# ---- design 1 ----
Figure 1. Wiring heat map (design 1).
(2 px per µm) 30 x 30 tiles, from dark purple (low) to yellow (high), scaled to the fullest tile. Values are wire area over tile area, all layers added.
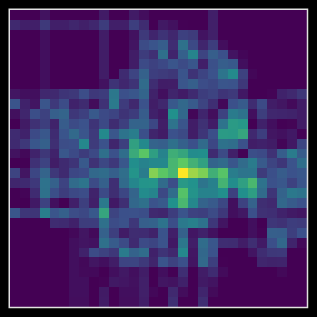

File: src/rtl/seg7_scan_ctrl.sv
// N-digit multiplexed 7-segment scan driver with frame-synchronous word swap,
// per-digit blank/dp masks, leading-zero suppression and PWM brightness.
module seg7_scan_ctrl #(
  parameter int DIGITS         = 8,
  parameter int SCAN_DIV       = 100000,
  parameter int PWM_BITS       = 4,
  parameter bit SEG_ACTIVE_LOW = 1'b1
) (
  input  logic                  clk,
  input  logic                  rst,
  input  logic                  we,
  input  logic [4*DIGITS-1:0]   i_data,
  input  logic [DIGITS-1:0]     blank_mask,
  input  logic [DIGITS-1:0]     dp_mask,
  input  logic                  lz_en,
  input  logic [PWM_BITS-1:0]   brightness,
  output logic [7:0]            disp_seg_o,
  output logic [DIGITS-1:0]     disp_an_o,
  output logic                  frame_done
);

  localparam int IW = (DIGITS > 1) ? $clog2(DIGITS) : 1;
  localparam int PW = $clog2(SCAN_DIV);
  localparam logic [7:0]    SEG_OFF    = SEG_ACTIVE_LOW ? 8'hFF : 8'h00;
  localparam logic [PW-1:0] PRESC_LAST = PW'(SCAN_DIV - 1);
  localparam logic [IW-1:0] IDX_LAST   = IW'(DIGITS - 1);

  // Active-high {g,f,e,d,c,b,a} pattern for one hex nibble.
  function automatic logic [6:0] hex_decode(input logic [3:0] nib);
    logic [6:0] seg;
    case (nib)
      4'h0:    seg = 7'h3F;
      4'h1:    seg = 7'h06;
      4'h2:    seg = 7'h5B;
      4'h3:    seg = 7'h4F;
      4'h4:    seg = 7'h66;
      4'h5:    seg = 7'h6D;
      4'h6:    seg = 7'h7D;
      4'h7:    seg = 7'h07;
      4'h8:    seg = 7'h7F;
      4'h9:    seg = 7'h6F;
      4'hA:    seg = 7'h77;
      4'hB:    seg = 7'h7C;
      4'hC:    seg = 7'h39;
      4'hD:    seg = 7'h5E;
      4'hE:    seg = 7'h79;
      4'hF:    seg = 7'h71;
      default: seg = 7'h00;
    endcase
    return seg;
  endfunction

  logic [PW-1:0]         r_presc;
  logic [IW-1:0]         r_idx;
  logic [PWM_BITS-1:0]   r_pwm;
  logic [4*DIGITS-1:0]   r_pend;
  logic                  r_pend_valid;
  logic [4*DIGITS-1:0]   r_active;
  logic [7:0]            r_seg;
  logic [DIGITS-1:0]     r_an;
  logic                  r_frame_done;

  logic                  w_presc_wrap;
  logic                  w_boundary;
  logic [DIGITS-1:0]     w_sel;
  logic [3:0]            w_nib;
  logic                  w_blank;
  logic                  w_dp;
  logic                  w_supp;
  logic                  w_en;
  logic [7:0]            w_raw;
  logic [7:0]            w_seg_next;
  logic [DIGITS-1:0]     w_an_next;

  // Frame boundary detection.
  always_comb begin
    w_presc_wrap = (r_presc == PRESC_LAST);
    w_boundary   = w_presc_wrap && (r_idx == IDX_LAST);
  end

  // Current-digit selection; zero run is tracked from the top digit downwards.
  always_comb begin : digit_sel
    logic v_zero_run;
    w_sel      = '0;
    w_nib      = 4'h0;
    w_blank    = 1'b0;
    w_dp       = 1'b0;
    w_supp     = 1'b0;
    v_zero_run = 1'b1;
    for (int k = DIGITS - 1; k >= 0; k--) begin
      v_zero_run = v_zero_run & (r_active[4*k +: 4] == 4'h0);
      if (r_idx == IW'(k)) begin
        w_sel[k] = 1'b1;
        w_nib    = r_active[4*k +: 4];
        w_blank  = blank_mask[k];
        w_dp     = dp_mask[k];
        w_supp   = lz_en & v_zero_run & (k != 0);
      end else begin
        w_sel[k] = 1'b0;
      end
    end
  end

  // Enable, anode and segment values for the next output register load.
  always_comb begin
    w_en      = (r_pwm <= brightness) & ~w_blank & ~w_supp;
    w_raw     = {w_dp, hex_decode(w_nib)};
    w_an_next = ~(w_sel & {DIGITS{w_en}});
    if (!w_en) begin
      w_seg_next = SEG_OFF;
    end else if (SEG_ACTIVE_LOW) begin
      w_seg_next = ~w_raw;
    end else begin
      w_seg_next = w_raw;
    end
  end

  // Prescaler, digit index and PWM counters.
  always_ff @(posedge clk or posedge rst) begin
    if (rst) begin
      r_presc <= '0;
      r_idx   <= '0;
      r_pwm   <= '0;
    end else begin
      r_pwm <= r_pwm + 1'b1;
      if (w_presc_wrap) begin
        r_presc <= '0;
        r_idx   <= (r_idx == IDX_LAST) ? '0 : r_idx + 1'b1;
      end else begin
        r_presc <= r_presc + 1'b1;
      end
    end
  end

  // Pending/active word; a write landing on the boundary bypasses the pending slot.
  always_ff @(posedge clk or posedge rst) begin
    if (rst) begin
      r_pend       <= '0;
      r_pend_valid <= 1'b0;
      r_active     <= '0;
    end else if (w_boundary) begin
      r_pend_valid <= 1'b0;
      if (we) begin
        r_active <= i_data;
      end else if (r_pend_valid) begin
        r_active <= r_pend;
      end
    end else if (we) begin
      r_pend       <= i_data;
      r_pend_valid <= 1'b1;
    end
  end

  // Registered pin drivers and frame pulse.
  always_ff @(posedge clk or posedge rst) begin
    if (rst) begin
      r_seg        <= SEG_OFF;
      r_an         <= '1;
      r_frame_done <= 1'b0;
    end else begin
      r_seg        <= w_seg_next;
      r_an         <= w_an_next;
      r_frame_done <= w_boundary;
    end
  end

  assign disp_seg_o = r_seg;
  assign disp_an_o  = r_an;
  assign frame_done = r_frame_done;

endmodule
File: config.mk
export PLATFORM = sky130hd
export DESIGN_NAME = seg7_scan_ctrl
export DESIGN_NICKNAME = d
export VERILOG_FILES = /design/src/rtl/seg7_scan_ctrl.sv
export SDC_FILE = /design/constraint.sdc
export NUM_CORES = 1
export LEC_CHECK = 0
export CAP_MARGIN = 40
export CORE_MARGIN = 1
export CORE_UTILIZATION = 26
export CTS_CLUSTER_DIAMETER = 60
export DETAILED_ROUTE_END_ITERATION = 16
export GPL_TIMING_DRIVEN = 0
export HOLD_SLACK_MARGIN = 0.12
export MAX_ROUTING_LAYER = met4
export PLACE_DENSITY_LB_ADDON = 0.25
export RECOVER_POWER = 50
export SETUP_SLACK_MARGIN = 0.5
export SLEW_MARGIN = 20
export SYNTH_ARGS = -nofsm -noshare
export SYNTH_HDL_FRONTEND = slang
export SYNTH_SLANG_ARGS = --single-unit
File: constraint.sdc
create_clock -name clk -period 9.2 [get_ports clk]
set_input_delay 1.38 -clock clk [delete_from_list [all_inputs] [get_ports clk]]
set_output_delay 1.38 -clock clk [all_outputs]
set_load 0.01 [all_outputs]
# ---- design 2 ----
==> src/rtl/sprite_layer.sv <==
// sprite_layer: pipelined single-sprite overlay for the VGA colour path.
//
// Places one palette-indexed sprite at a runtime position with a runtime
// power-of-two magnification, keys out one transparent palette index over
// the incoming background colour, and steps through animation frames that
// are stored back-to-back in an external synchronous sprite ROM.
//
// Ports:
//   vga_clk, reset_n            pixel clock, synchronous active-low reset
//   DrawX, DrawY, blank         current pixel coordinates, 1 = active video
//   pos_x, pos_y, scale         sprite top-left and log2 magnification,
//                               taken only at frame start (pixel 0,0)
//   anim_en                     allows the animation counters to advance
//   bg_red/green/blue           background colour aligned with DrawX/DrawY
//   rom_addr / rom_q            registered ROM address / ROM data one cycle later
//   pal_index / pal_*           index to the external combinational palette
//   red/green/blue, hit         registered pixel colour and in-box flag,
//                               three cycles behind the coordinate inputs
module sprite_layer #(
  parameter int SPR_W      = 55,
  parameter int SPR_H      = 55,
  parameter int FRAMES     = 1,
  parameter int HOLD       = 8,
  parameter int IDX_W      = 2,
  parameter int TRANSP_IDX = 0,
  parameter int ADDR_W     = $clog2(SPR_W*SPR_H*FRAMES)
) (
  input  logic              vga_clk,
  input  logic              reset_n,
  input  logic [9:0]        DrawX,
  input  logic [9:0]        DrawY,
  input  logic              blank,
  input  logic [9:0]        pos_x,
  input  logic [9:0]        pos_y,
  input  logic [1:0]        scale,
  input  logic              anim_en,
  input  logic [3:0]        bg_red,
  input  logic [3:0]        bg_green,
  input  logic [3:0]        bg_blue,
  output logic [ADDR_W-1:0] rom_addr,
  input  logic [IDX_W-1:0]  rom_q,
  output logic [IDX_W-1:0]  pal_index,
  input  logic [3:0]        pal_red,
  input  logic [3:0]        pal_green,
  input  logic [3:0]        pal_blue,
  output logic [3:0]        red,
  output logic [3:0]        green,
  output logic [3:0]        blue,
  output logic              hit
);

  localparam int FRM_W  = (FRAMES > 1) ? $clog2(FRAMES) : 1;
  localparam int HOLD_W = (HOLD > 1) ? $clog2(HOLD) : 1;
  localparam logic [FRM_W-1:0]  LAST_FRAME = FRM_W'(FRAMES - 1);
  localparam logic [HOLD_W-1:0] LAST_HOLD  = HOLD_W'(HOLD - 1);
  localparam logic [IDX_W-1:0]  TRANSP     = IDX_W'(TRANSP_IDX);

  // Frame-start shadows and animation state
  logic [9:0]        sx_q, sx_d, sy_q, sy_d;
  logic [1:0]        scale_q, scale_d;
  logic [FRM_W-1:0]  animFrame_q, animFrame_d;
  logic [HOLD_W-1:0] holdCnt_q, holdCnt_d;

  // Pipeline registers
  logic [ADDR_W-1:0] romAddr_q, romAddr_d;
  logic              hit1_q, hit1_d, blank1_q, blank1_d;
  logic [11:0]       bg1_q, bg1_d;
  logic              hit2_q, blank2_q;
  logic [11:0]       bg2_q;
  logic [11:0]       rgb_q, rgb_d;
  logic              hit_q;

  logic              frameStart;
  logic [12:0]       x13, y13, sx13, sy13, extW, extH, dx, dy, u, v;
  logic              inBox;

  // Shadows and animation counters only move on the frame-start pixel; that
  // pixel is still rendered from the old values because stage 0 reads the
  // registered shadows, not the raw inputs.
  always_comb begin
    frameStart  = (DrawX == 10'd0) && (DrawY == 10'd0);
    sx_d        = sx_q;
    sy_d        = sy_q;
    scale_d     = scale_q;
    animFrame_d = animFrame_q;
    holdCnt_d   = holdCnt_q;
    if (frameStart) begin
      sx_d    = pos_x;
      sy_d    = pos_y;
      scale_d = scale;
      if (anim_en) begin
        if (holdCnt_q == LAST_HOLD) begin
          holdCnt_d   = '0;
          animFrame_d = (animFrame_q == LAST_FRAME) ? '0 : animFrame_q + 1'b1;
        end else begin
          holdCnt_d = holdCnt_q + 1'b1;
        end
      end
    end
  end

  // Stage 0: box test and texel address. Everything is widened to 13 bits
  // so sx + extent never wraps, which makes the box clip at the screen edge.
  always_comb begin
    x13   = 13'(DrawX);
    y13   = 13'(DrawY);
    sx13  = 13'(sx_q);
    sy13  = 13'(sy_q);
    extW  = 13'(SPR_W) << scale_q;
    extH  = 13'(SPR_H) << scale_q;
    inBox = blank && (x13 >= sx13) && (x13 < sx13 + extW)
                  && (y13 >= sy13) && (y13 < sy13 + extH);
    dx    = x13 - sx13;
    dy    = y13 - sy13;
    u     = dx >> scale_q;
    v     = dy >> scale_q;
    romAddr_d = '0;
    if (inBox) begin
      romAddr_d = ADDR_W'(animFrame_q) * ADDR_W'(SPR_W*SPR_H)
                + ADDR_W'(v) * ADDR_W'(SPR_W) + ADDR_W'(u);
    end
    hit1_d   = inBox;
    blank1_d = blank;
    bg1_d    = {bg_red, bg_green, bg_blue};
  end

  // Output select: rom_q is valid during stage 2, so the palette lookup and
  // transparency key are resolved straight into the output register.
  always_comb begin
    if (!blank2_q) begin
      rgb_d = 12'h000;
    end else if (hit2_q && (rom_q != TRANSP)) begin
      rgb_d = {pal_red, pal_green, pal_blue};
    end else begin
      rgb_d = bg2_q;
    end
  end

  // All state, including every pipeline stage, clears on reset so the
  // outputs stay black until real pixels have flowed through.
  always_ff @(posedge vga_clk) begin
    if (!reset_n) begin
      sx_q        <= '0;
      sy_q        <= '0;
      scale_q     <= '0;
      animFrame_q <= '0;
      holdCnt_q   <= '0;
      romAddr_q   <= '0;
      hit1_q      <= 1'b0;
      blank1_q    <= 1'b0;
      bg1_q       <= '0;
      hit2_q      <= 1'b0;
      blank2_q    <= 1'b0;
      bg2_q       <= '0;
      rgb_q       <= '0;
      hit_q       <= 1'b0;
    end else begin
      sx_q        <= sx_d;
      sy_q        <= sy_d;
      scale_q     <= scale_d;
      animFrame_q <= animFrame_d;
      holdCnt_q   <= holdCnt_d;
      romAddr_q   <= romAddr_d;
      hit1_q      <= hit1_d;
      blank1_q    <= blank1_d;
      bg1_q       <= bg1_d;
      hit2_q      <= hit1_q;
      blank2_q    <= blank1_q;
      bg2_q       <= bg1_q;
      rgb_q       <= rgb_d;
      hit_q       <= hit2_q;
    end
  end

  assign rom_addr  = romAddr_q;
  assign pal_index = rom_q;
  assign red       = rgb_q[11:8];
  assign green     = rgb_q[7:4];
  assign blue      = rgb_q[3:0];
  assign hit       = hit_q;

endmodule

==> config.mk <==
export PLATFORM = sky130hd
export DESIGN_NAME = sprite_layer
export DESIGN_NICKNAME = d
export VERILOG_FILES = /design/src/rtl/sprite_layer.sv
export SDC_FILE = /design/constraint.sdc
export NUM_CORES = 1
export LEC_CHECK = 0
export CELL_PAD_IN_SITES_DETAIL_PLACEMENT = 1
export CELL_PAD_IN_SITES_GLOBAL_PLACEMENT = 1
export CORE_ASPECT_RATIO = 0.7
export CORE_UTILIZATION = 30
export CTS_BUF_LIST = sky130_fd_sc_hd__clkbuf_4
export CTS_CLUSTER_DIAMETER = 150
export DETAILED_ROUTE_END_ITERATION = 10
export GPL_ROUTABILITY_DRIVEN = 0
export GPL_TIMING_DRIVEN = 1
export MAX_ROUTING_LAYER = met4
export PLACE_DENSITY_LB_ADDON = 0.12
export SYNTH_ARGS = -nofsm -noshare
export SYNTH_HDL_FRONTEND = slang
export SYNTH_SLANG_ARGS = --single-unit
==> constraint.sdc <==
create_clock -name vga_clk -period 13.4 [get_ports vga_clk]
set_input_delay 3.35 -clock vga_clk [delete_from_list [all_inputs] [get_ports vga_clk]]
set_output_delay 3.35 -clock vga_clk [all_outputs]
set_load 0.02 [all_outputs]
# ---- design 3 ----
### src/rtl/en_hold_filter_if.sv
// Signal bundle for en_hold_filter: enable/data/clear inputs, filtered data,
// tracking flag, event counters and a state debug tap.
interface en_hold_filter_if #(
  parameter int WIDTH = 1,
  parameter int CNT_W = 8
);
  // Plain level interface with no valid/ready pair. Every input is sampled on
  // each rising clk edge, and every output is a flop that changes only on that edge.
  logic             en;
  logic [WIDTH-1:0] bar;
  logic             clr;
  logic [WIDTH-1:0] foo;
  logic             tracking;
  logic [CNT_W-1:0] chg_cnt;
  logic [CNT_W-1:0] drop_cnt;
  logic [1:0]       dbg_state;

  modport master (
    output en, bar, clr,
    input  foo, tracking, chg_cnt, drop_cnt, dbg_state
  );

  modport slave (
    input  en, bar, clr,
    output foo, tracking, chg_cnt, drop_cnt, dbg_state
  );
endinterface

### src/rtl/en_hold_filter.sv
// Enable-qualified data register. foo follows bar only after en has been high
// for FILT consecutive samples. Saturating counters record updates and stale-hold changes.
module en_hold_filter #(
  parameter int WIDTH = 1,
  parameter int FILT  = 2,
  parameter int CNT_W = 8
) (
  input logic            clk,
  input logic            rst_n,
  en_hold_filter_if.slave bus
);

  localparam int QW = (FILT > 1) ? $clog2(FILT) : 1;
  localparam logic [QW-1:0] QLAST = QW'(FILT - 1);

  // Encoding is visible on dbg_state: 0 idle, 1 qualifying, 2 tracking
  typedef enum logic [1:0] {
    S_IDLE  = 2'd0,
    S_QUAL  = 2'd1,
    S_TRACK = 2'd2
  } state_t;

  state_t           state_q, state_d;
  logic [QW-1:0]    qcnt_q, qcnt_d;
  logic [WIDTH-1:0] foo_q, foo_d;
  logic [WIDTH-1:0] bar_q, bar_d;
  logic             tracking_q, tracking_d;
  logic [CNT_W-1:0] chg_q, chg_d;
  logic [CNT_W-1:0] drop_q, drop_d;
  logic             upd;
  logic             chg_inc;
  logic             drop_inc;

  always_comb begin
    state_d = state_q;
    qcnt_d  = qcnt_q;
    case (state_q)
      S_IDLE: begin
        if (bus.en) begin
          if (FILT == 1) begin
            state_d = S_TRACK;
          end else begin
            state_d = S_QUAL;
            qcnt_d  = QW'(1);
          end
        end
      end
      S_QUAL: begin
        if (!bus.en) begin
          state_d = S_IDLE;
          qcnt_d  = '0;
        end else if (qcnt_q == QLAST) begin
          state_d = S_TRACK;
          qcnt_d  = '0;
        end else begin
          qcnt_d = qcnt_q + QW'(1);
        end
      end
      S_TRACK: begin
        if (!bus.en) state_d = S_IDLE;
      end
      default: begin
        state_d = S_IDLE;
        qcnt_d  = '0;
      end
    endcase
  end

  // foo only loads while already tracking; the edge that drops en leaves it held
  always_comb begin
    upd        = (state_q == S_TRACK) && bus.en;
    foo_d      = upd ? bus.bar : foo_q;
    bar_d      = bus.bar;
    tracking_d = (state_d == S_TRACK);
    chg_inc    = upd && (bus.bar != foo_q);
    drop_inc   = (state_q != S_TRACK) && (bus.bar != bar_q);

    chg_d = chg_q;
    if (bus.clr) chg_d = '0;
    else if (chg_inc && (chg_q != {CNT_W{1'b1}})) chg_d = chg_q + CNT_W'(1);

    drop_d = drop_q;
    if (bus.clr) drop_d = '0;
    else if (drop_inc && (drop_q != {CNT_W{1'b1}})) drop_d = drop_q + CNT_W'(1);
  end

  always_ff @(posedge clk or negedge rst_n) begin
    if (!rst_n) begin
      state_q    <= S_IDLE;
      qcnt_q     <= '0;
      foo_q      <= '0;
      bar_q      <= '0;
      tracking_q <= 1'b0;
      chg_q      <= '0;
      drop_q     <= '0;
    end else begin
      state_q    <= state_d;
      qcnt_q     <= qcnt_d;
      foo_q      <= foo_d;
      bar_q      <= bar_d;
      tracking_q <= tracking_d;
      chg_q      <= chg_d;
      drop_q     <= drop_d;
    end
  end

  assign bus.foo       = foo_q;
  assign bus.tracking  = tracking_q;
  assign bus.chg_cnt   = chg_q;
  assign bus.drop_cnt  = drop_q;
  assign bus.dbg_state = state_q;

  a_follow: assert property (@(posedge clk) disable iff (!rst_n)
    (tracking_q && $past(tracking_q) && $past(bus.en)) |-> (foo_q == $past(bus.bar)));

  a_hold: assert property (@(posedge clk) disable iff (!rst_n)
    (!$past(tracking_q)) |-> (foo_q == $past(foo_q)));

  c_diff: cover property (@(posedge clk) disable iff (!rst_n)
    tracking_q && (bus.bar != foo_q));

endmodule

### src/flat_wrapper.sv
// flat-port wrapper written by rule: the top's interface ports become plain ports
module en_hold_filter_flat 
#(
  parameter int WIDTH = 1,
  parameter int FILT  = 2,
  parameter int CNT_W = 8
)
  (clk, rst_n, bus_en, bus_bar, bus_clr, bus_foo, bus_tracking, bus_chg_cnt, bus_drop_cnt, bus_dbg_state);
  en_hold_filter_if #(.WIDTH(WIDTH), .CNT_W(CNT_W)) bus_i ();
  input logic clk;
  input logic rst_n;
  input wire logic [$bits(bus_i.en)-1:0] bus_en;
  input wire logic [$bits(bus_i.bar)-1:0] bus_bar;
  input wire logic [$bits(bus_i.clr)-1:0] bus_clr;
  output wire logic [$bits(bus_i.foo)-1:0] bus_foo;
  output wire logic [$bits(bus_i.tracking)-1:0] bus_tracking;
  output wire logic [$bits(bus_i.chg_cnt)-1:0] bus_chg_cnt;
  output wire logic [$bits(bus_i.drop_cnt)-1:0] bus_drop_cnt;
  output wire logic [$bits(bus_i.dbg_state)-1:0] bus_dbg_state;
  assign bus_i.en = bus_en;
  assign bus_i.bar = bus_bar;
  assign bus_i.clr = bus_clr;
  assign bus_foo = bus_i.foo;
  assign bus_tracking = bus_i.tracking;
  assign bus_chg_cnt = bus_i.chg_cnt;
  assign bus_drop_cnt = bus_i.drop_cnt;
  assign bus_dbg_state = bus_i.dbg_state;
  en_hold_filter #(.WIDTH(WIDTH), .FILT(FILT), .CNT_W(CNT_W)) u_core (.clk(clk), .rst_n(rst_n), .bus(bus_i));
endmodule
### config.mk
export PLATFORM = sky130hd
export DESIGN_NAME = en_hold_filter_flat
export DESIGN_NICKNAME = d
export VERILOG_FILES = /design/src/rtl/en_hold_filter_if.sv /design/src/rtl/en_hold_filter.sv /design/src/flat_wrapper.sv
export SDC_FILE = /design/constraint.sdc
export NUM_CORES = 1
export LEC_CHECK = 0
export CORE_UTILIZATION = 50
export CTS_BUF_LIST = sky130_fd_sc_hd__clkbuf_4 sky130_fd_sc_hd__clkbuf_8
export CTS_CLUSTER_SIZE = 8
export DETAILED_ROUTE_END_ITERATION = 6
export PLACE_DENSITY = 0.77
export RECOVER_POWER = 100
export SLEW_MARGIN = 20
export SYNTH_ARGS = -nofsm -noshare
export SYNTH_HDL_FRONTEND = slang
export SYNTH_SLANG_ARGS = --single-unit
### constraint.sdc
create_clock -name clk -period 2.55 [get_ports clk]
set_clock_uncertainty 0.2 [all_clocks]
set_input_delay 0.255 -clock clk [delete_from_list [all_inputs] [get_ports clk]]
set_output_delay 0.255 -clock clk [all_outputs]
set_load 0.02 [all_outputs]
# ---- design 4 ----
`config.mk`:
```
export PLATFORM = sky130hd
export DESIGN_NAME = simple_exec_sequencer
export DESIGN_NICKNAME = d
export VERILOG_FILES = /design/src/rtl/simple_exec_sequencer.sv
export SDC_FILE = /design/constraint.sdc
export NUM_CORES = 1
export LEC_CHECK = 0
export CORE_UTILIZATION = 45
export CTS_BUF_LIST = sky130_fd_sc_hd__clkbuf_16
export CTS_CLUSTER_SIZE = 30
export DETAILED_ROUTE_END_ITERATION = 10
export PLACE_DENSITY = 0.78
export SYNTH_ARGS = -nofsm -noshare
export SYNTH_HDL_FRONTEND = slang
export SYNTH_SLANG_ARGS = --single-unit
export TNS_END_PERCENT = 20
```
`constraint.sdc`:
```
create_clock -name clk -period 5.2 [get_ports clk]
set_input_delay 1.04 -clock clk [delete_from_list [all_inputs] [get_ports clk]]
set_output_delay 1.04 -clock clk [all_outputs]
set_load 0.05 [all_outputs]
```
`src/rtl/simple_exec_sequencer.sv`:
```
// simple_exec_sequencer: multi-cycle fetch/decode/exec/mem/wb control for the 16-bit SIMPLE core.
// Optional retired-instruction counter enabled by defining PERF_COUNTER_EN.
module simple_exec_sequencer #(
   parameter logic [15:0] RESET_PC      = 16'h0000,
   parameter logic [7:0]  FETCH_TIMEOUT = 8'd255
) (
   input  logic        clk,
   input  logic        rst,
   output logic        imem_req,
   input  logic        imem_ack,
   input  logic [15:0] imem_rdata,
   output logic [15:0] pc,
   output logic [1:0]  alu_op1,
   output logic [2:0]  alu_op2,
   output logic [2:0]  alu_cond,
   output logic [3:0]  alu_opcode,
   output logic [3:0]  alu_d,
   output logic        sel_in1_pc,
   output logic        sel_in2_imm,
   input  logic [15:0] alu_out,
   input  logic        alu_s,
   input  logic        alu_z,
   input  logic        alu_c,
   input  logic        alu_v,
   input  logic        alu_hlt,
   output logic        flag_s,
   output logic        flag_z,
   output logic        flag_c,
   output logic        flag_v,
   output logic        rf_we,
   output logic [2:0]  rf_waddr,
   output logic [15:0] rf_wdata,
   output logic        dmem_req,
   output logic        dmem_we,
   output logic [15:0] dmem_addr,
   input  logic        dmem_ack,
   input  logic [15:0] dmem_rdata,
`ifdef PERF_COUNTER_EN
   output logic [31:0] retired_cnt,
`endif
   output logic        halted,
   output logic        fault
);
   typedef enum logic [2:0] {S_FETCH, S_DECODE, S_EXEC, S_MEM, S_WB, S_HALT} state_t;
   state_t      state_q, state_d;
   logic [15:0] pc_q, pc_d, ir_q, ir_d, res_q, res_d, ld_q, ld_d;
   logic [3:0]  flags_q, flags_d;
   logic [7:0]  cnt_q, cnt_d;
   logic        halted_q, halted_d, fault_q, fault_d;
   logic        is_load, is_store, is_branch, is_li, is_alu, alu_wr, flag_upd, is_hlt, wr_en;
   assign is_load   = ir_q[15:14] == 2'b00;
   assign is_store  = ir_q[15:14] == 2'b01;
   assign is_alu    = ir_q[15:14] == 2'b11;
   assign is_branch = ir_q[15:14] == 2'b10 && (ir_q[13:11] == 3'b100 || ir_q[13:11] == 3'b111);
   assign is_li     = ir_q[15:14] == 2'b10 && ir_q[13:11] == 3'b000;
   // CMP (5) and opcode 7 only touch flags; 12-15 touch neither flags nor registers
   assign flag_upd  = is_alu && ir_q[7:4] < 4'd12;
   assign alu_wr    = flag_upd && ir_q[7:4] != 4'd5 && ir_q[7:4] != 4'd7;
   assign is_hlt    = is_alu && ir_q[7:4] == 4'd15;
   assign wr_en     = alu_wr || is_li || is_load;
   always_comb begin
      state_d  = state_q;
      pc_d     = pc_q;
      ir_d     = ir_q;
      res_d    = res_q;
      ld_d     = ld_q;
      flags_d  = flags_q;
      cnt_d    = cnt_q;
      halted_d = halted_q;
      fault_d  = fault_q;
      case (state_q)
         S_FETCH: begin
            if (imem_ack) begin
               ir_d    = imem_rdata;
               cnt_d   = 8'd0;
               state_d = S_DECODE;
            end else begin
               cnt_d = cnt_q + 8'd1;
               if (cnt_d == FETCH_TIMEOUT) begin
                  fault_d  = 1'b1;
                  halted_d = 1'b1;
                  state_d  = S_HALT;
               end
            end
         end
         S_DECODE: state_d = S_EXEC;
         S_EXEC: begin
            res_d   = alu_out;
            flags_d = flag_upd ? {alu_s, alu_z, alu_c, alu_v} : flags_q;
            if (is_hlt && alu_hlt) begin
               halted_d = 1'b1;
               state_d  = S_HALT;
            end else begin
               state_d = (is_load || is_store) ? S_MEM : S_WB;
            end
         end
         S_MEM: begin
            if (dmem_ack) begin
               ld_d    = is_load ? dmem_rdata : ld_q;
               state_d = S_WB;
            end
         end
         S_WB: begin
            pc_d    = is_branch ? res_q : pc_q + 16'd1;
            state_d = S_FETCH;
         end
         default: state_d = S_HALT;
      endcase
   end
   always_ff @(posedge clk or posedge rst) begin
      if (rst) begin
         state_q  <= S_FETCH;
         pc_q     <= RESET_PC;
         ir_q     <= 16'd0;
         res_q    <= 16'd0;
         ld_q     <= 16'd0;
         flags_q  <= 4'd0;
         cnt_q    <= 8'd0;
         halted_q <= 1'b0;
         fault_q  <= 1'b0;
      end else begin
         state_q  <= state_d;
         pc_q     <= pc_d;
         ir_q     <= ir_d;
         res_q    <= res_d;
         ld_q     <= ld_d;
         flags_q  <= flags_d;
         cnt_q    <= cnt_d;
         halted_q <= halted_d;
         fault_q  <= fault_d;
      end
   end
`ifdef PERF_COUNTER_EN
   logic [31:0] ret_q, ret_d;
   always_comb ret_d = (state_q == S_WB && ret_q != 32'hFFFF_FFFF) ? ret_q + 32'd1 : ret_q;
   always_ff @(posedge clk or posedge rst) begin
      if (rst) ret_q <= 32'd0;
      else     ret_q <= ret_d;
   end
   assign retired_cnt = ret_q;
`endif
   assign imem_req    = state_q == S_FETCH;
   assign pc          = pc_q;
   assign alu_op1     = ir_q[15:14];
   assign alu_op2     = ir_q[13:11];
   assign alu_cond    = ir_q[10:8];
   assign alu_opcode  = ir_q[7:4];
   assign alu_d       = ir_q[3:0];
   assign sel_in1_pc  = is_branch;
   assign sel_in2_imm = ir_q[15:14] != 2'b11;
   assign {flag_s, flag_z, flag_c, flag_v} = flags_q;
   assign rf_we       = state_q == S_WB && wr_en;
   assign rf_waddr    = is_load ? ir_q[13:11] : ir_q[10:8];
   assign rf_wdata    = is_load ? ld_q : res_q;
   assign dmem_req    = state_q == S_MEM;
   assign dmem_we     = state_q == S_MEM && is_store;
   assign dmem_addr   = res_q;
   assign halted      = halted_q;
   assign fault       = fault_q;
endmodule

```

==> notes/layouts.md <==
Pictures saved along the way, in no particular order.

Signal wires by layer.
Plate I
(8 px per µm) Two of the layers only.
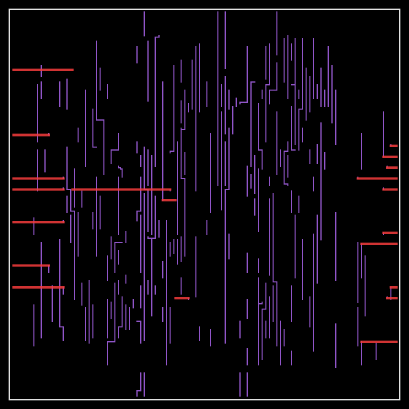
Plate II
(2 px per µm) Two of the layers only.
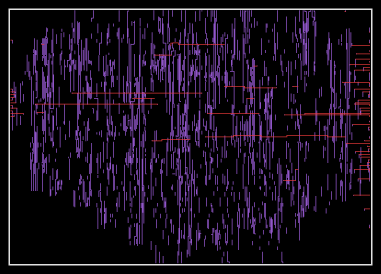
Plate III
(4 px per µm) Two of the layers only.
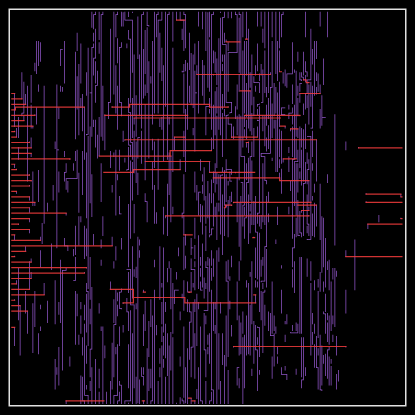
Plate IV
(2 px per µm) Two of the layers only.
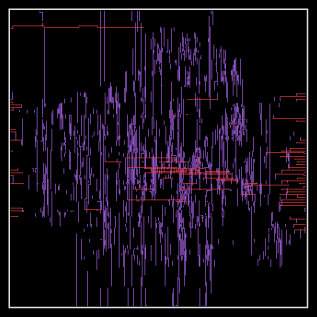
For design 3, see Plate I.
For design 4, see Plate III.
For design 2, see Plate II.
For design 1, see Plate IV.

Figure 2. Logic cells by family (design 3).
(8 px per µm)
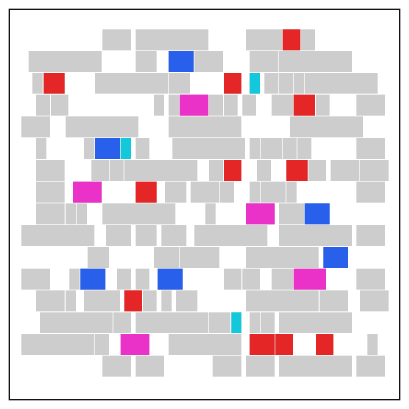
- red: AND and OR gates (cells 11)
- cyan: inverters (cells 3; most used inv_1)
- magenta: multiplexers (cells 5; most used mux2i_1)
- blue: XOR/XNOR gates (cells 6; most used xor2_1)
Comb/total area: 35.5%
Final Non-Filler Cells: 159

Figure 3. Placed standard cells (design 3).
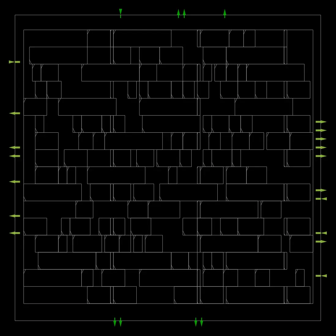
Core Util, Final: 68.7%
FF+latch count: 22
Seq area share: 40.0%
total core area: 2000 µm²

==> results_slide.txt, design 3 <==
Key Metrics from the Run

Floorplan
  • FP Util: 54.3%
  • Ports: 25
  • Horiz. Die Dim: 48.6 µm

Drt
  • Initial DRC count: 12
  • Routed length per instance: 13.7 µm
  • Highest Signal Layer: met4
  • Post-Route WL: 2180 µm

Timing
  • Worst hold slack: 292 ps
  • Final Cycle Share: 84.6%
  • Final setup fails: 0

Clock tree
  • H-tree depth: 1
  • CTS buffer count: 3
  • Setup bufs post-CTS: 0
  • Clk latency late pin: 310 ps

Synth
  • Post-Synthesis Cells: 104
  • Comb area leader: simple AND/OR/NAND/NOR gates
  • YS warnings: 0
  • Mapped cell area: 1090 µm²
  • Yosys cell count: 104
  • Count leader, synth: dfrtp_1
  • Yosys chip area: 1090 µm²
  • Synthesized area per cell: 10.4 µm²
  • EDFF count, synth: 0
  • Mapped Nets: 111
  • Area leader share: 50.7%
  • Synthesized registers: 22

Cells and area
  • Share of cells above drive strength 1: 3.79%
  • Logic Gate Count: 76
  • Final clock-cell share: 2.64%
  • Filler cells: 154
  • Storage cell area: 551 µm²

Min path
  • Hold Crit Endpoint: u_core.qcnt_q
  • HP Class: flip-flop to flip-flop

Status
  • Status: finished, final reports clean

Critical path
  • Worst path required time: 2600 ps

GRT
  • Global route hottest layer: met2
Figure 4. Layout detail (design 4).
Region (34, 34) to (64, 64) µm. Cells in grey, sequential cells in the stronger grey; small squares are vias.
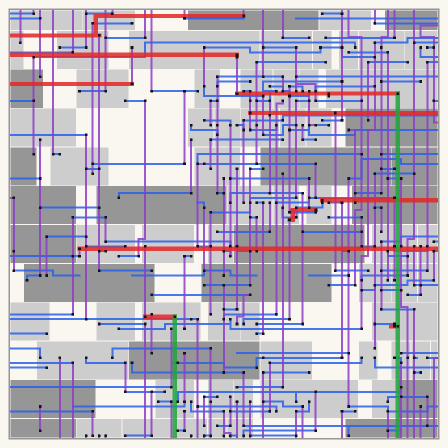
- green: met4
- blue: met1
- red: met3
- purple: met2
- netlist names of flops here include: pc (6), dmem_addr (4), ir_q (2)
- sequential cells in the window: 14
- most frequent: dfrtp_1 (14), clkdlybuf4s50_1 (9), nand2_1 (6)
- cells with their middle in the window: 70

==> results_slide.txt, design 4 <==
Key Metrics from the Run

Floorplan
  • Total core area: 8890 µm²
  • Tapcell Cnt: 108

Critical path
  • Worst r2r src: ir_q[14]
  • Worst path required time: 4160 ps
  • Crit Path Class: flip-flop to output port

Timing
  • Max frequency: 254 MHz
  • Unrepaired setup endpoints after global routing: false
  • Final Cycle Share: 75.6%

Synth
  • Netlist cell types: 56
  • Area leader share: 48.1%
  • Xor+xnor area frac: 0.624%
  • Most frequent cells after synthesis: 81 x dfrtp_1, 48 x mux2_2, 32 x nand2_1
  • Post-Synthesis Cells: 367

Status
  • Status: finished, final reports clean

GRT
  • Initial antenna violation count: 0
  • M3 GR Usage: 6.38%

Place
  • DP Cell Count: 588
  • Gpl congestion: 0.816

Cells and area
  • Seq area share: 34.6%
  • FF+latch count: 81
  • Largest area class, layout: sequential cells
  • Most frequent logic cell in the layout: clkdlybuf4s50_1
  • # clk buffers: 9
  • Core Util, Final: 65.8%

Clock tree
  • Worst-path clk slew: 60 ps
  • CTS max path bufs: 2

Drt
  • Final ANT Viol Nets: 0
  • Highest Signal Layer: met4
Figure 5. Placed standard cells (design 1).
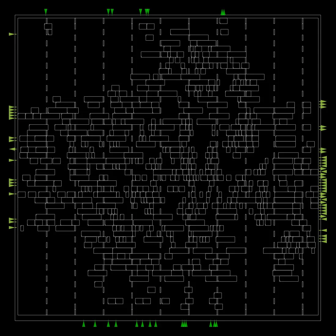
total core area: 21000 µm²
Filler cells: 2096

## Picture notes: Figure 1
- nearly empty tiles: 31%
- fullest tile: 0.65
- emptiest ninth of the die: upper left
- densest ninth of the die: centre
overall routing resource usage: 14.0%
routed length per instance: 15.7 µm
via count: 4222
Post-Route WL: 13900 µm

==> results_slide.txt, design 1 <==
Key Metrics from the Run

Run
  • Max cap viols: 2

Floorplan
  • Tapcell Cnt: 275
  • Die height: 148 µm
  • Horiz. Die Dim: 148 µm
  • Ports: 73

Timing
  • Final Max Tran Viols: 109
  • Fin Clk Skew: 5.72 ps

Critical path
  • Reg-to-reg endpoint: disp_seg_o[5]
  • Crit path from: rst
  • Critical path capture point: r_active[7]

Status
  • Failing checks: max-capacitance violations, max-slew violations
  • Status: complete, but fails checks

Cells and area
  • Nets: 677
  • Ant diodes: 0
  • Storage cell area: 2670 µm²
  • Gate Area: 2650 µm²

Place
  • Detailed placement HPWL: 10500 µm
  • DP Cell Count: 866
  • Gpl congestion: 0.892

Clock tree
  • CTS buffer count: 9
  • Root buf cell: clkbuf_16
  • H-tree depth: 3
  • CTS max path bufs: 2

Synth
  • Most frequent cells after synthesis: 90 x dfrtp_1, 53 x nor2_1, 52 x a21oi_1
  • Mapped cell area: 5570 µm²
  • Area leader share: 40.4%
  • Post-synth seq share: 48.0%
  • Post-Synthesis Cells: 519
  • Comb area leader: simple AND/OR/NAND/NOR gates
  • Mux share: 14.6%

GRT
  • M3 GR Usage: 3.13%
  • GR Util met2: 20.8%

Drt
  • Met2 WL: 6090 µm
  • Initial DRC count: 226
  • Pre-Repair DR Iteration Count: 4
Figure 6. Logic cells by family (design 2).
(2 px per µm)
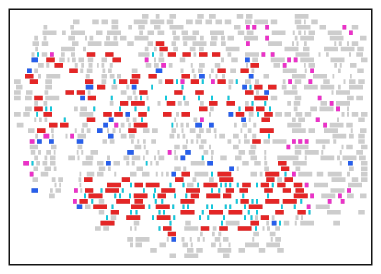
- cyan: inverters (cells 102; most used inv_1)
- magenta: AND and OR gates (cells 47; most used and2_1; where all over the die)
- red: adder and majority cells (cells 126; most used ha_1)
- blue: AND-OR and OR-AND gates (cells 35; most used o21a_1)
most frequent logic cell in the layout: inv_1
Final Non-Filler Cells: 1145
Comb/total area: 58.3%

==> results_slide.txt, design 2 <==
Key Metrics from the Run

Status
  • Status: finished, final reports clean

GRT
  • Global route hottest layer: met2
  • Overall routing resource usage: 17.5%

Clock tree
  • Cts repair resizes: 0
  • CTS max path bufs: 2
  • H-tree depth: 3

Place
  • # port buffers: 97

Synth
  • Compound Share, Synth: 15.0%
  • Count leader, synth: inv_1
  • Biggest area consumer among synthesized cells: dfxtp_1

Timing
  • Final Cycle Share: 73.1%

Cells and area
  • Gate Area: 4720 µm²
  • Post-route cell area: 8110 µm²

Critical path
  • Crit end category: flip-flop
  • CP Buf/Inv Count: 5
  • Worst reg-to-reg setup slack: 6600 ps
  • Worst r2r path cells: 26
  • CP top delay family: adder cells
  • Worst r2r src: sy_q[1]

Min path
  • HP Class: flip-flop to flip-flop

Drt
  • Initial DRC count: 170

# ---- design 5 ----
Figure 7. Wiring heat map (design 5).
(4 px per µm) 14 x 13 tiles, from dark purple (low) to yellow (high), scaled to the fullest tile. Values are wire area over tile area, all layers added.
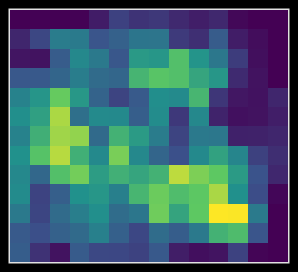

[config.mk]
export PLATFORM = sky130hd
export DESIGN_NAME = mux_rr_reg
export DESIGN_NICKNAME = d
export VERILOG_FILES = /design/src/rtl/mux_rr_reg.sv
export SDC_FILE = /design/constraint.sdc
export NUM_CORES = 1
export LEC_CHECK = 0
export CORE_ASPECT_RATIO = 0.9
export CORE_MARGIN = 2
export CORE_UTILIZATION = 45
export DETAILED_ROUTE_END_ITERATION = 8
export HOLD_SLACK_MARGIN = 0.12
export PLACE_DENSITY = 0.84
export SETUP_SLACK_MARGIN = 0.15
export SYNTH_ARGS = -nofsm -noshare
export SYNTH_HDL_FRONTEND = slang
export SYNTH_SLANG_ARGS = --single-unit
[constraint.sdc]
create_clock -name clk -period 3.6 [get_ports clk]
set_clock_uncertainty 0.15 [all_clocks]
set_input_delay 0.72 -clock clk [delete_from_list [all_inputs] [get_ports clk]]
set_output_delay 0.72 -clock clk [all_outputs]
set_load 0.02 [all_outputs]
[src/rtl/mux_rr_reg.sv]
// Registered N:1 stream multiplexer with a one-entry output stage.
// Supports fixed-select or round-robin arbitration and counts output handshakes.
module mux_rr_reg #(
    parameter int WIDTH    = 8,
    parameter int CHANNELS = 4,
    parameter int SEL_W    = 2
) (
    input  logic                      clk,
    input  logic                      reset,
    input  logic                      mode,
    input  logic [SEL_W-1:0]          sel,
    input  logic [CHANNELS*WIDTH-1:0] in_data,
    input  logic [CHANNELS-1:0]       in_valid,
    output logic [CHANNELS-1:0]       in_ready,
    output logic [WIDTH-1:0]          out_data,
    output logic [SEL_W-1:0]          out_sel,
    output logic                      out_valid,
    input  logic                      out_ready,
    output logic [15:0]               xfer_count
);

    logic [SEL_W-1:0] last_grant_q, last_grant_d;
    logic [SEL_W-1:0] out_sel_q, out_sel_d;
    logic [WIDTH-1:0] out_data_q, out_data_d;
    logic             out_valid_q, out_valid_d;
    logic [15:0]      xfer_count_q, xfer_count_d;

    logic             load_en;
    logic             grant_vld;
    logic [SEL_W-1:0] grant_idx;
    logic [SEL_W-1:0] cand_idx;
    logic             in_xfer;
    logic             out_xfer;
    int               cand;

    assign load_en  = !out_valid_q || out_ready;
    assign out_xfer = out_valid_q && out_ready;

    // Round-robin search starts one past the last granted channel.
    always_comb begin
        grant_vld = 1'b0;
        grant_idx = '0;
        cand      = 0;
        cand_idx  = '0;
        if (!mode) begin
            if (int'(sel) < CHANNELS) begin
                grant_vld = 1'b1;
                grant_idx = sel;
            end
        end else begin
            for (int k = 1; k <= CHANNELS; k++) begin
                cand     = (int'(last_grant_q) + k) % CHANNELS;
                cand_idx = SEL_W'(cand);
                if (!grant_vld && in_valid[cand_idx]) begin
                    grant_vld = 1'b1;
                    grant_idx = cand_idx;
                end
            end
        end
    end

    always_comb begin
        in_ready = '0;
        if (!reset && load_en && grant_vld) begin
            in_ready[grant_idx] = 1'b1;
        end
    end

    assign in_xfer = |(in_ready & in_valid);

    always_comb begin
        last_grant_d = last_grant_q;
        out_sel_d    = out_sel_q;
        out_data_d   = out_data_q;
        out_valid_d  = out_valid_q;
        xfer_count_d = xfer_count_q;
        if (out_xfer) begin
            xfer_count_d = xfer_count_q + 16'd1;
        end
        if (in_xfer) begin
            out_data_d  = in_data[int'(grant_idx)*WIDTH +: WIDTH];
            out_sel_d   = grant_idx;
            out_valid_d = 1'b1;
            if (mode) begin
                last_grant_d = grant_idx;
            end
        end else if (out_xfer) begin
            out_valid_d = 1'b0;
        end
    end

    always_ff @(posedge clk) begin
        if (reset) begin
            last_grant_q <= SEL_W'(CHANNELS - 1);
            out_sel_q    <= '0;
            out_data_q   <= '0;
            out_valid_q  <= 1'b0;
            xfer_count_q <= '0;
        end else begin
            last_grant_q <= last_grant_d;
            out_sel_q    <= out_sel_d;
            out_data_q   <= out_data_d;
            out_valid_q  <= out_valid_d;
            xfer_count_q <= xfer_count_d;
        end
    end

    assign out_data   = out_data_q;
    assign out_sel    = out_sel_q;
    assign out_valid  = out_valid_q;
    assign xfer_count = xfer_count_q;

endmodule

# ---- design 6 ----
**config.mk**
```make
export PLATFORM = sky130hd
export DESIGN_NAME = fetch_unit
export DESIGN_NICKNAME = d
export VERILOG_FILES = /design/src/rtl/fetch_pkg.sv /design/src/rtl/fetch_watchdog.sv /design/src/rtl/fetch_unit.sv
export SDC_FILE = /design/constraint.sdc
export NUM_CORES = 1
export LEC_CHECK = 0
export ABC_AREA = 0
export CORE_AREA = 2 2 121 123
export DETAILED_ROUTE_END_ITERATION = 10
export DIE_AREA = 0 0 123 125
export PLACE_DENSITY = 0.82
export SLEW_MARGIN = 10
export SYNTH_ARGS = -nofsm -noshare
export SYNTH_HDL_FRONTEND = slang
export SYNTH_HIERARCHICAL = 1
export SYNTH_SLANG_ARGS = --single-unit
```
**constraint.sdc**
```tcl
create_clock -name clk -period 5.9 [get_ports clk]
set_clock_uncertainty 0.2 [all_clocks]
set_input_delay 0.885 -clock clk [delete_from_list [all_inputs] [get_ports clk]]
set_output_delay 0.885 -clock clk [all_outputs]
set_load 0.1 [all_outputs]
```
**src/rtl/fetch_pkg.sv**
```systemverilog
// Shared definitions for the instruction-fetch stage: state encoding,
// instruction width and the NOP word presented while no instruction is held.
package fetch_pkg;

  localparam int INSTR_W = 32;

  localparam logic [INSTR_W-1:0] NOP = 32'h0000_0000;

  typedef enum logic [1:0] {
    FETCH = 2'd0,
    ISSUE = 2'd1,
    ERROR = 2'd2
  } fetch_state_e;

endpackage

```
**src/rtl/fetch_watchdog.sv**
```systemverilog
// Wait-state watchdog for the fetch stage. Counts cycles in which a fetch
// request is outstanding and unacknowledged; timeout_o fires in the cycle
// whose increment would reach MAX_WAIT. MAX_WAIT = 0 disables the timeout.
module fetch_watchdog
  import fetch_pkg::*;
#(
  parameter int unsigned MAX_WAIT = 255
) (
  input  logic clk,
  input  logic rst_n,
  input  logic clr_i,
  input  logic en_i,
  output logic timeout_o
);

  localparam int unsigned CW = (MAX_WAIT == 0) ? 1 : $clog2(MAX_WAIT + 1);

  logic [CW-1:0] cnt_q;
  logic [CW-1:0] cnt_d;
  logic [CW-1:0] cnt_inc;

  assign cnt_inc = cnt_q + CW'(1);

  // Next count: clear wins over increment.
  always_comb begin
    cnt_d = cnt_q;
    if (clr_i) begin
      cnt_d = '0;
    end else if (en_i) begin
      cnt_d = cnt_inc;
    end
  end

  // Wait counter register.
  always_ff @(posedge clk or negedge rst_n) begin
    if (!rst_n) begin
      cnt_q <= '0;
    end else begin
      cnt_q <= cnt_d;
    end
  end

  assign timeout_o = (MAX_WAIT != 0) && en_i && !clr_i && (cnt_inc == CW'(MAX_WAIT));

endmodule

```
**src/rtl/fetch_unit.sv**
```systemverilog
// Instruction-fetch stage: owns the PC, fetches words over a req/ack
// handshake that tolerates wait states, and hands each instruction to
// decode with a valid/ready handshake. Retiring advances the PC by 4 or
// loads a word-aligned branch target.
// Optional build macro FETCH_PERF_EN adds perf_retired / perf_stall counters.
module fetch_unit
  import fetch_pkg::*;
#(
  parameter logic [31:0] RESET_PC = 32'h0000_0000,
  parameter int unsigned MAX_WAIT = 255
) (
  input  logic               clk,
  input  logic               rst_n,
  output logic [31:0]        imem_addr,
  output logic               imem_req,
  input  logic               imem_ack,
  input  logic [INSTR_W-1:0] imem_rdata,
  output logic [INSTR_W-1:0] instr,
  output logic               instr_valid,
  input  logic               instr_ready,
  input  logic               pc_load,
  input  logic [31:0]        pc_target,
  output logic [31:0]        pc,
  output logic [31:0]        pc_plus4,
  output logic [31:0]        pc_plus8,
  output logic               fetch_err
`ifdef FETCH_PERF_EN
  ,
  output logic [31:0]        perf_retired,
  output logic [31:0]        perf_stall
`endif
);

  fetch_state_e       state_q;
  logic [31:0]        pc_q;
  logic               req_q;
  logic               valid_q;
  logic               err_q;
  logic [INSTR_W-1:0] instr_q;

  logic        fetching;
  logic        stall;
  logic        retire;
  logic        wd_timeout;
  logic [31:0] pc_next;

  // The first cycle after reset is idle (req not yet raised), so only
  // cycles with the request actually on the bus count as fetch cycles.
  assign fetching = (state_q == FETCH) && req_q;
  assign stall    = fetching && !imem_ack;
  assign retire   = valid_q && instr_ready;

  assign pc_plus4 = pc_q + 32'd4;
  assign pc_plus8 = pc_q + 32'd8;
  assign pc_next  = pc_load ? (pc_target & ~32'h3) : pc_plus4;

  fetch_watchdog #(
    .MAX_WAIT (MAX_WAIT)
  ) u_watchdog (
    .clk       (clk),
    .rst_n     (rst_n),
    .clr_i     (retire),
    .en_i      (stall),
    .timeout_o (wd_timeout)
  );

  // Fetch FSM with registered handshake outputs and PC update at retire.
  always_ff @(posedge clk or negedge rst_n) begin
    if (!rst_n) begin
      state_q <= FETCH;
      pc_q    <= RESET_PC;
      req_q   <= 1'b0;
      valid_q <= 1'b0;
      err_q   <= 1'b0;
      instr_q <= NOP;
    end else begin
      case (state_q)
        FETCH: begin
          if (!req_q) begin
            req_q <= 1'b1;
          end else if (imem_ack) begin
            instr_q <= imem_rdata;
            req_q   <= 1'b0;
            valid_q <= 1'b1;
            state_q <= ISSUE;
          end else if (wd_timeout) begin
            req_q   <= 1'b0;
            err_q   <= 1'b1;
            state_q <= ERROR;
          end
        end
        ISSUE: begin
          if (instr_ready) begin
            pc_q    <= pc_next;
            valid_q <= 1'b0;
            req_q   <= 1'b1;
            state_q <= FETCH;
          end
        end
        ERROR: begin
          req_q   <= 1'b0;
          valid_q <= 1'b0;
          err_q   <= 1'b1;
        end
        default: begin
          state_q <= ERROR;
        end
      endcase
    end
  end

  assign imem_addr   = pc_q;
  assign imem_req    = req_q;
  assign instr       = instr_q;
  assign instr_valid = valid_q;
  assign pc          = pc_q;
  assign fetch_err   = err_q;

`ifdef FETCH_PERF_EN
  logic [31:0] perf_retired_q;
  logic [31:0] perf_stall_q;

  // Free-running event counters, wrapping mod 2^32.
  always_ff @(posedge clk or negedge rst_n) begin
    if (!rst_n) begin
      perf_retired_q <= '0;
      perf_stall_q   <= '0;
    end else begin
      if (retire) perf_retired_q <= perf_retired_q + 32'd1;
      if (stall)  perf_stall_q   <= perf_stall_q + 32'd1;
    end
  end

  assign perf_retired = perf_retired_q;
  assign perf_stall   = perf_stall_q;
`endif

endmodule
```
# ---- design 7 ----
===== src/rtl/maze_pkg.sv =====
// rtl/maze_pkg.sv - shared encodings and constants for the maze key controller
// Key vectors are active-low throughout; direction indices address both Keyboard and i_Wall.
package maze_pkg;

  typedef enum logic [2:0] {
    IDLE      = 3'd0,
    DEBOUNCE  = 3'd1,
    MOVE      = 3'd2,
    WAIT_DRAW = 3'd3,
    RELEASE   = 3'd4
  } state_t;

  localparam int DIR_UP    = 3;
  localparam int DIR_DOWN  = 2;
  localparam int DIR_LEFT  = 1;
  localparam int DIR_RIGHT = 0;

  localparam int MAZE_DIM     = 16;
  localparam int MOVE_CNT_MAX = 999;

  localparam logic [3:0] KEYS_NONE = 4'b1111;

  function automatic logic one_key(input logic [3:0] keys);
    return $countones(~keys) == 1;
  endfunction

endpackage


===== src/rtl/key_debounce.sv =====
// rtl/key_debounce.sv - key synchronizer plus free-running stability counter
// The counter restarts on clr_i and saturates; the FSM decides what "stable" means per state.
module key_debounce #(
  parameter int CNT_W = 16
) (
  input  logic             clk_i,
  input  logic             rst_ni,
  input  logic [3:0]       key_raw_i,
  input  logic             clr_i,
  output logic [3:0]       key_sync_o,
  output logic [CNT_W-1:0] stable_cnt_o
);

  logic [3:0]       meta_q;
  logic [3:0]       sync_q;
  logic [CNT_W-1:0] cnt_q;
  logic [CNT_W-1:0] cnt_d;

  always_ff @(posedge clk_i or negedge rst_ni) begin
    if (!rst_ni) begin
      meta_q <= 4'b1111;
      sync_q <= 4'b1111;
      cnt_q  <= '0;
    end else begin
      meta_q <= key_raw_i;
      sync_q <= meta_q;
      cnt_q  <= cnt_d;
    end
  end

  always_comb begin
    cnt_d = cnt_q;
    if (clr_i) begin
      cnt_d = '0;
    end else if (cnt_q != '1) begin
      cnt_d = cnt_q + 1'b1;
    end
  end

  assign key_sync_o   = sync_q;
  assign stable_cnt_o = cnt_q;

endmodule


===== src/rtl/maze_key_ctrl.sv =====
// rtl/maze_key_ctrl.sv - key-driven maze player position controller
// Debounced single-key presses move the player one cell; walls, edges and a reached goal turn moves into bumps.
module maze_key_ctrl
  import maze_pkg::*;
#(
  parameter int DEBOUNCE_CYC = 16,
  parameter int GOAL_X       = 15,
  parameter int GOAL_Y       = 15
) (
  input  logic       Clk,
  input  logic       Rst,
  input  logic [3:0] Keyboard,
  input  logic       fDrawDone,
  input  logic [3:0] i_Wall,
  output logic [3:0] o_PosX,
  output logic [3:0] o_PosY,
  output logic       o_fMove,
  output logic       o_fBump,
  output logic [9:0] o_MoveCnt,
  output logic       o_fGoal,
  output logic [3:0] o_LED
);

  // The IDLE sample that opens DEBOUNCE counts as the first of the stable samples.
  localparam logic [15:0] DEB_LAST = 16'(DEBOUNCE_CYC - 2);
  localparam logic [15:0] REL_LAST = 16'(DEBOUNCE_CYC - 1);
  localparam logic [3:0]  POS_MAX  = 4'(MAZE_DIM - 1);

  state_t      state_q, state_d;
  logic [3:0]  key_sync;
  logic [3:0]  key_q, key_d;
  logic [15:0] stable_cnt;
  logic        cnt_clr;
  logic [3:0]  pos_x_q, pos_x_d;
  logic [3:0]  pos_y_q, pos_y_d;
  logic [9:0]  move_cnt_q, move_cnt_d;
  logic        goal_q, goal_d;
  logic        move_q, move_d;
  logic        bump_q, bump_d;
  logic [3:0]  dir;
  logic        at_edge;
  logic        legal;

  key_debounce #(.CNT_W(16)) u_key_debounce (
    .clk_i       (Clk),
    .rst_ni      (Rst),
    .key_raw_i   (Keyboard),
    .clr_i       (cnt_clr),
    .key_sync_o  (key_sync),
    .stable_cnt_o(stable_cnt)
  );

  assign dir     = ~key_q;
  assign at_edge = (dir[DIR_UP]    && (pos_y_q == 4'd0))    ||
                   (dir[DIR_DOWN]  && (pos_y_q == POS_MAX)) ||
                   (dir[DIR_LEFT]  && (pos_x_q == 4'd0))    ||
                   (dir[DIR_RIGHT] && (pos_x_q == POS_MAX));
  assign legal   = !at_edge && ((dir & i_Wall) == 4'b0000) && !goal_q;
  assign goal_d  = goal_q | ((pos_x_q == 4'(GOAL_X)) && (pos_y_q == 4'(GOAL_Y)));

  always_ff @(posedge Clk or negedge Rst) begin
    if (!Rst) begin
      state_q    <= IDLE;
      key_q      <= KEYS_NONE;
      pos_x_q    <= 4'd0;
      pos_y_q    <= 4'd0;
      move_cnt_q <= 10'd0;
      goal_q     <= 1'b0;
      move_q     <= 1'b0;
      bump_q     <= 1'b0;
    end else begin
      state_q    <= state_d;
      key_q      <= key_d;
      pos_x_q    <= pos_x_d;
      pos_y_q    <= pos_y_d;
      move_cnt_q <= move_cnt_d;
      goal_q     <= goal_d;
      move_q     <= move_d;
      bump_q     <= bump_d;
    end
  end

  always_comb begin
    state_d    = state_q;
    key_d      = key_q;
    pos_x_d    = pos_x_q;
    pos_y_d    = pos_y_q;
    move_cnt_d = move_cnt_q;
    move_d     = 1'b0;
    bump_d     = 1'b0;
    cnt_clr    = 1'b1;
    case (state_q)
      IDLE: begin
        if (one_key(key_sync)) begin
          key_d   = key_sync;
          state_d = DEBOUNCE;
        end
      end
      DEBOUNCE: begin
        cnt_clr = 1'b0;
        if (key_sync != key_q) begin
          state_d = IDLE;
        end else if (stable_cnt == DEB_LAST) begin
          state_d = MOVE;
        end
      end
      MOVE: begin
        if (legal) begin
          if (dir[DIR_UP]) begin
            pos_y_d = pos_y_q - 4'd1;
          end else if (dir[DIR_DOWN]) begin
            pos_y_d = pos_y_q + 4'd1;
          end else if (dir[DIR_LEFT]) begin
            pos_x_d = pos_x_q - 4'd1;
          end else begin
            pos_x_d = pos_x_q + 4'd1;
          end
          if (move_cnt_q != 10'(MOVE_CNT_MAX)) begin
            move_cnt_d = move_cnt_q + 10'd1;
          end
          move_d  = 1'b1;
          state_d = WAIT_DRAW;
        end else begin
          bump_d  = 1'b1;
          state_d = RELEASE;
        end
      end
      WAIT_DRAW: begin
        if (fDrawDone) begin
          state_d = RELEASE;
        end
      end
      RELEASE: begin
        // Any key seen here restarts the quiet window, so a held key never repeats.
        if (key_sync == KEYS_NONE) begin
          cnt_clr = 1'b0;
          if (stable_cnt == REL_LAST) begin
            state_d = IDLE;
          end
        end
      end
      default: state_d = IDLE;
    endcase
  end

  assign o_PosX    = pos_x_q;
  assign o_PosY    = pos_y_q;
  assign o_fMove   = move_q;
  assign o_fBump   = bump_q;
  assign o_MoveCnt = move_cnt_q;
  assign o_fGoal   = goal_q;
  assign o_LED     = (state_q == IDLE) ? 4'b0000 : ~key_sync;

endmodule


===== config.mk =====
export PLATFORM = sky130hd
export DESIGN_NAME = maze_key_ctrl
export DESIGN_NICKNAME = d
export VERILOG_FILES = /design/src/rtl/maze_pkg.sv /design/src/rtl/key_debounce.sv /design/src/rtl/maze_key_ctrl.sv
export SDC_FILE = /design/constraint.sdc
export NUM_CORES = 1
export LEC_CHECK = 0
export CELL_PAD_IN_SITES_DETAIL_PLACEMENT = 1
export CELL_PAD_IN_SITES_GLOBAL_PLACEMENT = 1
export CORE_MARGIN = 4
export CORE_UTILIZATION = 39
export DETAILED_ROUTE_END_ITERATION = 10
export GPL_ROUTABILITY_DRIVEN = 0
export PLACE_DENSITY_LB_ADDON = 0.2
export SYNTH_ARGS = -nofsm -noshare
export SYNTH_HDL_FRONTEND = slang
export SYNTH_SLANG_ARGS = --single-unit

===== constraint.sdc =====
create_clock -name Clk -period 2.4 [get_ports Clk]
set_clock_uncertainty 0.15 [all_clocks]
set_input_delay 0.48 -clock Clk [delete_from_list [all_inputs] [get_ports Clk]]
set_output_delay 0.48 -clock Clk [all_outputs]
set_load 0.1 [all_outputs]


## Gallery

Placed standard cells.
image #1
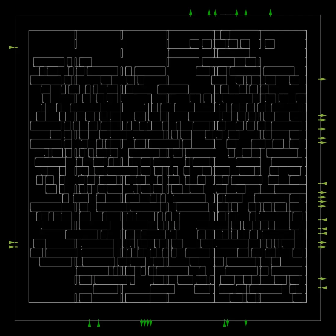
image #2
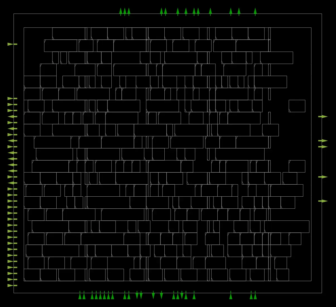
image #3
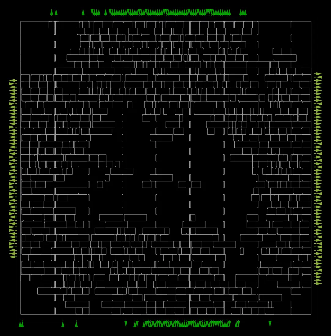
The one with the most sequential cells is image #3.
image #1: design 7
image #2: design 5
image #3: design 6

Figure 8. Layout detail (design 6).
Region (46, 48) to (76, 78) µm. Cells in grey, sequential cells in the stronger grey; small squares are vias.
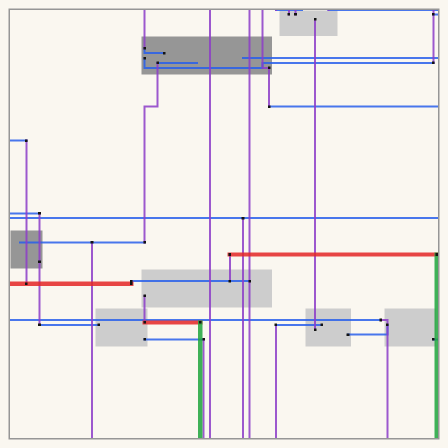
- red: met3
- green: met4
- blue: met1
- purple: met2
- sequential cells in the window: 1
- netlist names of flops here include: imem_addr (1)
- most frequent: clkdlybuf4s50_1 (2)
- cells with their middle in the window: 6

==> results_slide.txt, design 6 <==
Key Metrics from the Run

Status
  • Status: finished, final reports clean

Cells and area
  • Most frequent cells in the layout: 219 x clkdlybuf4s50_1, 75 x dfrtp_1, 39 x nor2_1, 38 x nand2_1, 34 x xor2_1
  • Gate Area: 2780 µm²
  • Filler cells: 1292
  • Post-route cell area: 7440 µm²
  • Storage cell area: 1880 µm²

Critical path
  • CP top delay family: buffers and inverters
  • CP Buf/Inv Count: 1
  • Worst reg-to-reg setup slack: 2720 ps

Floorplan
  • Ports: 232

Synth
  • Most frequent cells after synthesis: 75 x dfrtp_1, 47 x buf_4, 39 x nor2_1
  • Synth Area in Adders: 1.92%
  • Async SR Flop Fraction: 100%
  • Xor+xnor area frac: 10.8%
  • Mapped cell area: 5200 µm²

Power
  • Switching share of power: 23.8%
  • Clock power share: 45.2%
  • Peak supply drop: 0.170 mV
  • Comb. pwr: 0.0974 mW
  • Sequential power: 0.516 mW
  • Sequential power share: 46.1%
  • Power Total: 1.12 mW
  • Lkg Pwr: 3.19 nW

Drt
  • Post-Route WL: 14900 µm

GRT
  • Overall routing resource usage: 19.5%
  • Met1 Usage GRT: 24.8%
  • First-pass GRT wire length: 23700 µm
  • M3 GR Usage: 5.25%
  • Global route hottest layer: met2
  • Global route overflow: 0

Place
  • Placed Instance Area: 7170 µm²
  • Pre-CTS WS: 1580 ps

Timing
  • Sum Neg Setup Slack: 0 ps
  • Max frequency: 212 MHz
  • Min Tclk post-route: 4720 ps
  • Hold Vio Cnt, Final: 0

Clock tree
  • Hold-fix buffers, CTS: 0
  • CTS max path bufs: 2
  • CTS buffer count: 9
  • Setup bufs post-CTS: 0
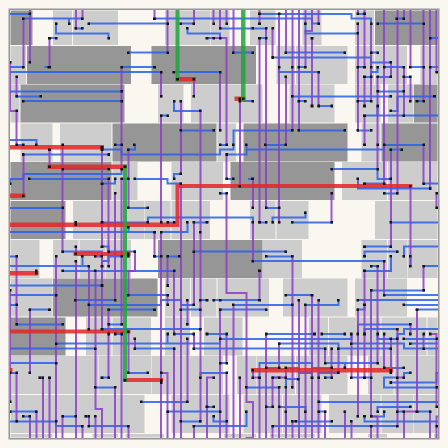
Figure 9: design 5, layout detail.
Region (20, 16) to (50, 46) µm. Cells in grey, sequential cells in the stronger grey; small squares are vias.
- purple: met2
- green: met4
- red: met3
- blue: met1
- most frequent: dfxtp_1 (13), clkdlybuf4s50_1 (8)
- sequential cells in the window: 13
- cells with their middle in the window: 80
- netlist names of flops here include: out_data (5), xfer_count (5), out_sel (2)

About Figure 7:
- emptiest ninth of the die: upper right
- fullest tile: 0.51
- mean over tiles: 0.19
- densest ninth of the die: middle left
overall routing resource usage: 23.7%
Post-Route WL: 4950 µm
via count: 1854

==> results_slide.txt, design 5 <==
Key Metrics from the Run

Drt
  • WL met1: 1980 µm
  • Initial DRC count: 74

GRT
  • First-pass GRT wire length: 8430 µm
  • Global route overflow: 0

Status
  • Status: finished, final reports clean

Cells and area
  • Ant diodes: 0
  • Non-clock buffers: 91
  • Inverters: 2

Critical path
  • Reg-to-reg endpoint: out_data[2]
  • Critical Path AT: 2500 ps
  • Crit end category: output port
  • Slowest CP cell: clkdlybuf4s50_1

Synth
  • Area leader share: 33.4%
  • Mapped Nets: 235
  • Top_reg_cell synth: dfxtp_1
  • Xor+xnor area frac: 6.04%
  • Biggest area consumer among synthesized cells: dfxtp_1
  • Count leader, synth: dfxtp_1
  • Basic Gates by Area: 21.1%
  • Async SR Flop Fraction: 0%
  • Compound Share, Synth: 18.9%

Place
  • Gpl congestion: 0.819

Clock tree
  • CTS Sinks: 29

Run
  • Max cap viols: 0

Timing
  • Worst slew margin: 76.3%
  • Final setup fails: 0
  • Final Max Tran Viols: 0

Power
  • Lkg Pwr: 1.00 nW
  • Switch Pwr: 0.247 mW
  • Sequential power share: 36.8%
  • Power Total: 0.949 mW

Floorplan
  • Tapcell Cnt: 46
Figure 10. Signal wires by layer (design 7).
(4 px per µm) Two of the layers only.
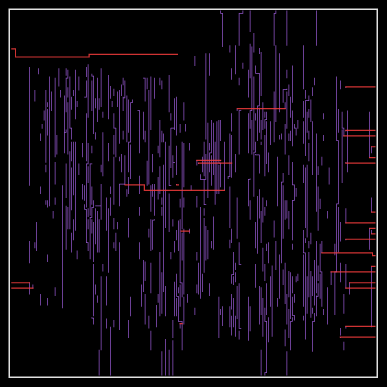
- purple: met2 (wire length 3170 µm)
- red: met3 (wire length 214 µm)
Post-Route WL: 6330 µm
overall routing resource usage: 15.9%
via count: 2165
routed length per instance: 15.3 µm

Figure 11. Wiring heat map (design 7).
(3 px per µm) 18 x 18 tiles, from dark purple (low) to yellow (high), scaled to the fullest tile. Values are wire area over tile area, all layers added.
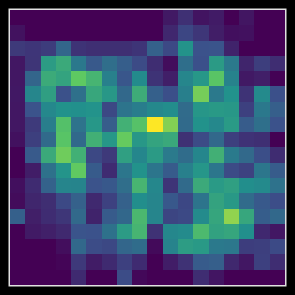
- tiles over half the peak: 19%
- mean over tiles: 0.12
- nearly empty tiles: 16%
- emptiest ninth of the die: lower left

==> results_slide.txt, design 7 <==
Key Metrics from the Run

Status
  • Status: finished, final reports clean

GRT
  • Vias in the first global route: 2267
  • Met1 Usage GRT: 21.0%
  • Largest net degree at the start of global routing: 53
  • Global route hottest layer: met2

Drt
  • Pre-Repair DR Iteration Count: 4
  • WL met3: 213 µm
  • DR DRC count: 0
  • Met2 WL: 3170 µm

Floorplan
  • Die Footprint: 8400 µm²
  • Total core area: 6790 µm²
  • Horiz. Die Dim: 91.7 µm
  • Tapcell Cnt: 96

Clock tree
  • CTS tree: built
  • Root buf cell: clkbuf_8

Cells and area
  • Comb/total area: 40.3%
  • Filler cells: 761
  • Nets: 340
  • Non-clock buffers: 51
  • Core Util, Final: 50.2%
  • Final clock-cell share: 2.82%
  • Inverters: 11
  • Final Non-Filler Cells: 413
  • Most frequent logic cell in the layout: buf_4

Timing
  • Unrepaired setup endpoints after global routing: true
  • Final WS setup: 41.4 ps

Synth
  • Biggest area consumer among synthesized cells: dfrtp_1
  • Synthesized registers: 52
  • YS warnings: 0
  • Count leader, synth: dfrtp_1

Critical path
  • Startpoint Class: flip-flop
  • Crit end category: flip-flop
  • Crit Path Class: flip-flop to flip-flop
  • Stages on worst setup path: 8
  • Slowest CP cell: dfstp_2

Power
  • Clock power share: 20.8%
  • Largest Pwr Group: registers

Place
  • Pre-CTS WS: -155 ps

# ---- design 8 ----
Figure 12. Layout detail (design 8).
Region (41, 41) to (71, 71) µm. Cells in grey, sequential cells in the stronger grey; small squares are vias.
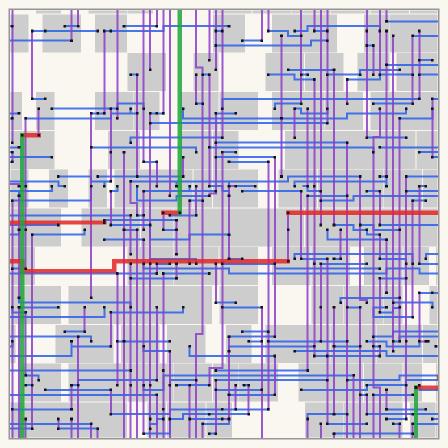

--- src/rtl/saturn_jump_unit_pkg.sv ---
// Shared definitions for the Saturn jump unit: widths, the decoder's jump type code
// and the collection state encoding.
package saturn_jump_unit_pkg;

   localparam int PC_W    = 20;
   localparam int MAX_LEN = 4;
   localparam int FIELD_W = 4 * (MAX_LEN + 1);

   localparam logic [3:0] INSTR_TYPE_JUMP = 4'h6;

   typedef enum logic [1:0] {
      ST_IDLE    = 2'd0,
      ST_COLLECT = 2'd1,
      ST_APPLY   = 2'd2
   } jump_state_e;

endpackage

--- src/rtl/saturn_jump_target_calc.sv ---
// Combinational jump target: zero-extends an absolute field or sign-extends a
// relative offset of 4*(len+1) bits and adds it to the base, wrapping at 2^PC_W.
module saturn_jump_target_calc
   import saturn_jump_unit_pkg::*;
(
   input  logic [FIELD_W-1:0] field,
   input  logic [2:0]         len,
   input  logic               absolute,
   input  logic [PC_W-1:0]    base,
   output logic [PC_W-1:0]    target
);

   logic [PC_W-1:0] zext;
   logic [PC_W-1:0] sext;

   always_comb begin
      zext = '0;
      sext = '0;
      case (len)
         3'd0: begin
            zext = {{(PC_W-4){1'b0}}, field[3:0]};
            sext = {{(PC_W-4){field[3]}}, field[3:0]};
         end
         3'd1: begin
            zext = {{(PC_W-8){1'b0}}, field[7:0]};
            sext = {{(PC_W-8){field[7]}}, field[7:0]};
         end
         3'd2: begin
            zext = {{(PC_W-12){1'b0}}, field[11:0]};
            sext = {{(PC_W-12){field[11]}}, field[11:0]};
         end
         3'd3: begin
            zext = {{(PC_W-16){1'b0}}, field[15:0]};
            sext = {{(PC_W-16){field[15]}}, field[15:0]};
         end
         default: begin
            zext = field;
            sext = field;
         end
      endcase
      // The adder width equals the PC width, so the carry out is dropped and the PC wraps.
      target = absolute ? zext : base + sext;
   end

endmodule

--- src/rtl/saturn_jump_unit.sv ---
// Collects the jump field nibbles that follow a JUMP opcode, computes the target and
// issues a one-cycle PC load (plus a return-stack push for calls).
module saturn_jump_unit
   import saturn_jump_unit_pkg::*;
(
   input  logic            i_clk,
   input  logic            i_reset,
   input  logic            i_clk_en,
   input  logic [3:0]      i_phases,
   input  logic            i_bus_busy,
   input  logic [3:0]      i_nibble,
   input  logic [PC_W-1:0] i_current_pc,
   input  logic [3:0]      i_instr_type,
   input  logic            i_instr_execute,
   input  logic [2:0]      i_jump_length,
   input  logic            i_jump_absolute,
   input  logic            i_push_pc,
   output logic            o_pc_load,
   output logic [PC_W-1:0] o_pc_target,
   output logic            o_rstk_push,
   output logic [PC_W-1:0] o_rstk_value,
   output logic            o_busy,
   output logic            o_error
);

   jump_state_e        state_q, state_d;
   logic [2:0]         len_q, count_q;
   logic               abs_q, push_q, error_q;
   logic [FIELD_W-1:0] shift_q, field_next;
   logic [PC_W-1:0]    base_q, base_next, target_next, target_q, ret_q;
   logic               jump_strobe, collect_en, last_nibble;
   logic               start, collect, apply, err_set;
   logic               unused_phases;

   assign unused_phases = &{1'b0, i_phases[1:0]};

   assign jump_strobe = i_phases[2] && i_instr_execute && (i_instr_type == INSTR_TYPE_JUMP);
   assign collect_en  = i_clk_en && i_phases[2] && !i_bus_busy;
   assign last_nibble = (count_q == len_q);

   // The target is computed from the field including the nibble arriving now, so it is
   // ready in the APPLY cycle that pulses the load.
   always_comb begin
      field_next = shift_q;
      for (int k = 0; k <= MAX_LEN; k++) begin
         if (count_q == 3'(k)) field_next[4*k +: 4] = i_nibble;
      end
      base_next = (count_q == 3'd0) ? i_current_pc : base_q;
   end

   saturn_jump_target_calc u_target_calc (
      .field    (field_next),
      .len      (len_q),
      .absolute (abs_q),
      .base     (base_next),
      .target   (target_next)
   );

   always_ff @(posedge i_clk) begin
      // NOTE: clocked state uses <= so every register samples pre-edge values.
      if (i_reset) state_q <= ST_IDLE;
      else         state_q <= state_d;
   end

   always_comb begin
      // NOTE: every signal in this block gets a default first, so no path infers a latch.
      state_d = state_q;
      start   = 1'b0;
      collect = 1'b0;
      apply   = 1'b0;
      err_set = 1'b0;
      unique case (state_q)
         ST_IDLE: begin
            if (i_clk_en && jump_strobe) begin
               if (i_jump_length > 3'(MAX_LEN)) begin
                  err_set = 1'b1;
               end else begin
                  start   = 1'b1;
                  state_d = ST_COLLECT;
               end
            end
         end
         ST_COLLECT: begin
            err_set = i_clk_en && jump_strobe;
            if (collect_en) begin
               collect = 1'b1;
               if (last_nibble) state_d = ST_APPLY;
            end
         end
         ST_APPLY: begin
            err_set = i_clk_en && jump_strobe;
            if (i_clk_en && i_phases[3]) begin
               apply   = 1'b1;
               state_d = ST_IDLE;
            end
         end
         default: state_d = ST_IDLE;
      endcase
      o_pc_load   = apply;
      o_rstk_push = apply && push_q;
      o_busy      = (state_q != ST_IDLE);
   end

   always_ff @(posedge i_clk) begin
      // NOTE: the field and address registers are reset too, so the outputs read 0, not X, after reset.
      if (i_reset) begin
         len_q    <= '0;
         count_q  <= '0;
         abs_q    <= 1'b0;
         push_q   <= 1'b0;
         error_q  <= 1'b0;
         shift_q  <= '0;
         base_q   <= '0;
         target_q <= '0;
         ret_q    <= '0;
      end else begin
         if (err_set) error_q <= 1'b1;
         if (start) begin
            len_q   <= i_jump_length;
            abs_q   <= i_jump_absolute;
            push_q  <= i_push_pc;
            count_q <= '0;
            shift_q <= '0;
         end
         if (collect) begin
            shift_q <= field_next;
            base_q  <= base_next;
            if (last_nibble) begin
               target_q <= target_next;
               ret_q    <= i_current_pc + PC_W'(1);
            end else begin
               count_q <= count_q + 3'd1;
            end
         end
      end
   end

   assign o_pc_target  = target_q;
   assign o_rstk_value = ret_q;
   assign o_error      = error_q;

endmodule

--- config.mk ---
export PLATFORM = sky130hd
export DESIGN_NAME = saturn_jump_unit
export DESIGN_NICKNAME = d
export VERILOG_FILES = /design/src/rtl/saturn_jump_unit_pkg.sv /design/src/rtl/saturn_jump_target_calc.sv /design/src/rtl/saturn_jump_unit.sv
export SDC_FILE = /design/constraint.sdc
export NUM_CORES = 1
export LEC_CHECK = 0
export CAP_MARGIN = 15
export CORE_MARGIN = 3
export CORE_UTILIZATION = 49
export CTS_CLUSTER_SIZE = 8
export DETAILED_ROUTE_END_ITERATION = 12
export MAX_ROUTING_LAYER = met4
export PLACE_DENSITY = 0.73
export SLEW_MARGIN = 10
export SYNTH_ARGS = -nofsm -noshare
export SYNTH_HDL_FRONTEND = slang
export SYNTH_SLANG_ARGS = --single-unit
export TNS_END_PERCENT = 20
--- constraint.sdc ---
create_clock -name i_clk -period 3.53 [get_ports i_clk]
set_input_delay 1.059 -clock i_clk [delete_from_list [all_inputs] [get_ports i_clk]]
set_output_delay 1.059 -clock i_clk [all_outputs]
set_load 0.01 [all_outputs]
# ---- design 9 ----
### src/rtl/div_bcd_formatter.sv
// Formats the 4-bit divider result (quotient, remainder, divide-by-zero) as two-digit BCD.
// Define DIV_FMT_SEG7_EN to add the registered active-low 7-segment output "seg".
module div_bcd_formatter (
    input  logic        clk,
    input  logic        rst,
    input  logic        in_valid,
    output logic        in_ready,
    input  logic [3:0]  q,
    input  logic [3:0]  r,
    input  logic [3:0]  b,
    output logic        out_valid,
    input  logic        out_ready,
    output logic [7:0]  q_bcd,
    output logic [7:0]  r_bcd,
    output logic        dz
`ifdef DIV_FMT_SEG7_EN
    ,
    output logic [27:0] seg
`endif
);

    // Handshakes: a word moves on the rising edge where valid && ready are both high;
    // in_ready is high only in IDLE, out_valid only in DONE, and nothing overlaps.
    typedef enum logic [1:0] {
        IDLE = 2'd0,
        CONV = 2'd1,
        DONE = 2'd2
    } state_t;

    state_t      state_q, state_d;
    logic [1:0]  cnt_q, cnt_d;
    logic [11:0] q_dd_q, q_dd_d;
    logic [11:0] r_dd_q, r_dd_d;
    logic        dz_next_q, dz_next_d;
    logic [7:0]  q_bcd_q, q_bcd_d;
    logic [7:0]  r_bcd_q, r_bcd_d;
    logic        dz_q, dz_d;
    logic        in_ready_q, in_ready_d;
    logic        out_valid_q, out_valid_d;
    logic [11:0] q_adj, r_adj;
    logic [11:0] q_step, r_step;

    // Working register is {bcd tens, bcd ones, binary source}; +3 on digits >= 5 before each shift.
    function automatic logic [11:0] dabble_adj(input logic [11:0] w);
        logic [11:0] res;
        res = w;
        if (res[7:4] >= 4'd5)
            res[7:4] = res[7:4] + 4'd3;
        if (res[11:8] >= 4'd5)
            res[11:8] = res[11:8] + 4'd3;
        return res;
    endfunction

`ifdef DIV_FMT_SEG7_EN
    logic [27:0] seg_q, seg_d;

    function automatic logic [6:0] seg7(input logic [3:0] d);
        logic [6:0] s;
        case (d)
            4'd0:    s = 7'h40;
            4'd1:    s = 7'h79;
            4'd2:    s = 7'h24;
            4'd3:    s = 7'h30;
            4'd4:    s = 7'h19;
            4'd5:    s = 7'h12;
            4'd6:    s = 7'h02;
            4'd7:    s = 7'h78;
            4'd8:    s = 7'h00;
            4'd9:    s = 7'h10;
            default: s = 7'h3F;
        endcase
        return s;
    endfunction
`endif

    always_comb begin
        state_d     = state_q;
        cnt_d       = cnt_q;
        q_dd_d      = q_dd_q;
        r_dd_d      = r_dd_q;
        dz_next_d   = dz_next_q;
        q_bcd_d     = q_bcd_q;
        r_bcd_d     = r_bcd_q;
        dz_d        = dz_q;
        in_ready_d  = in_ready_q;
        out_valid_d = out_valid_q;
        q_adj       = dabble_adj(q_dd_q);
        r_adj       = dabble_adj(r_dd_q);
        q_step      = q_adj << 1;
        r_step      = r_adj << 1;
`ifdef DIV_FMT_SEG7_EN
        seg_d       = seg_q;
`endif
        case (state_q)
            IDLE: begin
                if (in_valid) begin
                    q_dd_d     = {8'h00, q};
                    r_dd_d     = {8'h00, r};
                    dz_next_d  = (b == 4'd0);
                    cnt_d      = 2'd0;
                    state_d    = CONV;
                    in_ready_d = 1'b0;
                end
            end
            CONV: begin
                q_dd_d = q_step;
                r_dd_d = r_step;
                cnt_d  = cnt_q + 2'd1;
                if (cnt_q == 2'd3) begin
                    state_d     = DONE;
                    out_valid_d = 1'b1;
                    q_bcd_d     = dz_next_q ? 8'h00 : q_step[11:4];
                    r_bcd_d     = r_step[11:4];
                    dz_d        = dz_next_q;
`ifdef DIV_FMT_SEG7_EN
                    seg_d = dz_next_q ? {4{7'h3F}} :
                            {seg7(q_step[11:8]), seg7(q_step[7:4]),
                             seg7(r_step[11:8]), seg7(r_step[7:4])};
`endif
                end
            end
            DONE: begin
                if (out_ready) begin
                    state_d     = IDLE;
                    out_valid_d = 1'b0;
                    in_ready_d  = 1'b1;
                end
            end
            default: begin
                state_d     = IDLE;
                out_valid_d = 1'b0;
                in_ready_d  = 1'b1;
            end
        endcase
    end

    always_ff @(posedge clk) begin
        if (rst) begin
            state_q     <= IDLE;
            cnt_q       <= 2'd0;
            q_dd_q      <= 12'h000;
            r_dd_q      <= 12'h000;
            dz_next_q   <= 1'b0;
            q_bcd_q     <= 8'h00;
            r_bcd_q     <= 8'h00;
            dz_q        <= 1'b0;
            in_ready_q  <= 1'b1;
            out_valid_q <= 1'b0;
`ifdef DIV_FMT_SEG7_EN
            seg_q       <= {4{7'h40}};
`endif
        end else begin
            state_q     <= state_d;
            cnt_q       <= cnt_d;
            q_dd_q      <= q_dd_d;
            r_dd_q      <= r_dd_d;
            dz_next_q   <= dz_next_d;
            q_bcd_q     <= q_bcd_d;
            r_bcd_q     <= r_bcd_d;
            dz_q        <= dz_d;
            in_ready_q  <= in_ready_d;
            out_valid_q <= out_valid_d;
`ifdef DIV_FMT_SEG7_EN
            seg_q       <= seg_d;
`endif
        end
    end

    assign in_ready  = in_ready_q;
    assign out_valid = out_valid_q;
    assign q_bcd     = q_bcd_q;
    assign r_bcd     = r_bcd_q;
    assign dz        = dz_q;
`ifdef DIV_FMT_SEG7_EN
    assign seg       = seg_q;
`endif

endmodule

### config.mk
export PLATFORM = sky130hd
export DESIGN_NAME = div_bcd_formatter
export DESIGN_NICKNAME = d
export VERILOG_FILES = /design/src/rtl/div_bcd_formatter.sv
export SDC_FILE = /design/constraint.sdc
export NUM_CORES = 1
export LEC_CHECK = 0
export CAP_MARGIN = 20
export CELL_PAD_IN_SITES_DETAIL_PLACEMENT = 1
export CELL_PAD_IN_SITES_GLOBAL_PLACEMENT = 2
export CORE_MARGIN = 8
export CORE_UTILIZATION = 35
export CTS_CLUSTER_SIZE = 14
export DETAILED_ROUTE_END_ITERATION = 10
export PLACE_DENSITY = 0.91
export SYNTH_ARGS = -nofsm -noshare
export SYNTH_HDL_FRONTEND = slang
export SYNTH_SLANG_ARGS = --single-unit
### constraint.sdc
create_clock -name clk -period 2.5 [get_ports clk]
set_clock_uncertainty 0.2 [all_clocks]
set_input_delay 0.375 -clock clk [delete_from_list [all_inputs] [get_ports clk]]
set_output_delay 0.375 -clock clk [all_outputs]
set_load 0.005 [all_outputs]
# ---- design 10 ----
**src/rtl/morse_decoder.sv**
```systemverilog
// morse_decoder: tick-timed Morse key decoder emitting a 6-bit character code per letter
module morse_decoder #(
  parameter int DASH_UNITS = 2,
  parameter int GAP_UNITS  = 3
) (
  input  logic       clk,
  input  logic       reset,
  input  logic       key,
  input  logic       tick,
  output logic [5:0] char_code,
  output logic       char_valid,
  output logic       busy
);
  typedef enum logic [1:0] {IDLE, MARK, SPACE, EMIT} state_t;
  localparam logic [3:0] DASH_C = 4'(DASH_UNITS);
  localparam logic [3:0] GAP_C  = 4'(GAP_UNITS);
  state_t state_q, state_d;
  logic [4:0] sym_q, sym_d;
  logic [2:0] len_q, len_d;
  logic [3:0] cnt_q, cnt_d;
  logic       ovf_q, ovf_d;
  logic [5:0] code_q, code_d;
  logic       valid_q, valid_d;
  logic       busy_q, busy_d;
  // first symbol of a letter sits at bit len-1, dot = 0, dash = 1
  function automatic logic [5:0] lookup(input logic [2:0] l, input logic [4:0] s);
    case ({l, s})
      8'b001_00000: lookup = 6'd14;
      8'b001_00001: lookup = 6'd29;
      8'b010_00000: lookup = 6'd18;
      8'b010_00001: lookup = 6'd10;
      8'b010_00010: lookup = 6'd23;
      8'b010_00011: lookup = 6'd22;
      8'b011_00000: lookup = 6'd28;
      8'b011_00001: lookup = 6'd30;
      8'b011_00010: lookup = 6'd27;
      8'b011_00011: lookup = 6'd32;
      8'b011_00100: lookup = 6'd13;
      8'b011_00101: lookup = 6'd20;
      8'b011_00110: lookup = 6'd16;
      8'b011_00111: lookup = 6'd24;
      8'b100_00000: lookup = 6'd17;
      8'b100_00001: lookup = 6'd31;
      8'b100_00010: lookup = 6'd15;
      8'b100_00100: lookup = 6'd21;
      8'b100_00110: lookup = 6'd25;
      8'b100_00111: lookup = 6'd19;
      8'b100_01000: lookup = 6'd11;
      8'b100_01001: lookup = 6'd33;
      8'b100_01010: lookup = 6'd12;
      8'b100_01011: lookup = 6'd34;
      8'b100_01100: lookup = 6'd35;
      8'b100_01101: lookup = 6'd26;
      8'b101_11111: lookup = 6'd0;
      8'b101_01111: lookup = 6'd1;
      8'b101_00111: lookup = 6'd2;
      8'b101_00011: lookup = 6'd3;
      8'b101_00001: lookup = 6'd4;
      8'b101_00000: lookup = 6'd5;
      8'b101_10000: lookup = 6'd6;
      8'b101_11000: lookup = 6'd7;
      8'b101_11100: lookup = 6'd8;
      8'b101_11110: lookup = 6'd9;
      default:      lookup = 6'd63;
    endcase
  endfunction
  always_comb begin
    state_d = state_q;
    sym_d   = sym_q;
    len_d   = len_q;
    cnt_d   = cnt_q;
    ovf_d   = ovf_q;
    code_d  = code_q;
    valid_d = 1'b0;
    case (state_q)
      IDLE: begin
        sym_d   = '0;
        len_d   = '0;
        ovf_d   = 1'b0;
        cnt_d   = '0;
        state_d = key ? MARK : IDLE;
      end
      MARK: begin
        if (!key) begin
          ovf_d   = ovf_q | (len_q == 3'd5);
          sym_d   = (len_q == 3'd5) ? sym_q : {sym_q[3:0], cnt_q >= DASH_C};
          len_d   = (len_q == 3'd5) ? len_q : len_q + 3'd1;
          cnt_d   = '0;
          state_d = SPACE;
        end else if (tick && cnt_q != 4'hf) begin
          cnt_d = cnt_q + 4'd1;
        end
      end
      SPACE: begin
        if (key) begin
          cnt_d   = '0;
          state_d = MARK;
        end else if (tick) begin
          cnt_d = (cnt_q == 4'hf) ? cnt_q : cnt_q + 4'd1;
          if (cnt_d >= GAP_C) begin
            state_d = EMIT;
            code_d  = ovf_q ? 6'd63 : lookup(len_q, sym_q);
            valid_d = 1'b1;
          end
        end
      end
      EMIT: state_d = IDLE;
    endcase
    busy_d = state_d != IDLE;
  end
  always_ff @(posedge clk) begin
    if (!reset) begin
      state_q <= IDLE;
      sym_q   <= '0;
      len_q   <= '0;
      cnt_q   <= '0;
      ovf_q   <= 1'b0;
      code_q  <= 6'd63;
      valid_q <= 1'b0;
      busy_q  <= 1'b0;
    end else begin
      state_q <= state_d;
      sym_q   <= sym_d;
      len_q   <= len_d;
      cnt_q   <= cnt_d;
      ovf_q   <= ovf_d;
      code_q  <= code_d;
      valid_q <= valid_d;
      busy_q  <= busy_d;
    end
  end
  assign char_code  = code_q;
  assign char_valid = valid_q;
  assign busy       = busy_q;
endmodule

```
**config.mk**
```make
export PLATFORM = sky130hd
export DESIGN_NAME = morse_decoder
export DESIGN_NICKNAME = d
export VERILOG_FILES = /design/src/rtl/morse_decoder.sv
export SDC_FILE = /design/constraint.sdc
export NUM_CORES = 1
export LEC_CHECK = 0
export ABC_AREA = 1
export CAP_MARGIN = 10
export CORE_ASPECT_RATIO = 1.75
export CORE_MARGIN = 1
export CORE_UTILIZATION = 45
export CTS_BUF_LIST = sky130_fd_sc_hd__clkbuf_4
export CTS_CLUSTER_DIAMETER = 40
export DETAILED_ROUTE_END_ITERATION = 10
export HOLD_SLACK_MARGIN = 0.12
export PLACE_DENSITY = 0.65
export REMOVE_ABC_BUFFERS = 1
export SETUP_SLACK_MARGIN = 0.2
export SKIP_LAST_GASP = 1
export SYNTH_ARGS = -nofsm -noshare
export SYNTH_HDL_FRONTEND = slang
export SYNTH_SLANG_ARGS = --single-unit
```
**constraint.sdc**
```tcl
create_clock -name clk -period 3 [get_ports clk]
set_input_delay 0.6 -clock clk [delete_from_list [all_inputs] [get_ports clk]]
set_output_delay 0.6 -clock clk [all_outputs]
set_load 0.02 [all_outputs]
```
Figure 13. Placed standard cells (design 8).
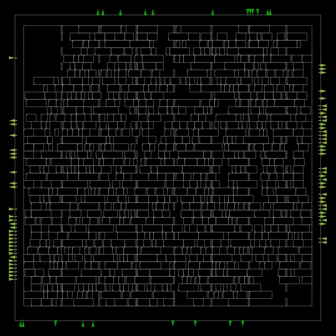
Final Non-Filler Cells: 1011
Core Util, Final: 72.0%
Filler cells: 820
Site Rows: 38
FF+latch count: 91

About Figure 12:
- blue: met1
- purple: met2
- green: met4
- red: met3
- most frequent: buf_4 (24), a21oi_1 (7), nor2_1 (5)
- cells with their middle in the window: 77
- sequential cells in the window: 0

==> results_slide.txt, design 8 <==
Key Metrics from the Run

Status
  • Status: finished, final reports clean

Clock tree
  • Cts repair resizes: 41
  • CTS tree: built
  • CTS max path bufs: 2

Drt
  • Initial DRC count: 377
  • DR DRC count: 0
  • Met2 WL: 7900 µm

Min path
  • Hold path startpoint: base_q[7]

Power
  • Clock power share: 35.8%
  • Sequential power share: 41.6%
  • P_clk: 0.900 mW
  • Switching share of power: 27.3%
  • Lkg Pwr: 3.05 nW

Floorplan
  • FP Util: 50.8%

Place
  • # port buffers: 83
  • Placed Instance Area: 7250 µm²

Synth
  • Most frequent cells after synthesis: 91 x dfxtp_1, 90 x nor2_1, 79 x nand2_1
  • Mapped cell area: 5580 µm²
  • Synth Area in Adders: 6.86%
  • EDFF count, synth: 0
  • Count leader, synth: dfxtp_1

Cells and area
  • Largest area class, layout: logic gates
  • Comb/total area: 47.7%

Critical path
  • Crit Path Class: input port to flip-flop
  • Stages on worst setup path: 15
  • Worst r2r path cells: 17
  • Critical path capture point: o_pc_target[18]

Timing
  • Fin Clk Skew: 12.2 ps
  • Final Cycle Share: 99.0%
  • Final setup fails: 0

GRT
  • Global route hottest layer: met2
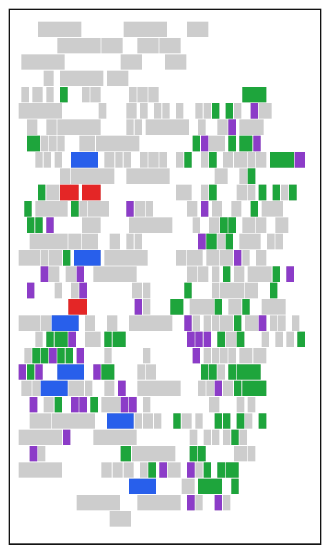
Figure 14: design 10, logic cells by family.
(6 px per µm)
- purple: inverters (cells 41; most used inv_1)
- red: XOR/XNOR gates (cells 3; most used xnor2_1)
- blue: adder and majority cells (cells 7; most used ha_1)
- green: NOR gates (cells 71; most used nor2_1)
most frequent logic cell in the layout: nand2_1
Final Non-Filler Cells: 377
Comb/total area: 61.1%

==> results_slide.txt, design 10 <==
Key Metrics from the Run

Status
  • Status: finished, final reports clean

Place
  • Placed Instance Area: 2060 µm²
  • # port buffers: 11
  • Gpl congestion: 0.949

GRT
  • First-pass GRT wire length: 8590 µm

Cells and area
  • Ant diodes: 0
  • Most frequent cells in the layout: 89 x nand2_1, 57 x nor2_1, 28 x inv_1, 23 x dfxtp_1, 20 x a21oi_1
  • Final clock-cell share: 1.32%

Synth
  • Top cells by area: dfxtp_1 24%, nand2_1 17%, nor2_1 11%
  • Post-synth seq share: 23.7%
  • Xor+xnor area frac: 1.35%
  • EDFF count, synth: 0
  • Post-Synthesis Cells: 319
  • Netlist cell types: 34
  • YS warnings: 0

Min path
  • HP Class: flip-flop to flip-flop

Clock tree
  • CTS tree: built
  • Hold-fix buffers, CTS: 0
  • Worst-path clk slew: 130 ps

Critical path
  • Worst Path Max Fanout: 11
  • Reg-to-reg endpoint: char_code[4]
  • Stages on worst setup path: 11
  • Critical Path AT: 2160 ps
  • Worst r2r path cells: 11

Power
  • Lkg Pwr: 0.981 nW
  • Largest Pwr Group: registers
  • Switch Pwr: 0.154 mW
  • Power per cell area: 258 nW/µm²

Drt
  • WL met1: 1830 µm
  • Pre-Repair DR Iteration Count: 5
  • Post-Route WL: 5010 µm
  • WL met3: 171 µm
  • Final ANT Viol Nets: 0

Timing
  • Worst slew margin: 57.7%

Floorplan
  • Die height: 88.9 µm

Run
  • Tool Warnings: 29
  • Max cap viols: 0
Figure 15. Logic cells by family (design 9).
(4 px per µm)
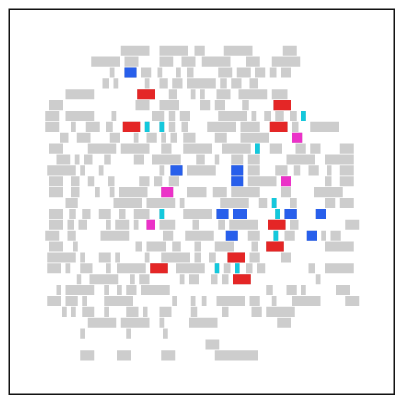
- cyan: inverters (cells 10; most used inv_1)
- magenta: AND and OR gates (cells 4; most used or4_1)
- blue: AND-OR and OR-AND gates (cells 10; most used a22o_1)
- red: adder and majority cells (cells 9; most used ha_1)
most frequent logic cell in the layout: dfxtp_1
Final Non-Filler Cells: 360

Figure 16. Signal wires by layer (design 9).
(4 px per µm) Two of the layers only.
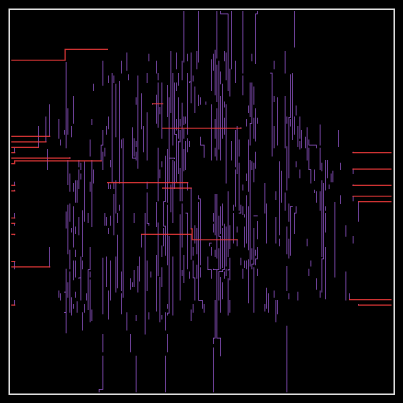
- red: met3 (wire length 244 µm)
- purple: met2 (wire length 2630 µm)
via count: 1900
Post-Route WL: 5450 µm
overall routing resource usage: 12.8%
routed length per instance: 15.1 µm

==> results_slide.txt, design 9 <==
Key Metrics from the Run

Critical path
  • Startpoint Class: flip-flop
  • CP top delay family: AND-OR/OR-AND gates
  • CP cell instances: inv_1 -> ha_1 -> nand2b_1 -> a21oi_1 -> mux2_2 -> o21ai_0
  • Slowest CP cell: mux2_2
  • Crit path from: q_dd_q[8]

Floorplan
  • Site Rows: 29
  • Total core area: 6280 µm²

GRT
  • Vias in the first global route: 1989

Synth
  • Top_reg_cell synth: dfxtp_1
  • Xor+xnor area frac: 1.57%
  • Basic Gates by Area: 23.3%
  • Async SR Flop Fraction: 0%
  • Area leader share: 43.0%
  • Mapped Nets: 275
  • YS warnings: 0
  • EDFF count, synth: 0

Cells and area
  • Inverters: 10
  • Final clock-cell share: 4.06%
  • Syn-to-layout area delta: 22.8%
  • Ant diodes: 0
  • Most frequent cells in the layout: 48 x dfxtp_1, 34 x clkdlybuf4s50_1, 29 x nor2_1, 22 x nand2_1, 16 x a21oi_1
  • Layout non-clock buf frac: 14.2%
  • Non-clock buffers: 39

Clock tree
  • Clk latency late pin: 310 ps
  • Setup bufs post-CTS: 0
  • Cts repair resizes: 0
  • CTS buffer count: 5
  • CTS max path bufs: 2

Drt
  • WL met3: 243 µm
  • Via density: 5.28

Status
  • Status: finished, final reports clean

Place
  • Placed Instance Area: 2630 µm²

Power
  • Switching share of power: 23.9%
  • Lkg Pwr: 1.01 nW
  • Comb pwr share: 8.6%
  • Sequential power: 0.794 mW
  • Comb. pwr: 0.128 mW
  • Peak supply drop: 0.253 mV
  • Clock power share: 38.4%
  • P_clk: 0.575 mW
  • Power per cell area: 546 nW/µm²

Min path
  • Hold path startpoint: dz
  • Hold Path Stages: 2

# ---- design 11 ----
Figure 17. Wiring heat map (design 11).
(4 px per µm) 14 x 14 tiles, from dark purple (low) to yellow (high), scaled to the fullest tile. Values are wire area over tile area, all layers added.
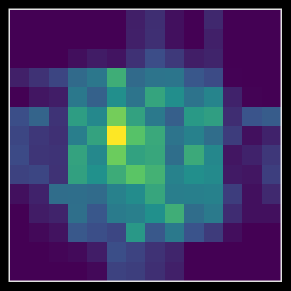

[src/rtl/alu_result_serializer.sv]
// Serializes a 17-bit ALU result plus its 2-bit op code into a three-byte frame:
// low byte, middle byte, then {tag, 5'b0, result[16]} flagged as the last byte.
module alu_result_serializer #(
    parameter int TAG_EN = 1,
    parameter int CNT_W  = 8
) (
    input  logic             i_clk,
    input  logic             i_rst,
    input  logic [16:0]      i_result,
    input  logic [1:0]       i_control,
    input  logic             i_valid,
    output logic             o_ready,
    output logic [7:0]       o_byte,
    output logic             o_byte_valid,
    input  logic             i_byte_ready,
    output logic             o_last,
    output logic [CNT_W-1:0] o_frame_cnt
);

    localparam logic [1:0] IDLE = 2'd0;
    localparam logic [1:0] B0   = 2'd1;
    localparam logic [1:0] B1   = 2'd2;
    localparam logic [1:0] B2   = 2'd3;

    logic [1:0]  state;
    logic [1:0]  state_next;
    logic [16:0] held_result;
    logic [1:0]  held_control;
    logic [1:0]  tag;
    logic        accept;
    logic        handoff;

    // A new word may enter while the last byte is being taken, so frames run gap-free
    assign handoff = (state == B2) && i_byte_ready;
    assign o_ready = (state == IDLE) || handoff;
    assign accept  = i_valid && o_ready;
    assign tag     = (TAG_EN != 0) ? held_control : 2'b00;

    always_comb begin
        state_next = state;
        case (state)
            IDLE: if (accept) state_next = B0;
            B0:   if (i_byte_ready) state_next = B1;
            B1:   if (i_byte_ready) state_next = B2;
            B2:   if (i_byte_ready) state_next = accept ? B0 : IDLE;
            default: state_next = IDLE;
        endcase
    end

    always_ff @(posedge i_clk) begin
        if (i_rst) begin
            state        <= IDLE;
            held_result  <= '0;
            held_control <= '0;
            o_frame_cnt  <= '0;
        end else begin
            state <= state_next;
            if (accept) begin
                held_result  <= i_result;
                held_control <= i_control;
            end
            if (handoff) begin
                o_frame_cnt <= o_frame_cnt + CNT_W'(1);
            end
        end
    end

    always_comb begin
        o_byte       = 8'h00;
        o_byte_valid = 1'b0;
        o_last       = 1'b0;
        case (state)
            B0: begin
                o_byte       = held_result[7:0];
                o_byte_valid = 1'b1;
            end
            B1: begin
                o_byte       = held_result[15:8];
                o_byte_valid = 1'b1;
            end
            B2: begin
                o_byte       = {tag, 5'b00000, held_result[16]};
                o_byte_valid = 1'b1;
                o_last       = 1'b1;
            end
            default: ;
        endcase
    end

endmodule

[config.mk]
export PLATFORM = sky130hd
export DESIGN_NAME = alu_result_serializer
export DESIGN_NICKNAME = d
export VERILOG_FILES = /design/src/rtl/alu_result_serializer.sv
export SDC_FILE = /design/constraint.sdc
export NUM_CORES = 1
export LEC_CHECK = 0
export CORE_MARGIN = 8
export CORE_UTILIZATION = 52
export CTS_BUF_LIST = sky130_fd_sc_hd__clkbuf_8
export CTS_CLUSTER_DIAMETER = 60
export DETAILED_ROUTE_END_ITERATION = 12
export PLACE_DENSITY = 0.87
export SLEW_MARGIN = 20
export SYNTH_ARGS = -nofsm -noshare
export SYNTH_HDL_FRONTEND = slang
export SYNTH_SLANG_ARGS = --single-unit
[constraint.sdc]
create_clock -name i_clk -period 3.81 [get_ports i_clk]
set_clock_uncertainty 0.1 [all_clocks]
set_input_delay 0.5715 -clock i_clk [delete_from_list [all_inputs] [get_ports i_clk]]
set_output_delay 0.5715 -clock i_clk [all_outputs]
set_load 0.02 [all_outputs]
# ---- design 12 ----
===== src/rtl/snake_pkg.sv =====
// Shared types and constants for the snake game blocks.
// Direction, coordinate and FSM encodings used by body, apple and render.
package snake_pkg;

  localparam int X_W   = 7;
  localparam int Y_W   = 6;
  localparam int LEN_W = 5;

  localparam int GRID_W_DEF = 64;
  localparam int GRID_H_DEF = 48;

  localparam logic [1:0] DIR_UP    = 2'b00;
  localparam logic [1:0] DIR_RIGHT = 2'b01;
  localparam logic [1:0] DIR_DOWN  = 2'b10;
  localparam logic [1:0] DIR_LEFT  = 2'b11;

  localparam logic [1:0] ST_IDLE = 2'b00;
  localparam logic [1:0] ST_RUN  = 2'b01;
  localparam logic [1:0] ST_DEAD = 2'b10;

  typedef struct packed {
    logic [X_W-1:0] x;
    logic [Y_W-1:0] y;
  } cell_t;

  // Opposite directions differ only in the upper bit.
  function automatic logic [1:0] dir_opp(
    input logic [1:0] d
  );
    return d ^ 2'b10;
  endfunction

endpackage


===== src/rtl/snake_seg_match.sv =====
// Masked equality of one cell against the first count segments.
// Shared by the self-collision check and the renderer query.
module snake_seg_match
  import snake_pkg::*;
#(
  parameter int MAX_LEN = 16
) (
  input  logic [MAX_LEN-1:0][X_W-1:0] seg_x,
  input  logic [MAX_LEN-1:0][Y_W-1:0] seg_y,
  input  logic [LEN_W-1:0]            count,
  input  logic [X_W-1:0]              px,
  input  logic [Y_W-1:0]              py,
  output logic                        hit
);

  always_comb begin
    hit = 1'b0;
    for (int k = 0; k < MAX_LEN; k++) begin
      if (k < int'(count)
          && seg_x[k] == px
          && seg_y[k] == py) begin
        hit = 1'b1;
      end
    end
  end

endmodule


===== src/rtl/snake_body.sv =====
// Snake head movement, body shift register, growth and collisions.
// Also answers the renderer's registered "is this cell snake" query.
module snake_body
  import snake_pkg::*;
#(
  parameter int GRID_W   = GRID_W_DEF,
  parameter int GRID_H   = GRID_H_DEF,
  parameter int MAX_LEN  = 16,
  parameter int INIT_LEN = 3,
  parameter int START_X  = 10,
  parameter int START_Y  = 10
) (
  input  logic             clk,
  input  logic             reset_n,
  input  logic             start,
  input  logic             step,
  input  logic [1:0]       dir_in,
  input  logic [X_W-1:0]   apple_x,
  input  logic [Y_W-1:0]   apple_y,
  input  logic [X_W-1:0]   query_x,
  input  logic [Y_W-1:0]   query_y,
  output logic [X_W-1:0]   head_x,
  output logic [Y_W-1:0]   head_y,
  output logic [LEN_W-1:0] length,
  output logic             ate,
  output logic             alive,
  output logic             game_over,
  output logic             query_hit
);

  localparam logic [LEN_W-1:0] LEN_MAX  =
    LEN_W'(MAX_LEN);
  localparam logic [LEN_W-1:0] LEN_INIT =
    LEN_W'(INIT_LEN);

  logic [1:0] state;
  logic [1:0] dir;
  logic [1:0] last_dir;
  logic [1:0] applied;

  logic [MAX_LEN-1:0][X_W-1:0] seg_x;
  logic [MAX_LEN-1:0][Y_W-1:0] seg_y;
  logic [LEN_W-1:0]            len;
  logic [LEN_W-1:0]            self_cnt;

  cell_t nxt;
  logic  run;
  logic  launch;
  logic  step_run;
  logic  wall;
  logic  apple_eq;
  logic  grow;
  logic  self_hit;
  logic  collide;
  logic  q_hit;

  assign run      = state == ST_RUN;
  assign launch   = start && !run;
  assign step_run = run && step;

  // Wall test looks at the current head so nothing wraps.
  always_comb begin
    nxt.x = seg_x[0];
    nxt.y = seg_y[0];
    wall  = 1'b0;
    unique case (1'b1)
      dir == DIR_UP: begin
        wall  = seg_y[0] == '0;
        nxt.y = seg_y[0] - Y_W'(1);
      end
      dir == DIR_RIGHT: begin
        wall  = int'(seg_x[0]) >= GRID_W - 1;
        nxt.x = seg_x[0] + X_W'(1);
      end
      dir == DIR_DOWN: begin
        wall  = int'(seg_y[0]) >= GRID_H - 1;
        nxt.y = seg_y[0] + Y_W'(1);
      end
      dir == DIR_LEFT: begin
        wall  = seg_x[0] == '0;
        nxt.x = seg_x[0] - X_W'(1);
      end
      default: ;
    endcase
  end

  assign apple_eq = nxt.x == apple_x
                 && nxt.y == apple_y;
  assign grow     = apple_eq && len < LEN_MAX;

  // A growing snake keeps its tail, so the tail cell blocks too.
  always_comb begin
    self_cnt = '0;
    if (grow) begin
      self_cnt = len;
    end else if (len != '0) begin
      self_cnt = len - LEN_W'(1);
    end
  end

  snake_seg_match #(
    .MAX_LEN (MAX_LEN)
  ) u_self (
    .seg_x (seg_x),
    .seg_y (seg_y),
    .count (self_cnt),
    .px    (nxt.x),
    .py    (nxt.y),
    .hit   (self_hit)
  );

  snake_seg_match #(
    .MAX_LEN (MAX_LEN)
  ) u_query (
    .seg_x (seg_x),
    .seg_y (seg_y),
    .count (len),
    .px    (query_x),
    .py    (query_y),
    .hit   (q_hit)
  );

  assign collide = wall || self_hit;
  assign applied = step_run ? dir : last_dir;

  always_ff @(posedge clk or negedge reset_n) begin
    if (!reset_n) begin
      state <= ST_IDLE;
    end else if (launch) begin
      state <= ST_RUN;
    end else if (step_run && collide) begin
      state <= ST_DEAD;
    end
  end

  // Reversal is judged against the move actually taken.
  always_ff @(posedge clk or negedge reset_n) begin
    if (!reset_n) begin
      dir      <= DIR_RIGHT;
      last_dir <= DIR_RIGHT;
    end else if (launch) begin
      dir      <= DIR_RIGHT;
      last_dir <= DIR_RIGHT;
    end else if (run) begin
      if (dir_in != dir_opp(applied)) begin
        dir <= dir_in;
      end
      if (step_run) begin
        last_dir <= dir;
      end
    end
  end

  always_ff @(posedge clk or negedge reset_n) begin
    if (!reset_n) begin
      seg_x <= '0;
      seg_y <= '0;
      len   <= '0;
      ate   <= 1'b0;
    end else begin
      ate <= 1'b0;
      if (launch) begin
        for (int k = 0; k < MAX_LEN; k++) begin
          if (k < INIT_LEN) begin
            seg_x[k] <= X_W'(START_X - k);
            seg_y[k] <= Y_W'(START_Y);
          end else begin
            seg_x[k] <= '0;
            seg_y[k] <= '0;
          end
        end
        len <= LEN_INIT;
      end else if (step_run && !collide) begin
        for (int k = MAX_LEN - 1; k > 0; k--) begin
          seg_x[k] <= seg_x[k-1];
          seg_y[k] <= seg_y[k-1];
        end
        seg_x[0] <= nxt.x;
        seg_y[0] <= nxt.y;
        if (grow) begin
          len <= len + LEN_W'(1);
        end
        ate <= apple_eq;
      end
    end
  end

  always_ff @(posedge clk or negedge reset_n) begin
    if (!reset_n) begin
      query_hit <= 1'b0;
    end else begin
      query_hit <= q_hit;
    end
  end

  assign head_x    = seg_x[0];
  assign head_y    = seg_y[0];
  assign length    = len;
  assign alive     = run;
  assign game_over = state == ST_DEAD;

endmodule


===== config.mk =====
export PLATFORM = sky130hd
export DESIGN_NAME = snake_body
export DESIGN_NICKNAME = d
export VERILOG_FILES = /design/src/rtl/snake_pkg.sv /design/src/rtl/snake_seg_match.sv /design/src/rtl/snake_body.sv
export SDC_FILE = /design/constraint.sdc
export NUM_CORES = 1
export LEC_CHECK = 0
export CELL_PAD_IN_SITES_DETAIL_PLACEMENT = 1
export CELL_PAD_IN_SITES_GLOBAL_PLACEMENT = 1
export CORE_MARGIN = 2
export CORE_UTILIZATION = 48
export DETAILED_ROUTE_END_ITERATION = 8
export MAX_ROUTING_LAYER = met4
export PLACE_DENSITY = 0.93
export SLEW_MARGIN = 20
export SYNTH_ARGS = -nofsm -noshare
export SYNTH_HDL_FRONTEND = slang
export SYNTH_HIERARCHICAL = 1
export SYNTH_SLANG_ARGS = --single-unit
export TNS_END_PERCENT = 5

===== constraint.sdc =====
create_clock -name clk -period 7.5 [get_ports clk]
set_input_delay 0.75 -clock clk [delete_from_list [all_inputs] [get_ports clk]]
set_output_delay 0.75 -clock clk [all_outputs]
set_load 0.01 [all_outputs]

Figure 18. Signal wires by layer (design 11).
(6 px per µm) Two of the layers only.
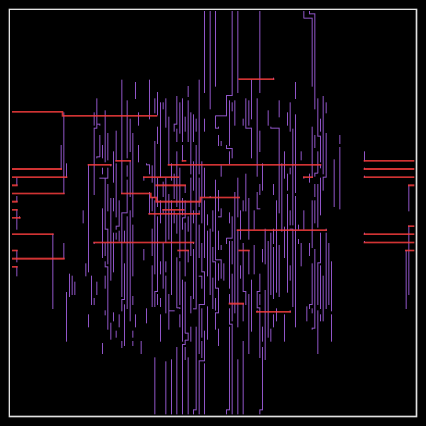
- purple: met2 (wire length 1930 µm)
- red: met3 (wire length 238 µm)
via count: 1412
overall routing resource usage: 18.0%
routed length per instance: 15.9 µm
Post-Route WL: 3760 µm

## Picture notes: Figure 17
- mean over tiles: 0.13
- tiles over half the peak: 12%
- fullest tile: 0.61

==> results_slide.txt, design 11 <==
Key Metrics from the Run

Drt
  • DR DRC count: 0
  • WL met1: 1540 µm
  • Via density: 5.96
  • WL met3: 238 µm
  • Final ANT Viol Nets: 0
  • Pre-Repair DR Iteration Count: 4

Power
  • Sequential power: 0.385 mW
  • Switching share of power: 39.8%
  • Power per cell area: 584 nW/µm²
  • Lkg Pwr: 0.666 nW
  • Comb pwr share: 43.7%

Synth
  • Compound Share, Synth: 26.8%
  • Biggest area consumer among synthesized cells: dfxtp_1
  • Synth Area in Adders: 4.51%
  • YS warnings: 0
  • Basic Gates by Area: 18.5%
  • Yosys chip area: 1390 µm²
  • Mapped Nets: 198
  • Post-Synthesis Cells: 170

Cells and area
  • Inverters: 7
  • Top Registers: held_result: 17 flops, o_frame_cnt: 8 flops
  • Most frequent logic cell in the layout: clkdlybuf4s50_1
  • Filler cells: 206
  • Gate Area: 708 µm²
  • Syn-to-layout area delta: 34.6%
  • Share of cells above drive strength 1: 4.83%

Place
  • # port buffers: 41

Timing
  • Final WS setup: 823 ps
  • Max frequency: 335 MHz

Critical path
  • Worst path required time: 3140 ps
  • Critical Path AT: 2320 ps
  • Most frequent CP cell: clkdlybuf4s50_1
  • Stages on worst setup path: 5
  • Worst reg-to-reg setup slack: 1830 ps
  • CP top delay family: buffers and inverters
  • Worst r2r src: state[0]
  • Startpoint Class: input port

GRT
  • Largest net degree at the start of global routing: 30

Run
  • Max cap viols: 0
  • Tool Warnings: 29

Clock tree
  • H-tree depth: 2

Min path
  • Hold Path Stages: 2

Status
  • Status: finished, final reports clean
Figure 19. Layout detail (design 12).
Region (76, 76) to (106, 106) µm. Cells in grey, sequential cells in the stronger grey; small squares are vias.
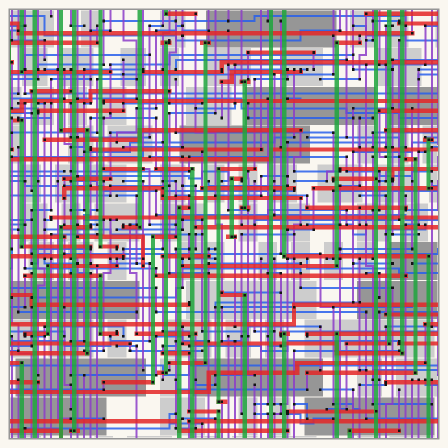
- green: met4
- red: met3
- blue: met1
- purple: met2
- cells with their middle in the window: 71
- netlist names of flops here include: seg_y (9)
- most frequent: nand2_1 (22), dfrtp_1 (9), xnor2_1 (8)
- sequential cells in the window: 9

==> results_slide.txt, design 12 <==
Key Metrics from the Run

Drt
  • Post-Route WL: 61000 µm
  • WL met1: 21800 µm
  • DR DRC count: 0

Power
  • Comb pwr share: 55.9%
  • Comb. pwr: 4.07 mW

Status
  • Status: finished, final reports clean

Cells and area
  • Most frequent logic cell in the layout: nand2_1
  • Largest area class, layout: logic gates
  • Storage cell area: 5540 µm²

Critical path
  • Startpoint Class: flip-flop

Timing
  • Final WS setup: 122 ps

Clock tree
  • Clk latency late pin: 570 ps

Floorplan
  • Tapcell Cnt: 402

Synth
  • Mapped cell area: 15400 µm²
  • Xor+xnor area frac: 25.4%

# ---- design 13 ----
===== config.mk =====
export PLATFORM = sky130hd
export DESIGN_NAME = hybrid_encrypt_core
export DESIGN_NICKNAME = d
export VERILOG_FILES = /design/src/rtl/hybrid_encrypt_core.sv
export SDC_FILE = /design/constraint.sdc
export NUM_CORES = 1
export LEC_CHECK = 0
export CAP_MARGIN = 20
export CORE_MARGIN = 2
export CORE_UTILIZATION = 31
export CTS_CLUSTER_DIAMETER = 60
export DETAILED_ROUTE_END_ITERATION = 8
export GPL_ROUTABILITY_DRIVEN = 0
export PLACE_DENSITY_LB_ADDON = 0.3
export SETUP_SLACK_MARGIN = 0.15
export SLEW_MARGIN = 20
export SYNTH_ARGS = -nofsm -noshare
export SYNTH_HDL_FRONTEND = slang
export SYNTH_SLANG_ARGS = --single-unit

===== constraint.sdc =====
create_clock -name clk -period 10.27 [get_ports clk]
set_input_delay 2.054 -clock clk [delete_from_list [all_inputs] [get_ports clk]]
set_output_delay 2.054 -clock clk [all_outputs]
set_load 0.02 [all_outputs]

===== src/rtl/hybrid_encrypt_core.sv =====
// Sequential Vigenere + Polybius cipher: one character per clock, start/done handshake.
// Optional HYBRID_ENC_LOWERCASE_EN folds 'a'..'z' in message and key to uppercase.
module hybrid_encrypt_core #(
  parameter int unsigned N = 12
) (
  input  logic              clk,
  input  logic              rst_n,
  input  logic              start,
  input  logic [8*N-1:0]    message,
  input  logic [8*N-1:0]    key,
  output logic              busy,
  output logic              done,
  output logic [16*N-1:0]   encrypted_hybrid
);

  localparam int unsigned IdxW = (N > 1) ? $clog2(N) : 1;

  typedef enum logic [0:0] {StIdle, StRun} state_e;

  state_e            state_q, state_d;
  logic [IdxW-1:0]   idx_q, idx_d;
  logic [8*N-1:0]    msg_q, msg_d;
  logic [8*N-1:0]    key_q, key_d;
  logic [16*N-1:0]   out_q, out_d;
  logic              done_q, done_d;

  logic [7:0]  m_chr, k_chr;
  logic        m_letter, k_letter;
  logic [5:0]  m_off, k_off, sum6;
  logic [4:0]  pidx, row, col;
  logic [15:0] slot;

  // Message and key shift left each step, so the current character is always the top byte.
  always_comb begin
    m_chr = msg_q[8*N-1 -: 8];
    k_chr = key_q[8*N-1 -: 8];
`ifdef HYBRID_ENC_LOWERCASE_EN
    if (m_chr >= 8'h61 && m_chr <= 8'h7A) m_chr = m_chr - 8'h20;
    if (k_chr >= 8'h61 && k_chr <= 8'h7A) k_chr = k_chr - 8'h20;
`endif
    m_letter = (m_chr >= 8'h41) && (m_chr <= 8'h5A);
    k_letter = (k_chr >= 8'h41) && (k_chr <= 8'h5A);
    // Low six bits of 'A'..'Z' are 1..26, so subtracting 1 yields the 0..25 offset.
    m_off = m_chr[5:0] - 6'd1;
    k_off = k_letter ? (k_chr[5:0] - 6'd1) : 6'd0;
    sum6  = m_off + k_off;
    if (sum6 >= 6'd26) sum6 = sum6 - 6'd26;
    if (sum6[4:0] < 5'd9)       pidx = sum6[4:0];
    else if (sum6[4:0] == 5'd9) pidx = 5'd8;
    else                        pidx = sum6[4:0] - 5'd1;
    row  = pidx / 5'd5;
    col  = pidx % 5'd5;
    slot = m_letter ? {8'h31 + {3'b000, row}, 8'h31 + {3'b000, col}} : 16'h3030;
  end

  always_comb begin
    state_d = state_q;
    idx_d   = idx_q;
    msg_d   = msg_q;
    key_d   = key_q;
    out_d   = out_q;
    done_d  = 1'b0;
    unique case (state_q)
      StIdle: begin
        if (start) begin
          state_d = StRun;
          msg_d   = message;
          key_d   = key;
          idx_d   = '0;
        end
      end
      StRun: begin
        out_d[16*(N-1-int'(idx_q)) +: 16] = slot;
        msg_d = msg_q << 8;
        key_d = key_q << 8;
        idx_d = idx_q + IdxW'(1);
        if (idx_q == IdxW'(N-1)) begin
          state_d = StIdle;
          done_d  = 1'b1;
          idx_d   = '0;
        end
      end
      default: state_d = StIdle;
    endcase
  end

  always_ff @(posedge clk or negedge rst_n) begin
    if (!rst_n) begin
      state_q <= StIdle;
      idx_q   <= '0;
      msg_q   <= '0;
      key_q   <= '0;
      out_q   <= '0;
      done_q  <= 1'b0;
    end else begin
      state_q <= state_d;
      idx_q   <= idx_d;
      msg_q   <= msg_d;
      key_q   <= key_d;
      out_q   <= out_d;
      done_q  <= done_d;
    end
  end

  assign busy             = (state_q == StRun);
  assign done             = done_q;
  assign encrypted_hybrid = out_q;

endmodule


==> results_slide.txt <==
Key Metrics from the Run

GRT
  • First-pass GRT wire length: 70700 µm
  • M3 GR Usage: 6.12%
  • Initial antenna violation count: 16

Critical path
  • Worst r2r src: key_q[88]
  • Worst Path Max Fanout: 16
  • Stages on worst setup path: 41
  • Critical Path AT: 9790 ps
  • Slowest CP cell: xnor3_1
  • CP top delay family: simple AND/OR/NAND/NOR gates

Cells and area
  • FF+latch count: 342
  • Core Util, Final: 41.4%
  • Filler cells: 5110
  • Syn-to-layout area delta: 32.8%
  • Nets: 2140
  • Logic Gate Count: 1135
  • Inverters: 33
  • Max reg flops: 144

Clock tree
  • Setup bufs post-CTS: 0
  • Hold-fix buffers, CTS: 0
  • Root buf cell: clkbuf_16
  • Clk latency late pin: 560 ps
  • Worst-path clk slew: 60 ps

Timing
  • Final Max Tran Viols: 0
  • Worst Max-Slew Pin Slew: 974 ps
  • Min Tclk post-route: 9360 ps
  • Final WS setup: 908 ps
  • Max frequency: 107 MHz

Synth
  • Synthesized area per cell: 10.1 µm²
  • Async SR Flop Fraction: 100%
  • Yosys chip area: 16300 µm²
  • Mux share: 13.0%
  • YS warnings: 0
  • Biggest area consumer among synthesized cells: dfrtp_1
  • Area leader share: 52.6%
  • Post-synth seq share: 52.6%

Place
  • # port buffers: 352

Run
  • Tool Warnings: 48

Min path
  • Hold Path Stages: 2

Status
  • Status: finished, final reports clean

Drt
  • Final ANT Viol Nets: 0

Floorplan
  • Ports: 389
  • Total core area: 52200 µm²
  • Site Rows: 84
Figure 20. Logic cells by family (design 13).
(1.5 px per µm)
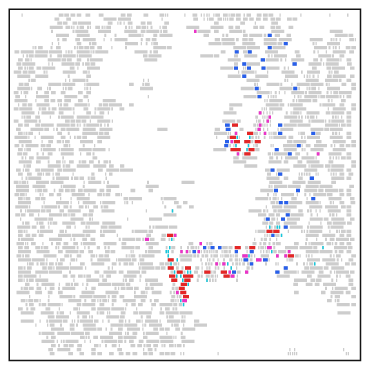
- red: adder and majority cells (cells 30; most used ha_1)
- cyan: inverters (cells 33; most used inv_1)
- magenta: AND and OR gates (cells 30; most used or2_2)
- blue: AND-OR and OR-AND gates (cells 50; most used a22o_1)
most frequent logic cell in the layout: clkdlybuf4s50_1
Final Non-Filler Cells: 2638
Comb/total area: 32.5%

Figure 21. Wiring heat map (design 13).
(1 px per µm) 23 x 23 tiles, from dark purple (low) to yellow (high), scaled to the fullest tile. Values are wire area over tile area, all layers added.
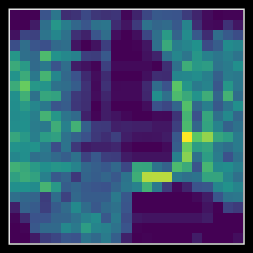
- nearly empty tiles: 14%
- emptiest ninth of the die: centre
- fullest tile: 0.50
- mean over tiles: 0.14
- tiles over half the peak: 15%
Post-Route WL: 45100 µm
via count: 12.8k
routed length per instance: 17.1 µm
overall routing resource usage: 16.4%



==> gallery <==
Layout detail.
(a)
Region (11, 29) to (41, 59) µm. Cells in grey, sequential cells in the stronger grey; small squares are vias.
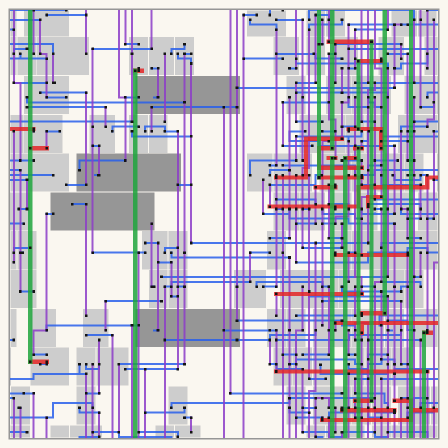
(b)
Region (9, 9) to (39, 39) µm. Cells in grey, sequential cells in the stronger grey; small squares are vias.
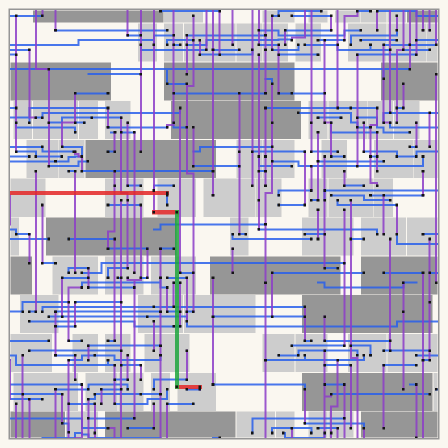
(c)
Region (75, 48) to (105, 78) µm. Cells in grey, sequential cells in the stronger grey; small squares are vias.
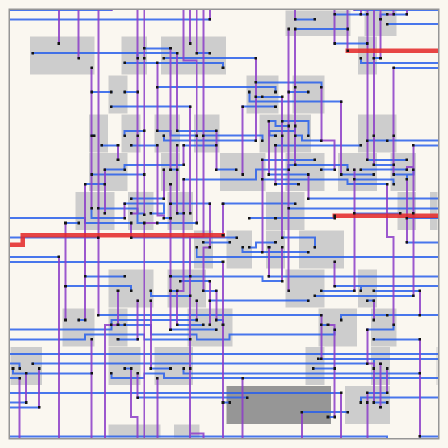
(d)
Region (102, 102) to (132, 132) µm. Cells in grey, sequential cells in the stronger grey; small squares are vias.
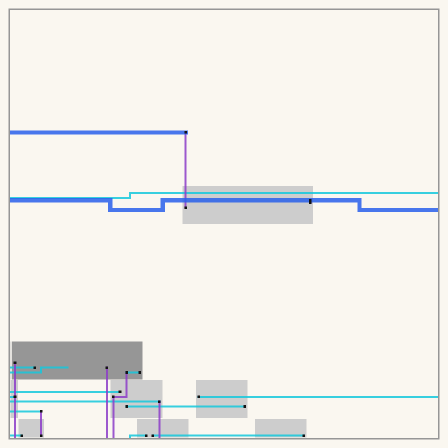
(e)
Region (19, 19) to (49, 49) µm. Cells in grey, sequential cells in the stronger grey; small squares are vias.
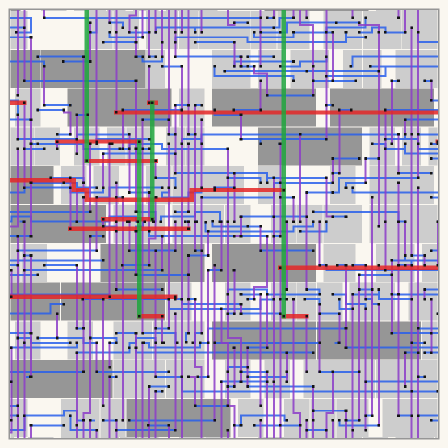
(f)
Region (33, 33) to (63, 63) µm. Cells in grey, sequential cells in the stronger grey; small squares are vias.
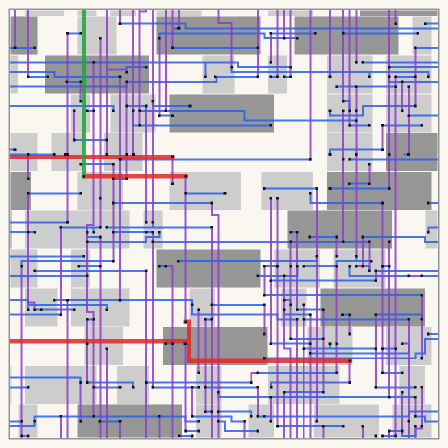
design 3: (b)
design 2: (c)
design 13: (d)
design 11: (e)
design 10: (a)
design 9: (f)

Key to (c):
- purple: met2
- blue: met1
- red: met3
- sequential cells in the window: 1
- cells with their middle in the window: 46
- most frequent: nand2_1 (6), a21oi_1 (5), nor2_1 (4)
- netlist names of flops here include: scale_q (1)


## Gallery

Placed standard cells.
panel A
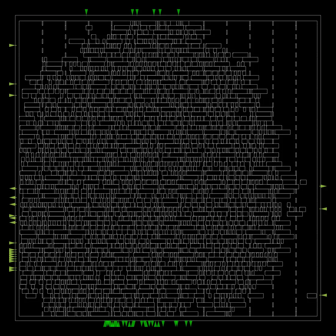
panel B
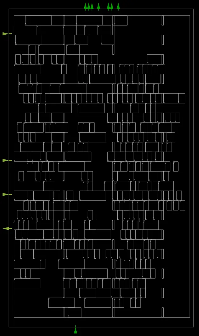
panel C
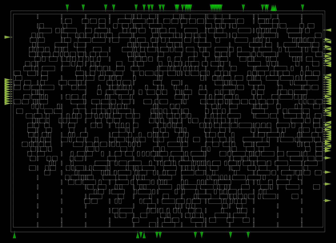
panel D
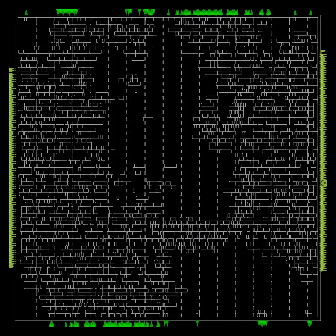
panel E
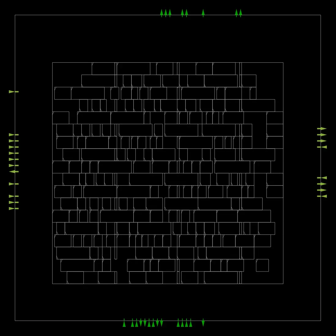
panel F
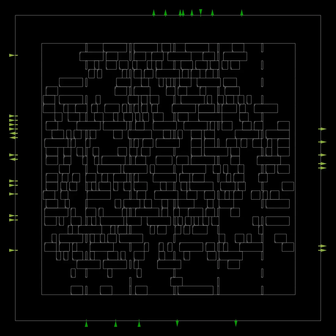
Panel D comes from design 13.
Panel C comes from design 2.
Panel A comes from design 12.
Panel B comes from design 10.
Panel E comes from design 11.
Panel F comes from design 9.
Of these, most cells: panel D
Of these, fewest sequential cells: panel B

Power figures rest on the tool's default switching activity, not on a simulated workload.
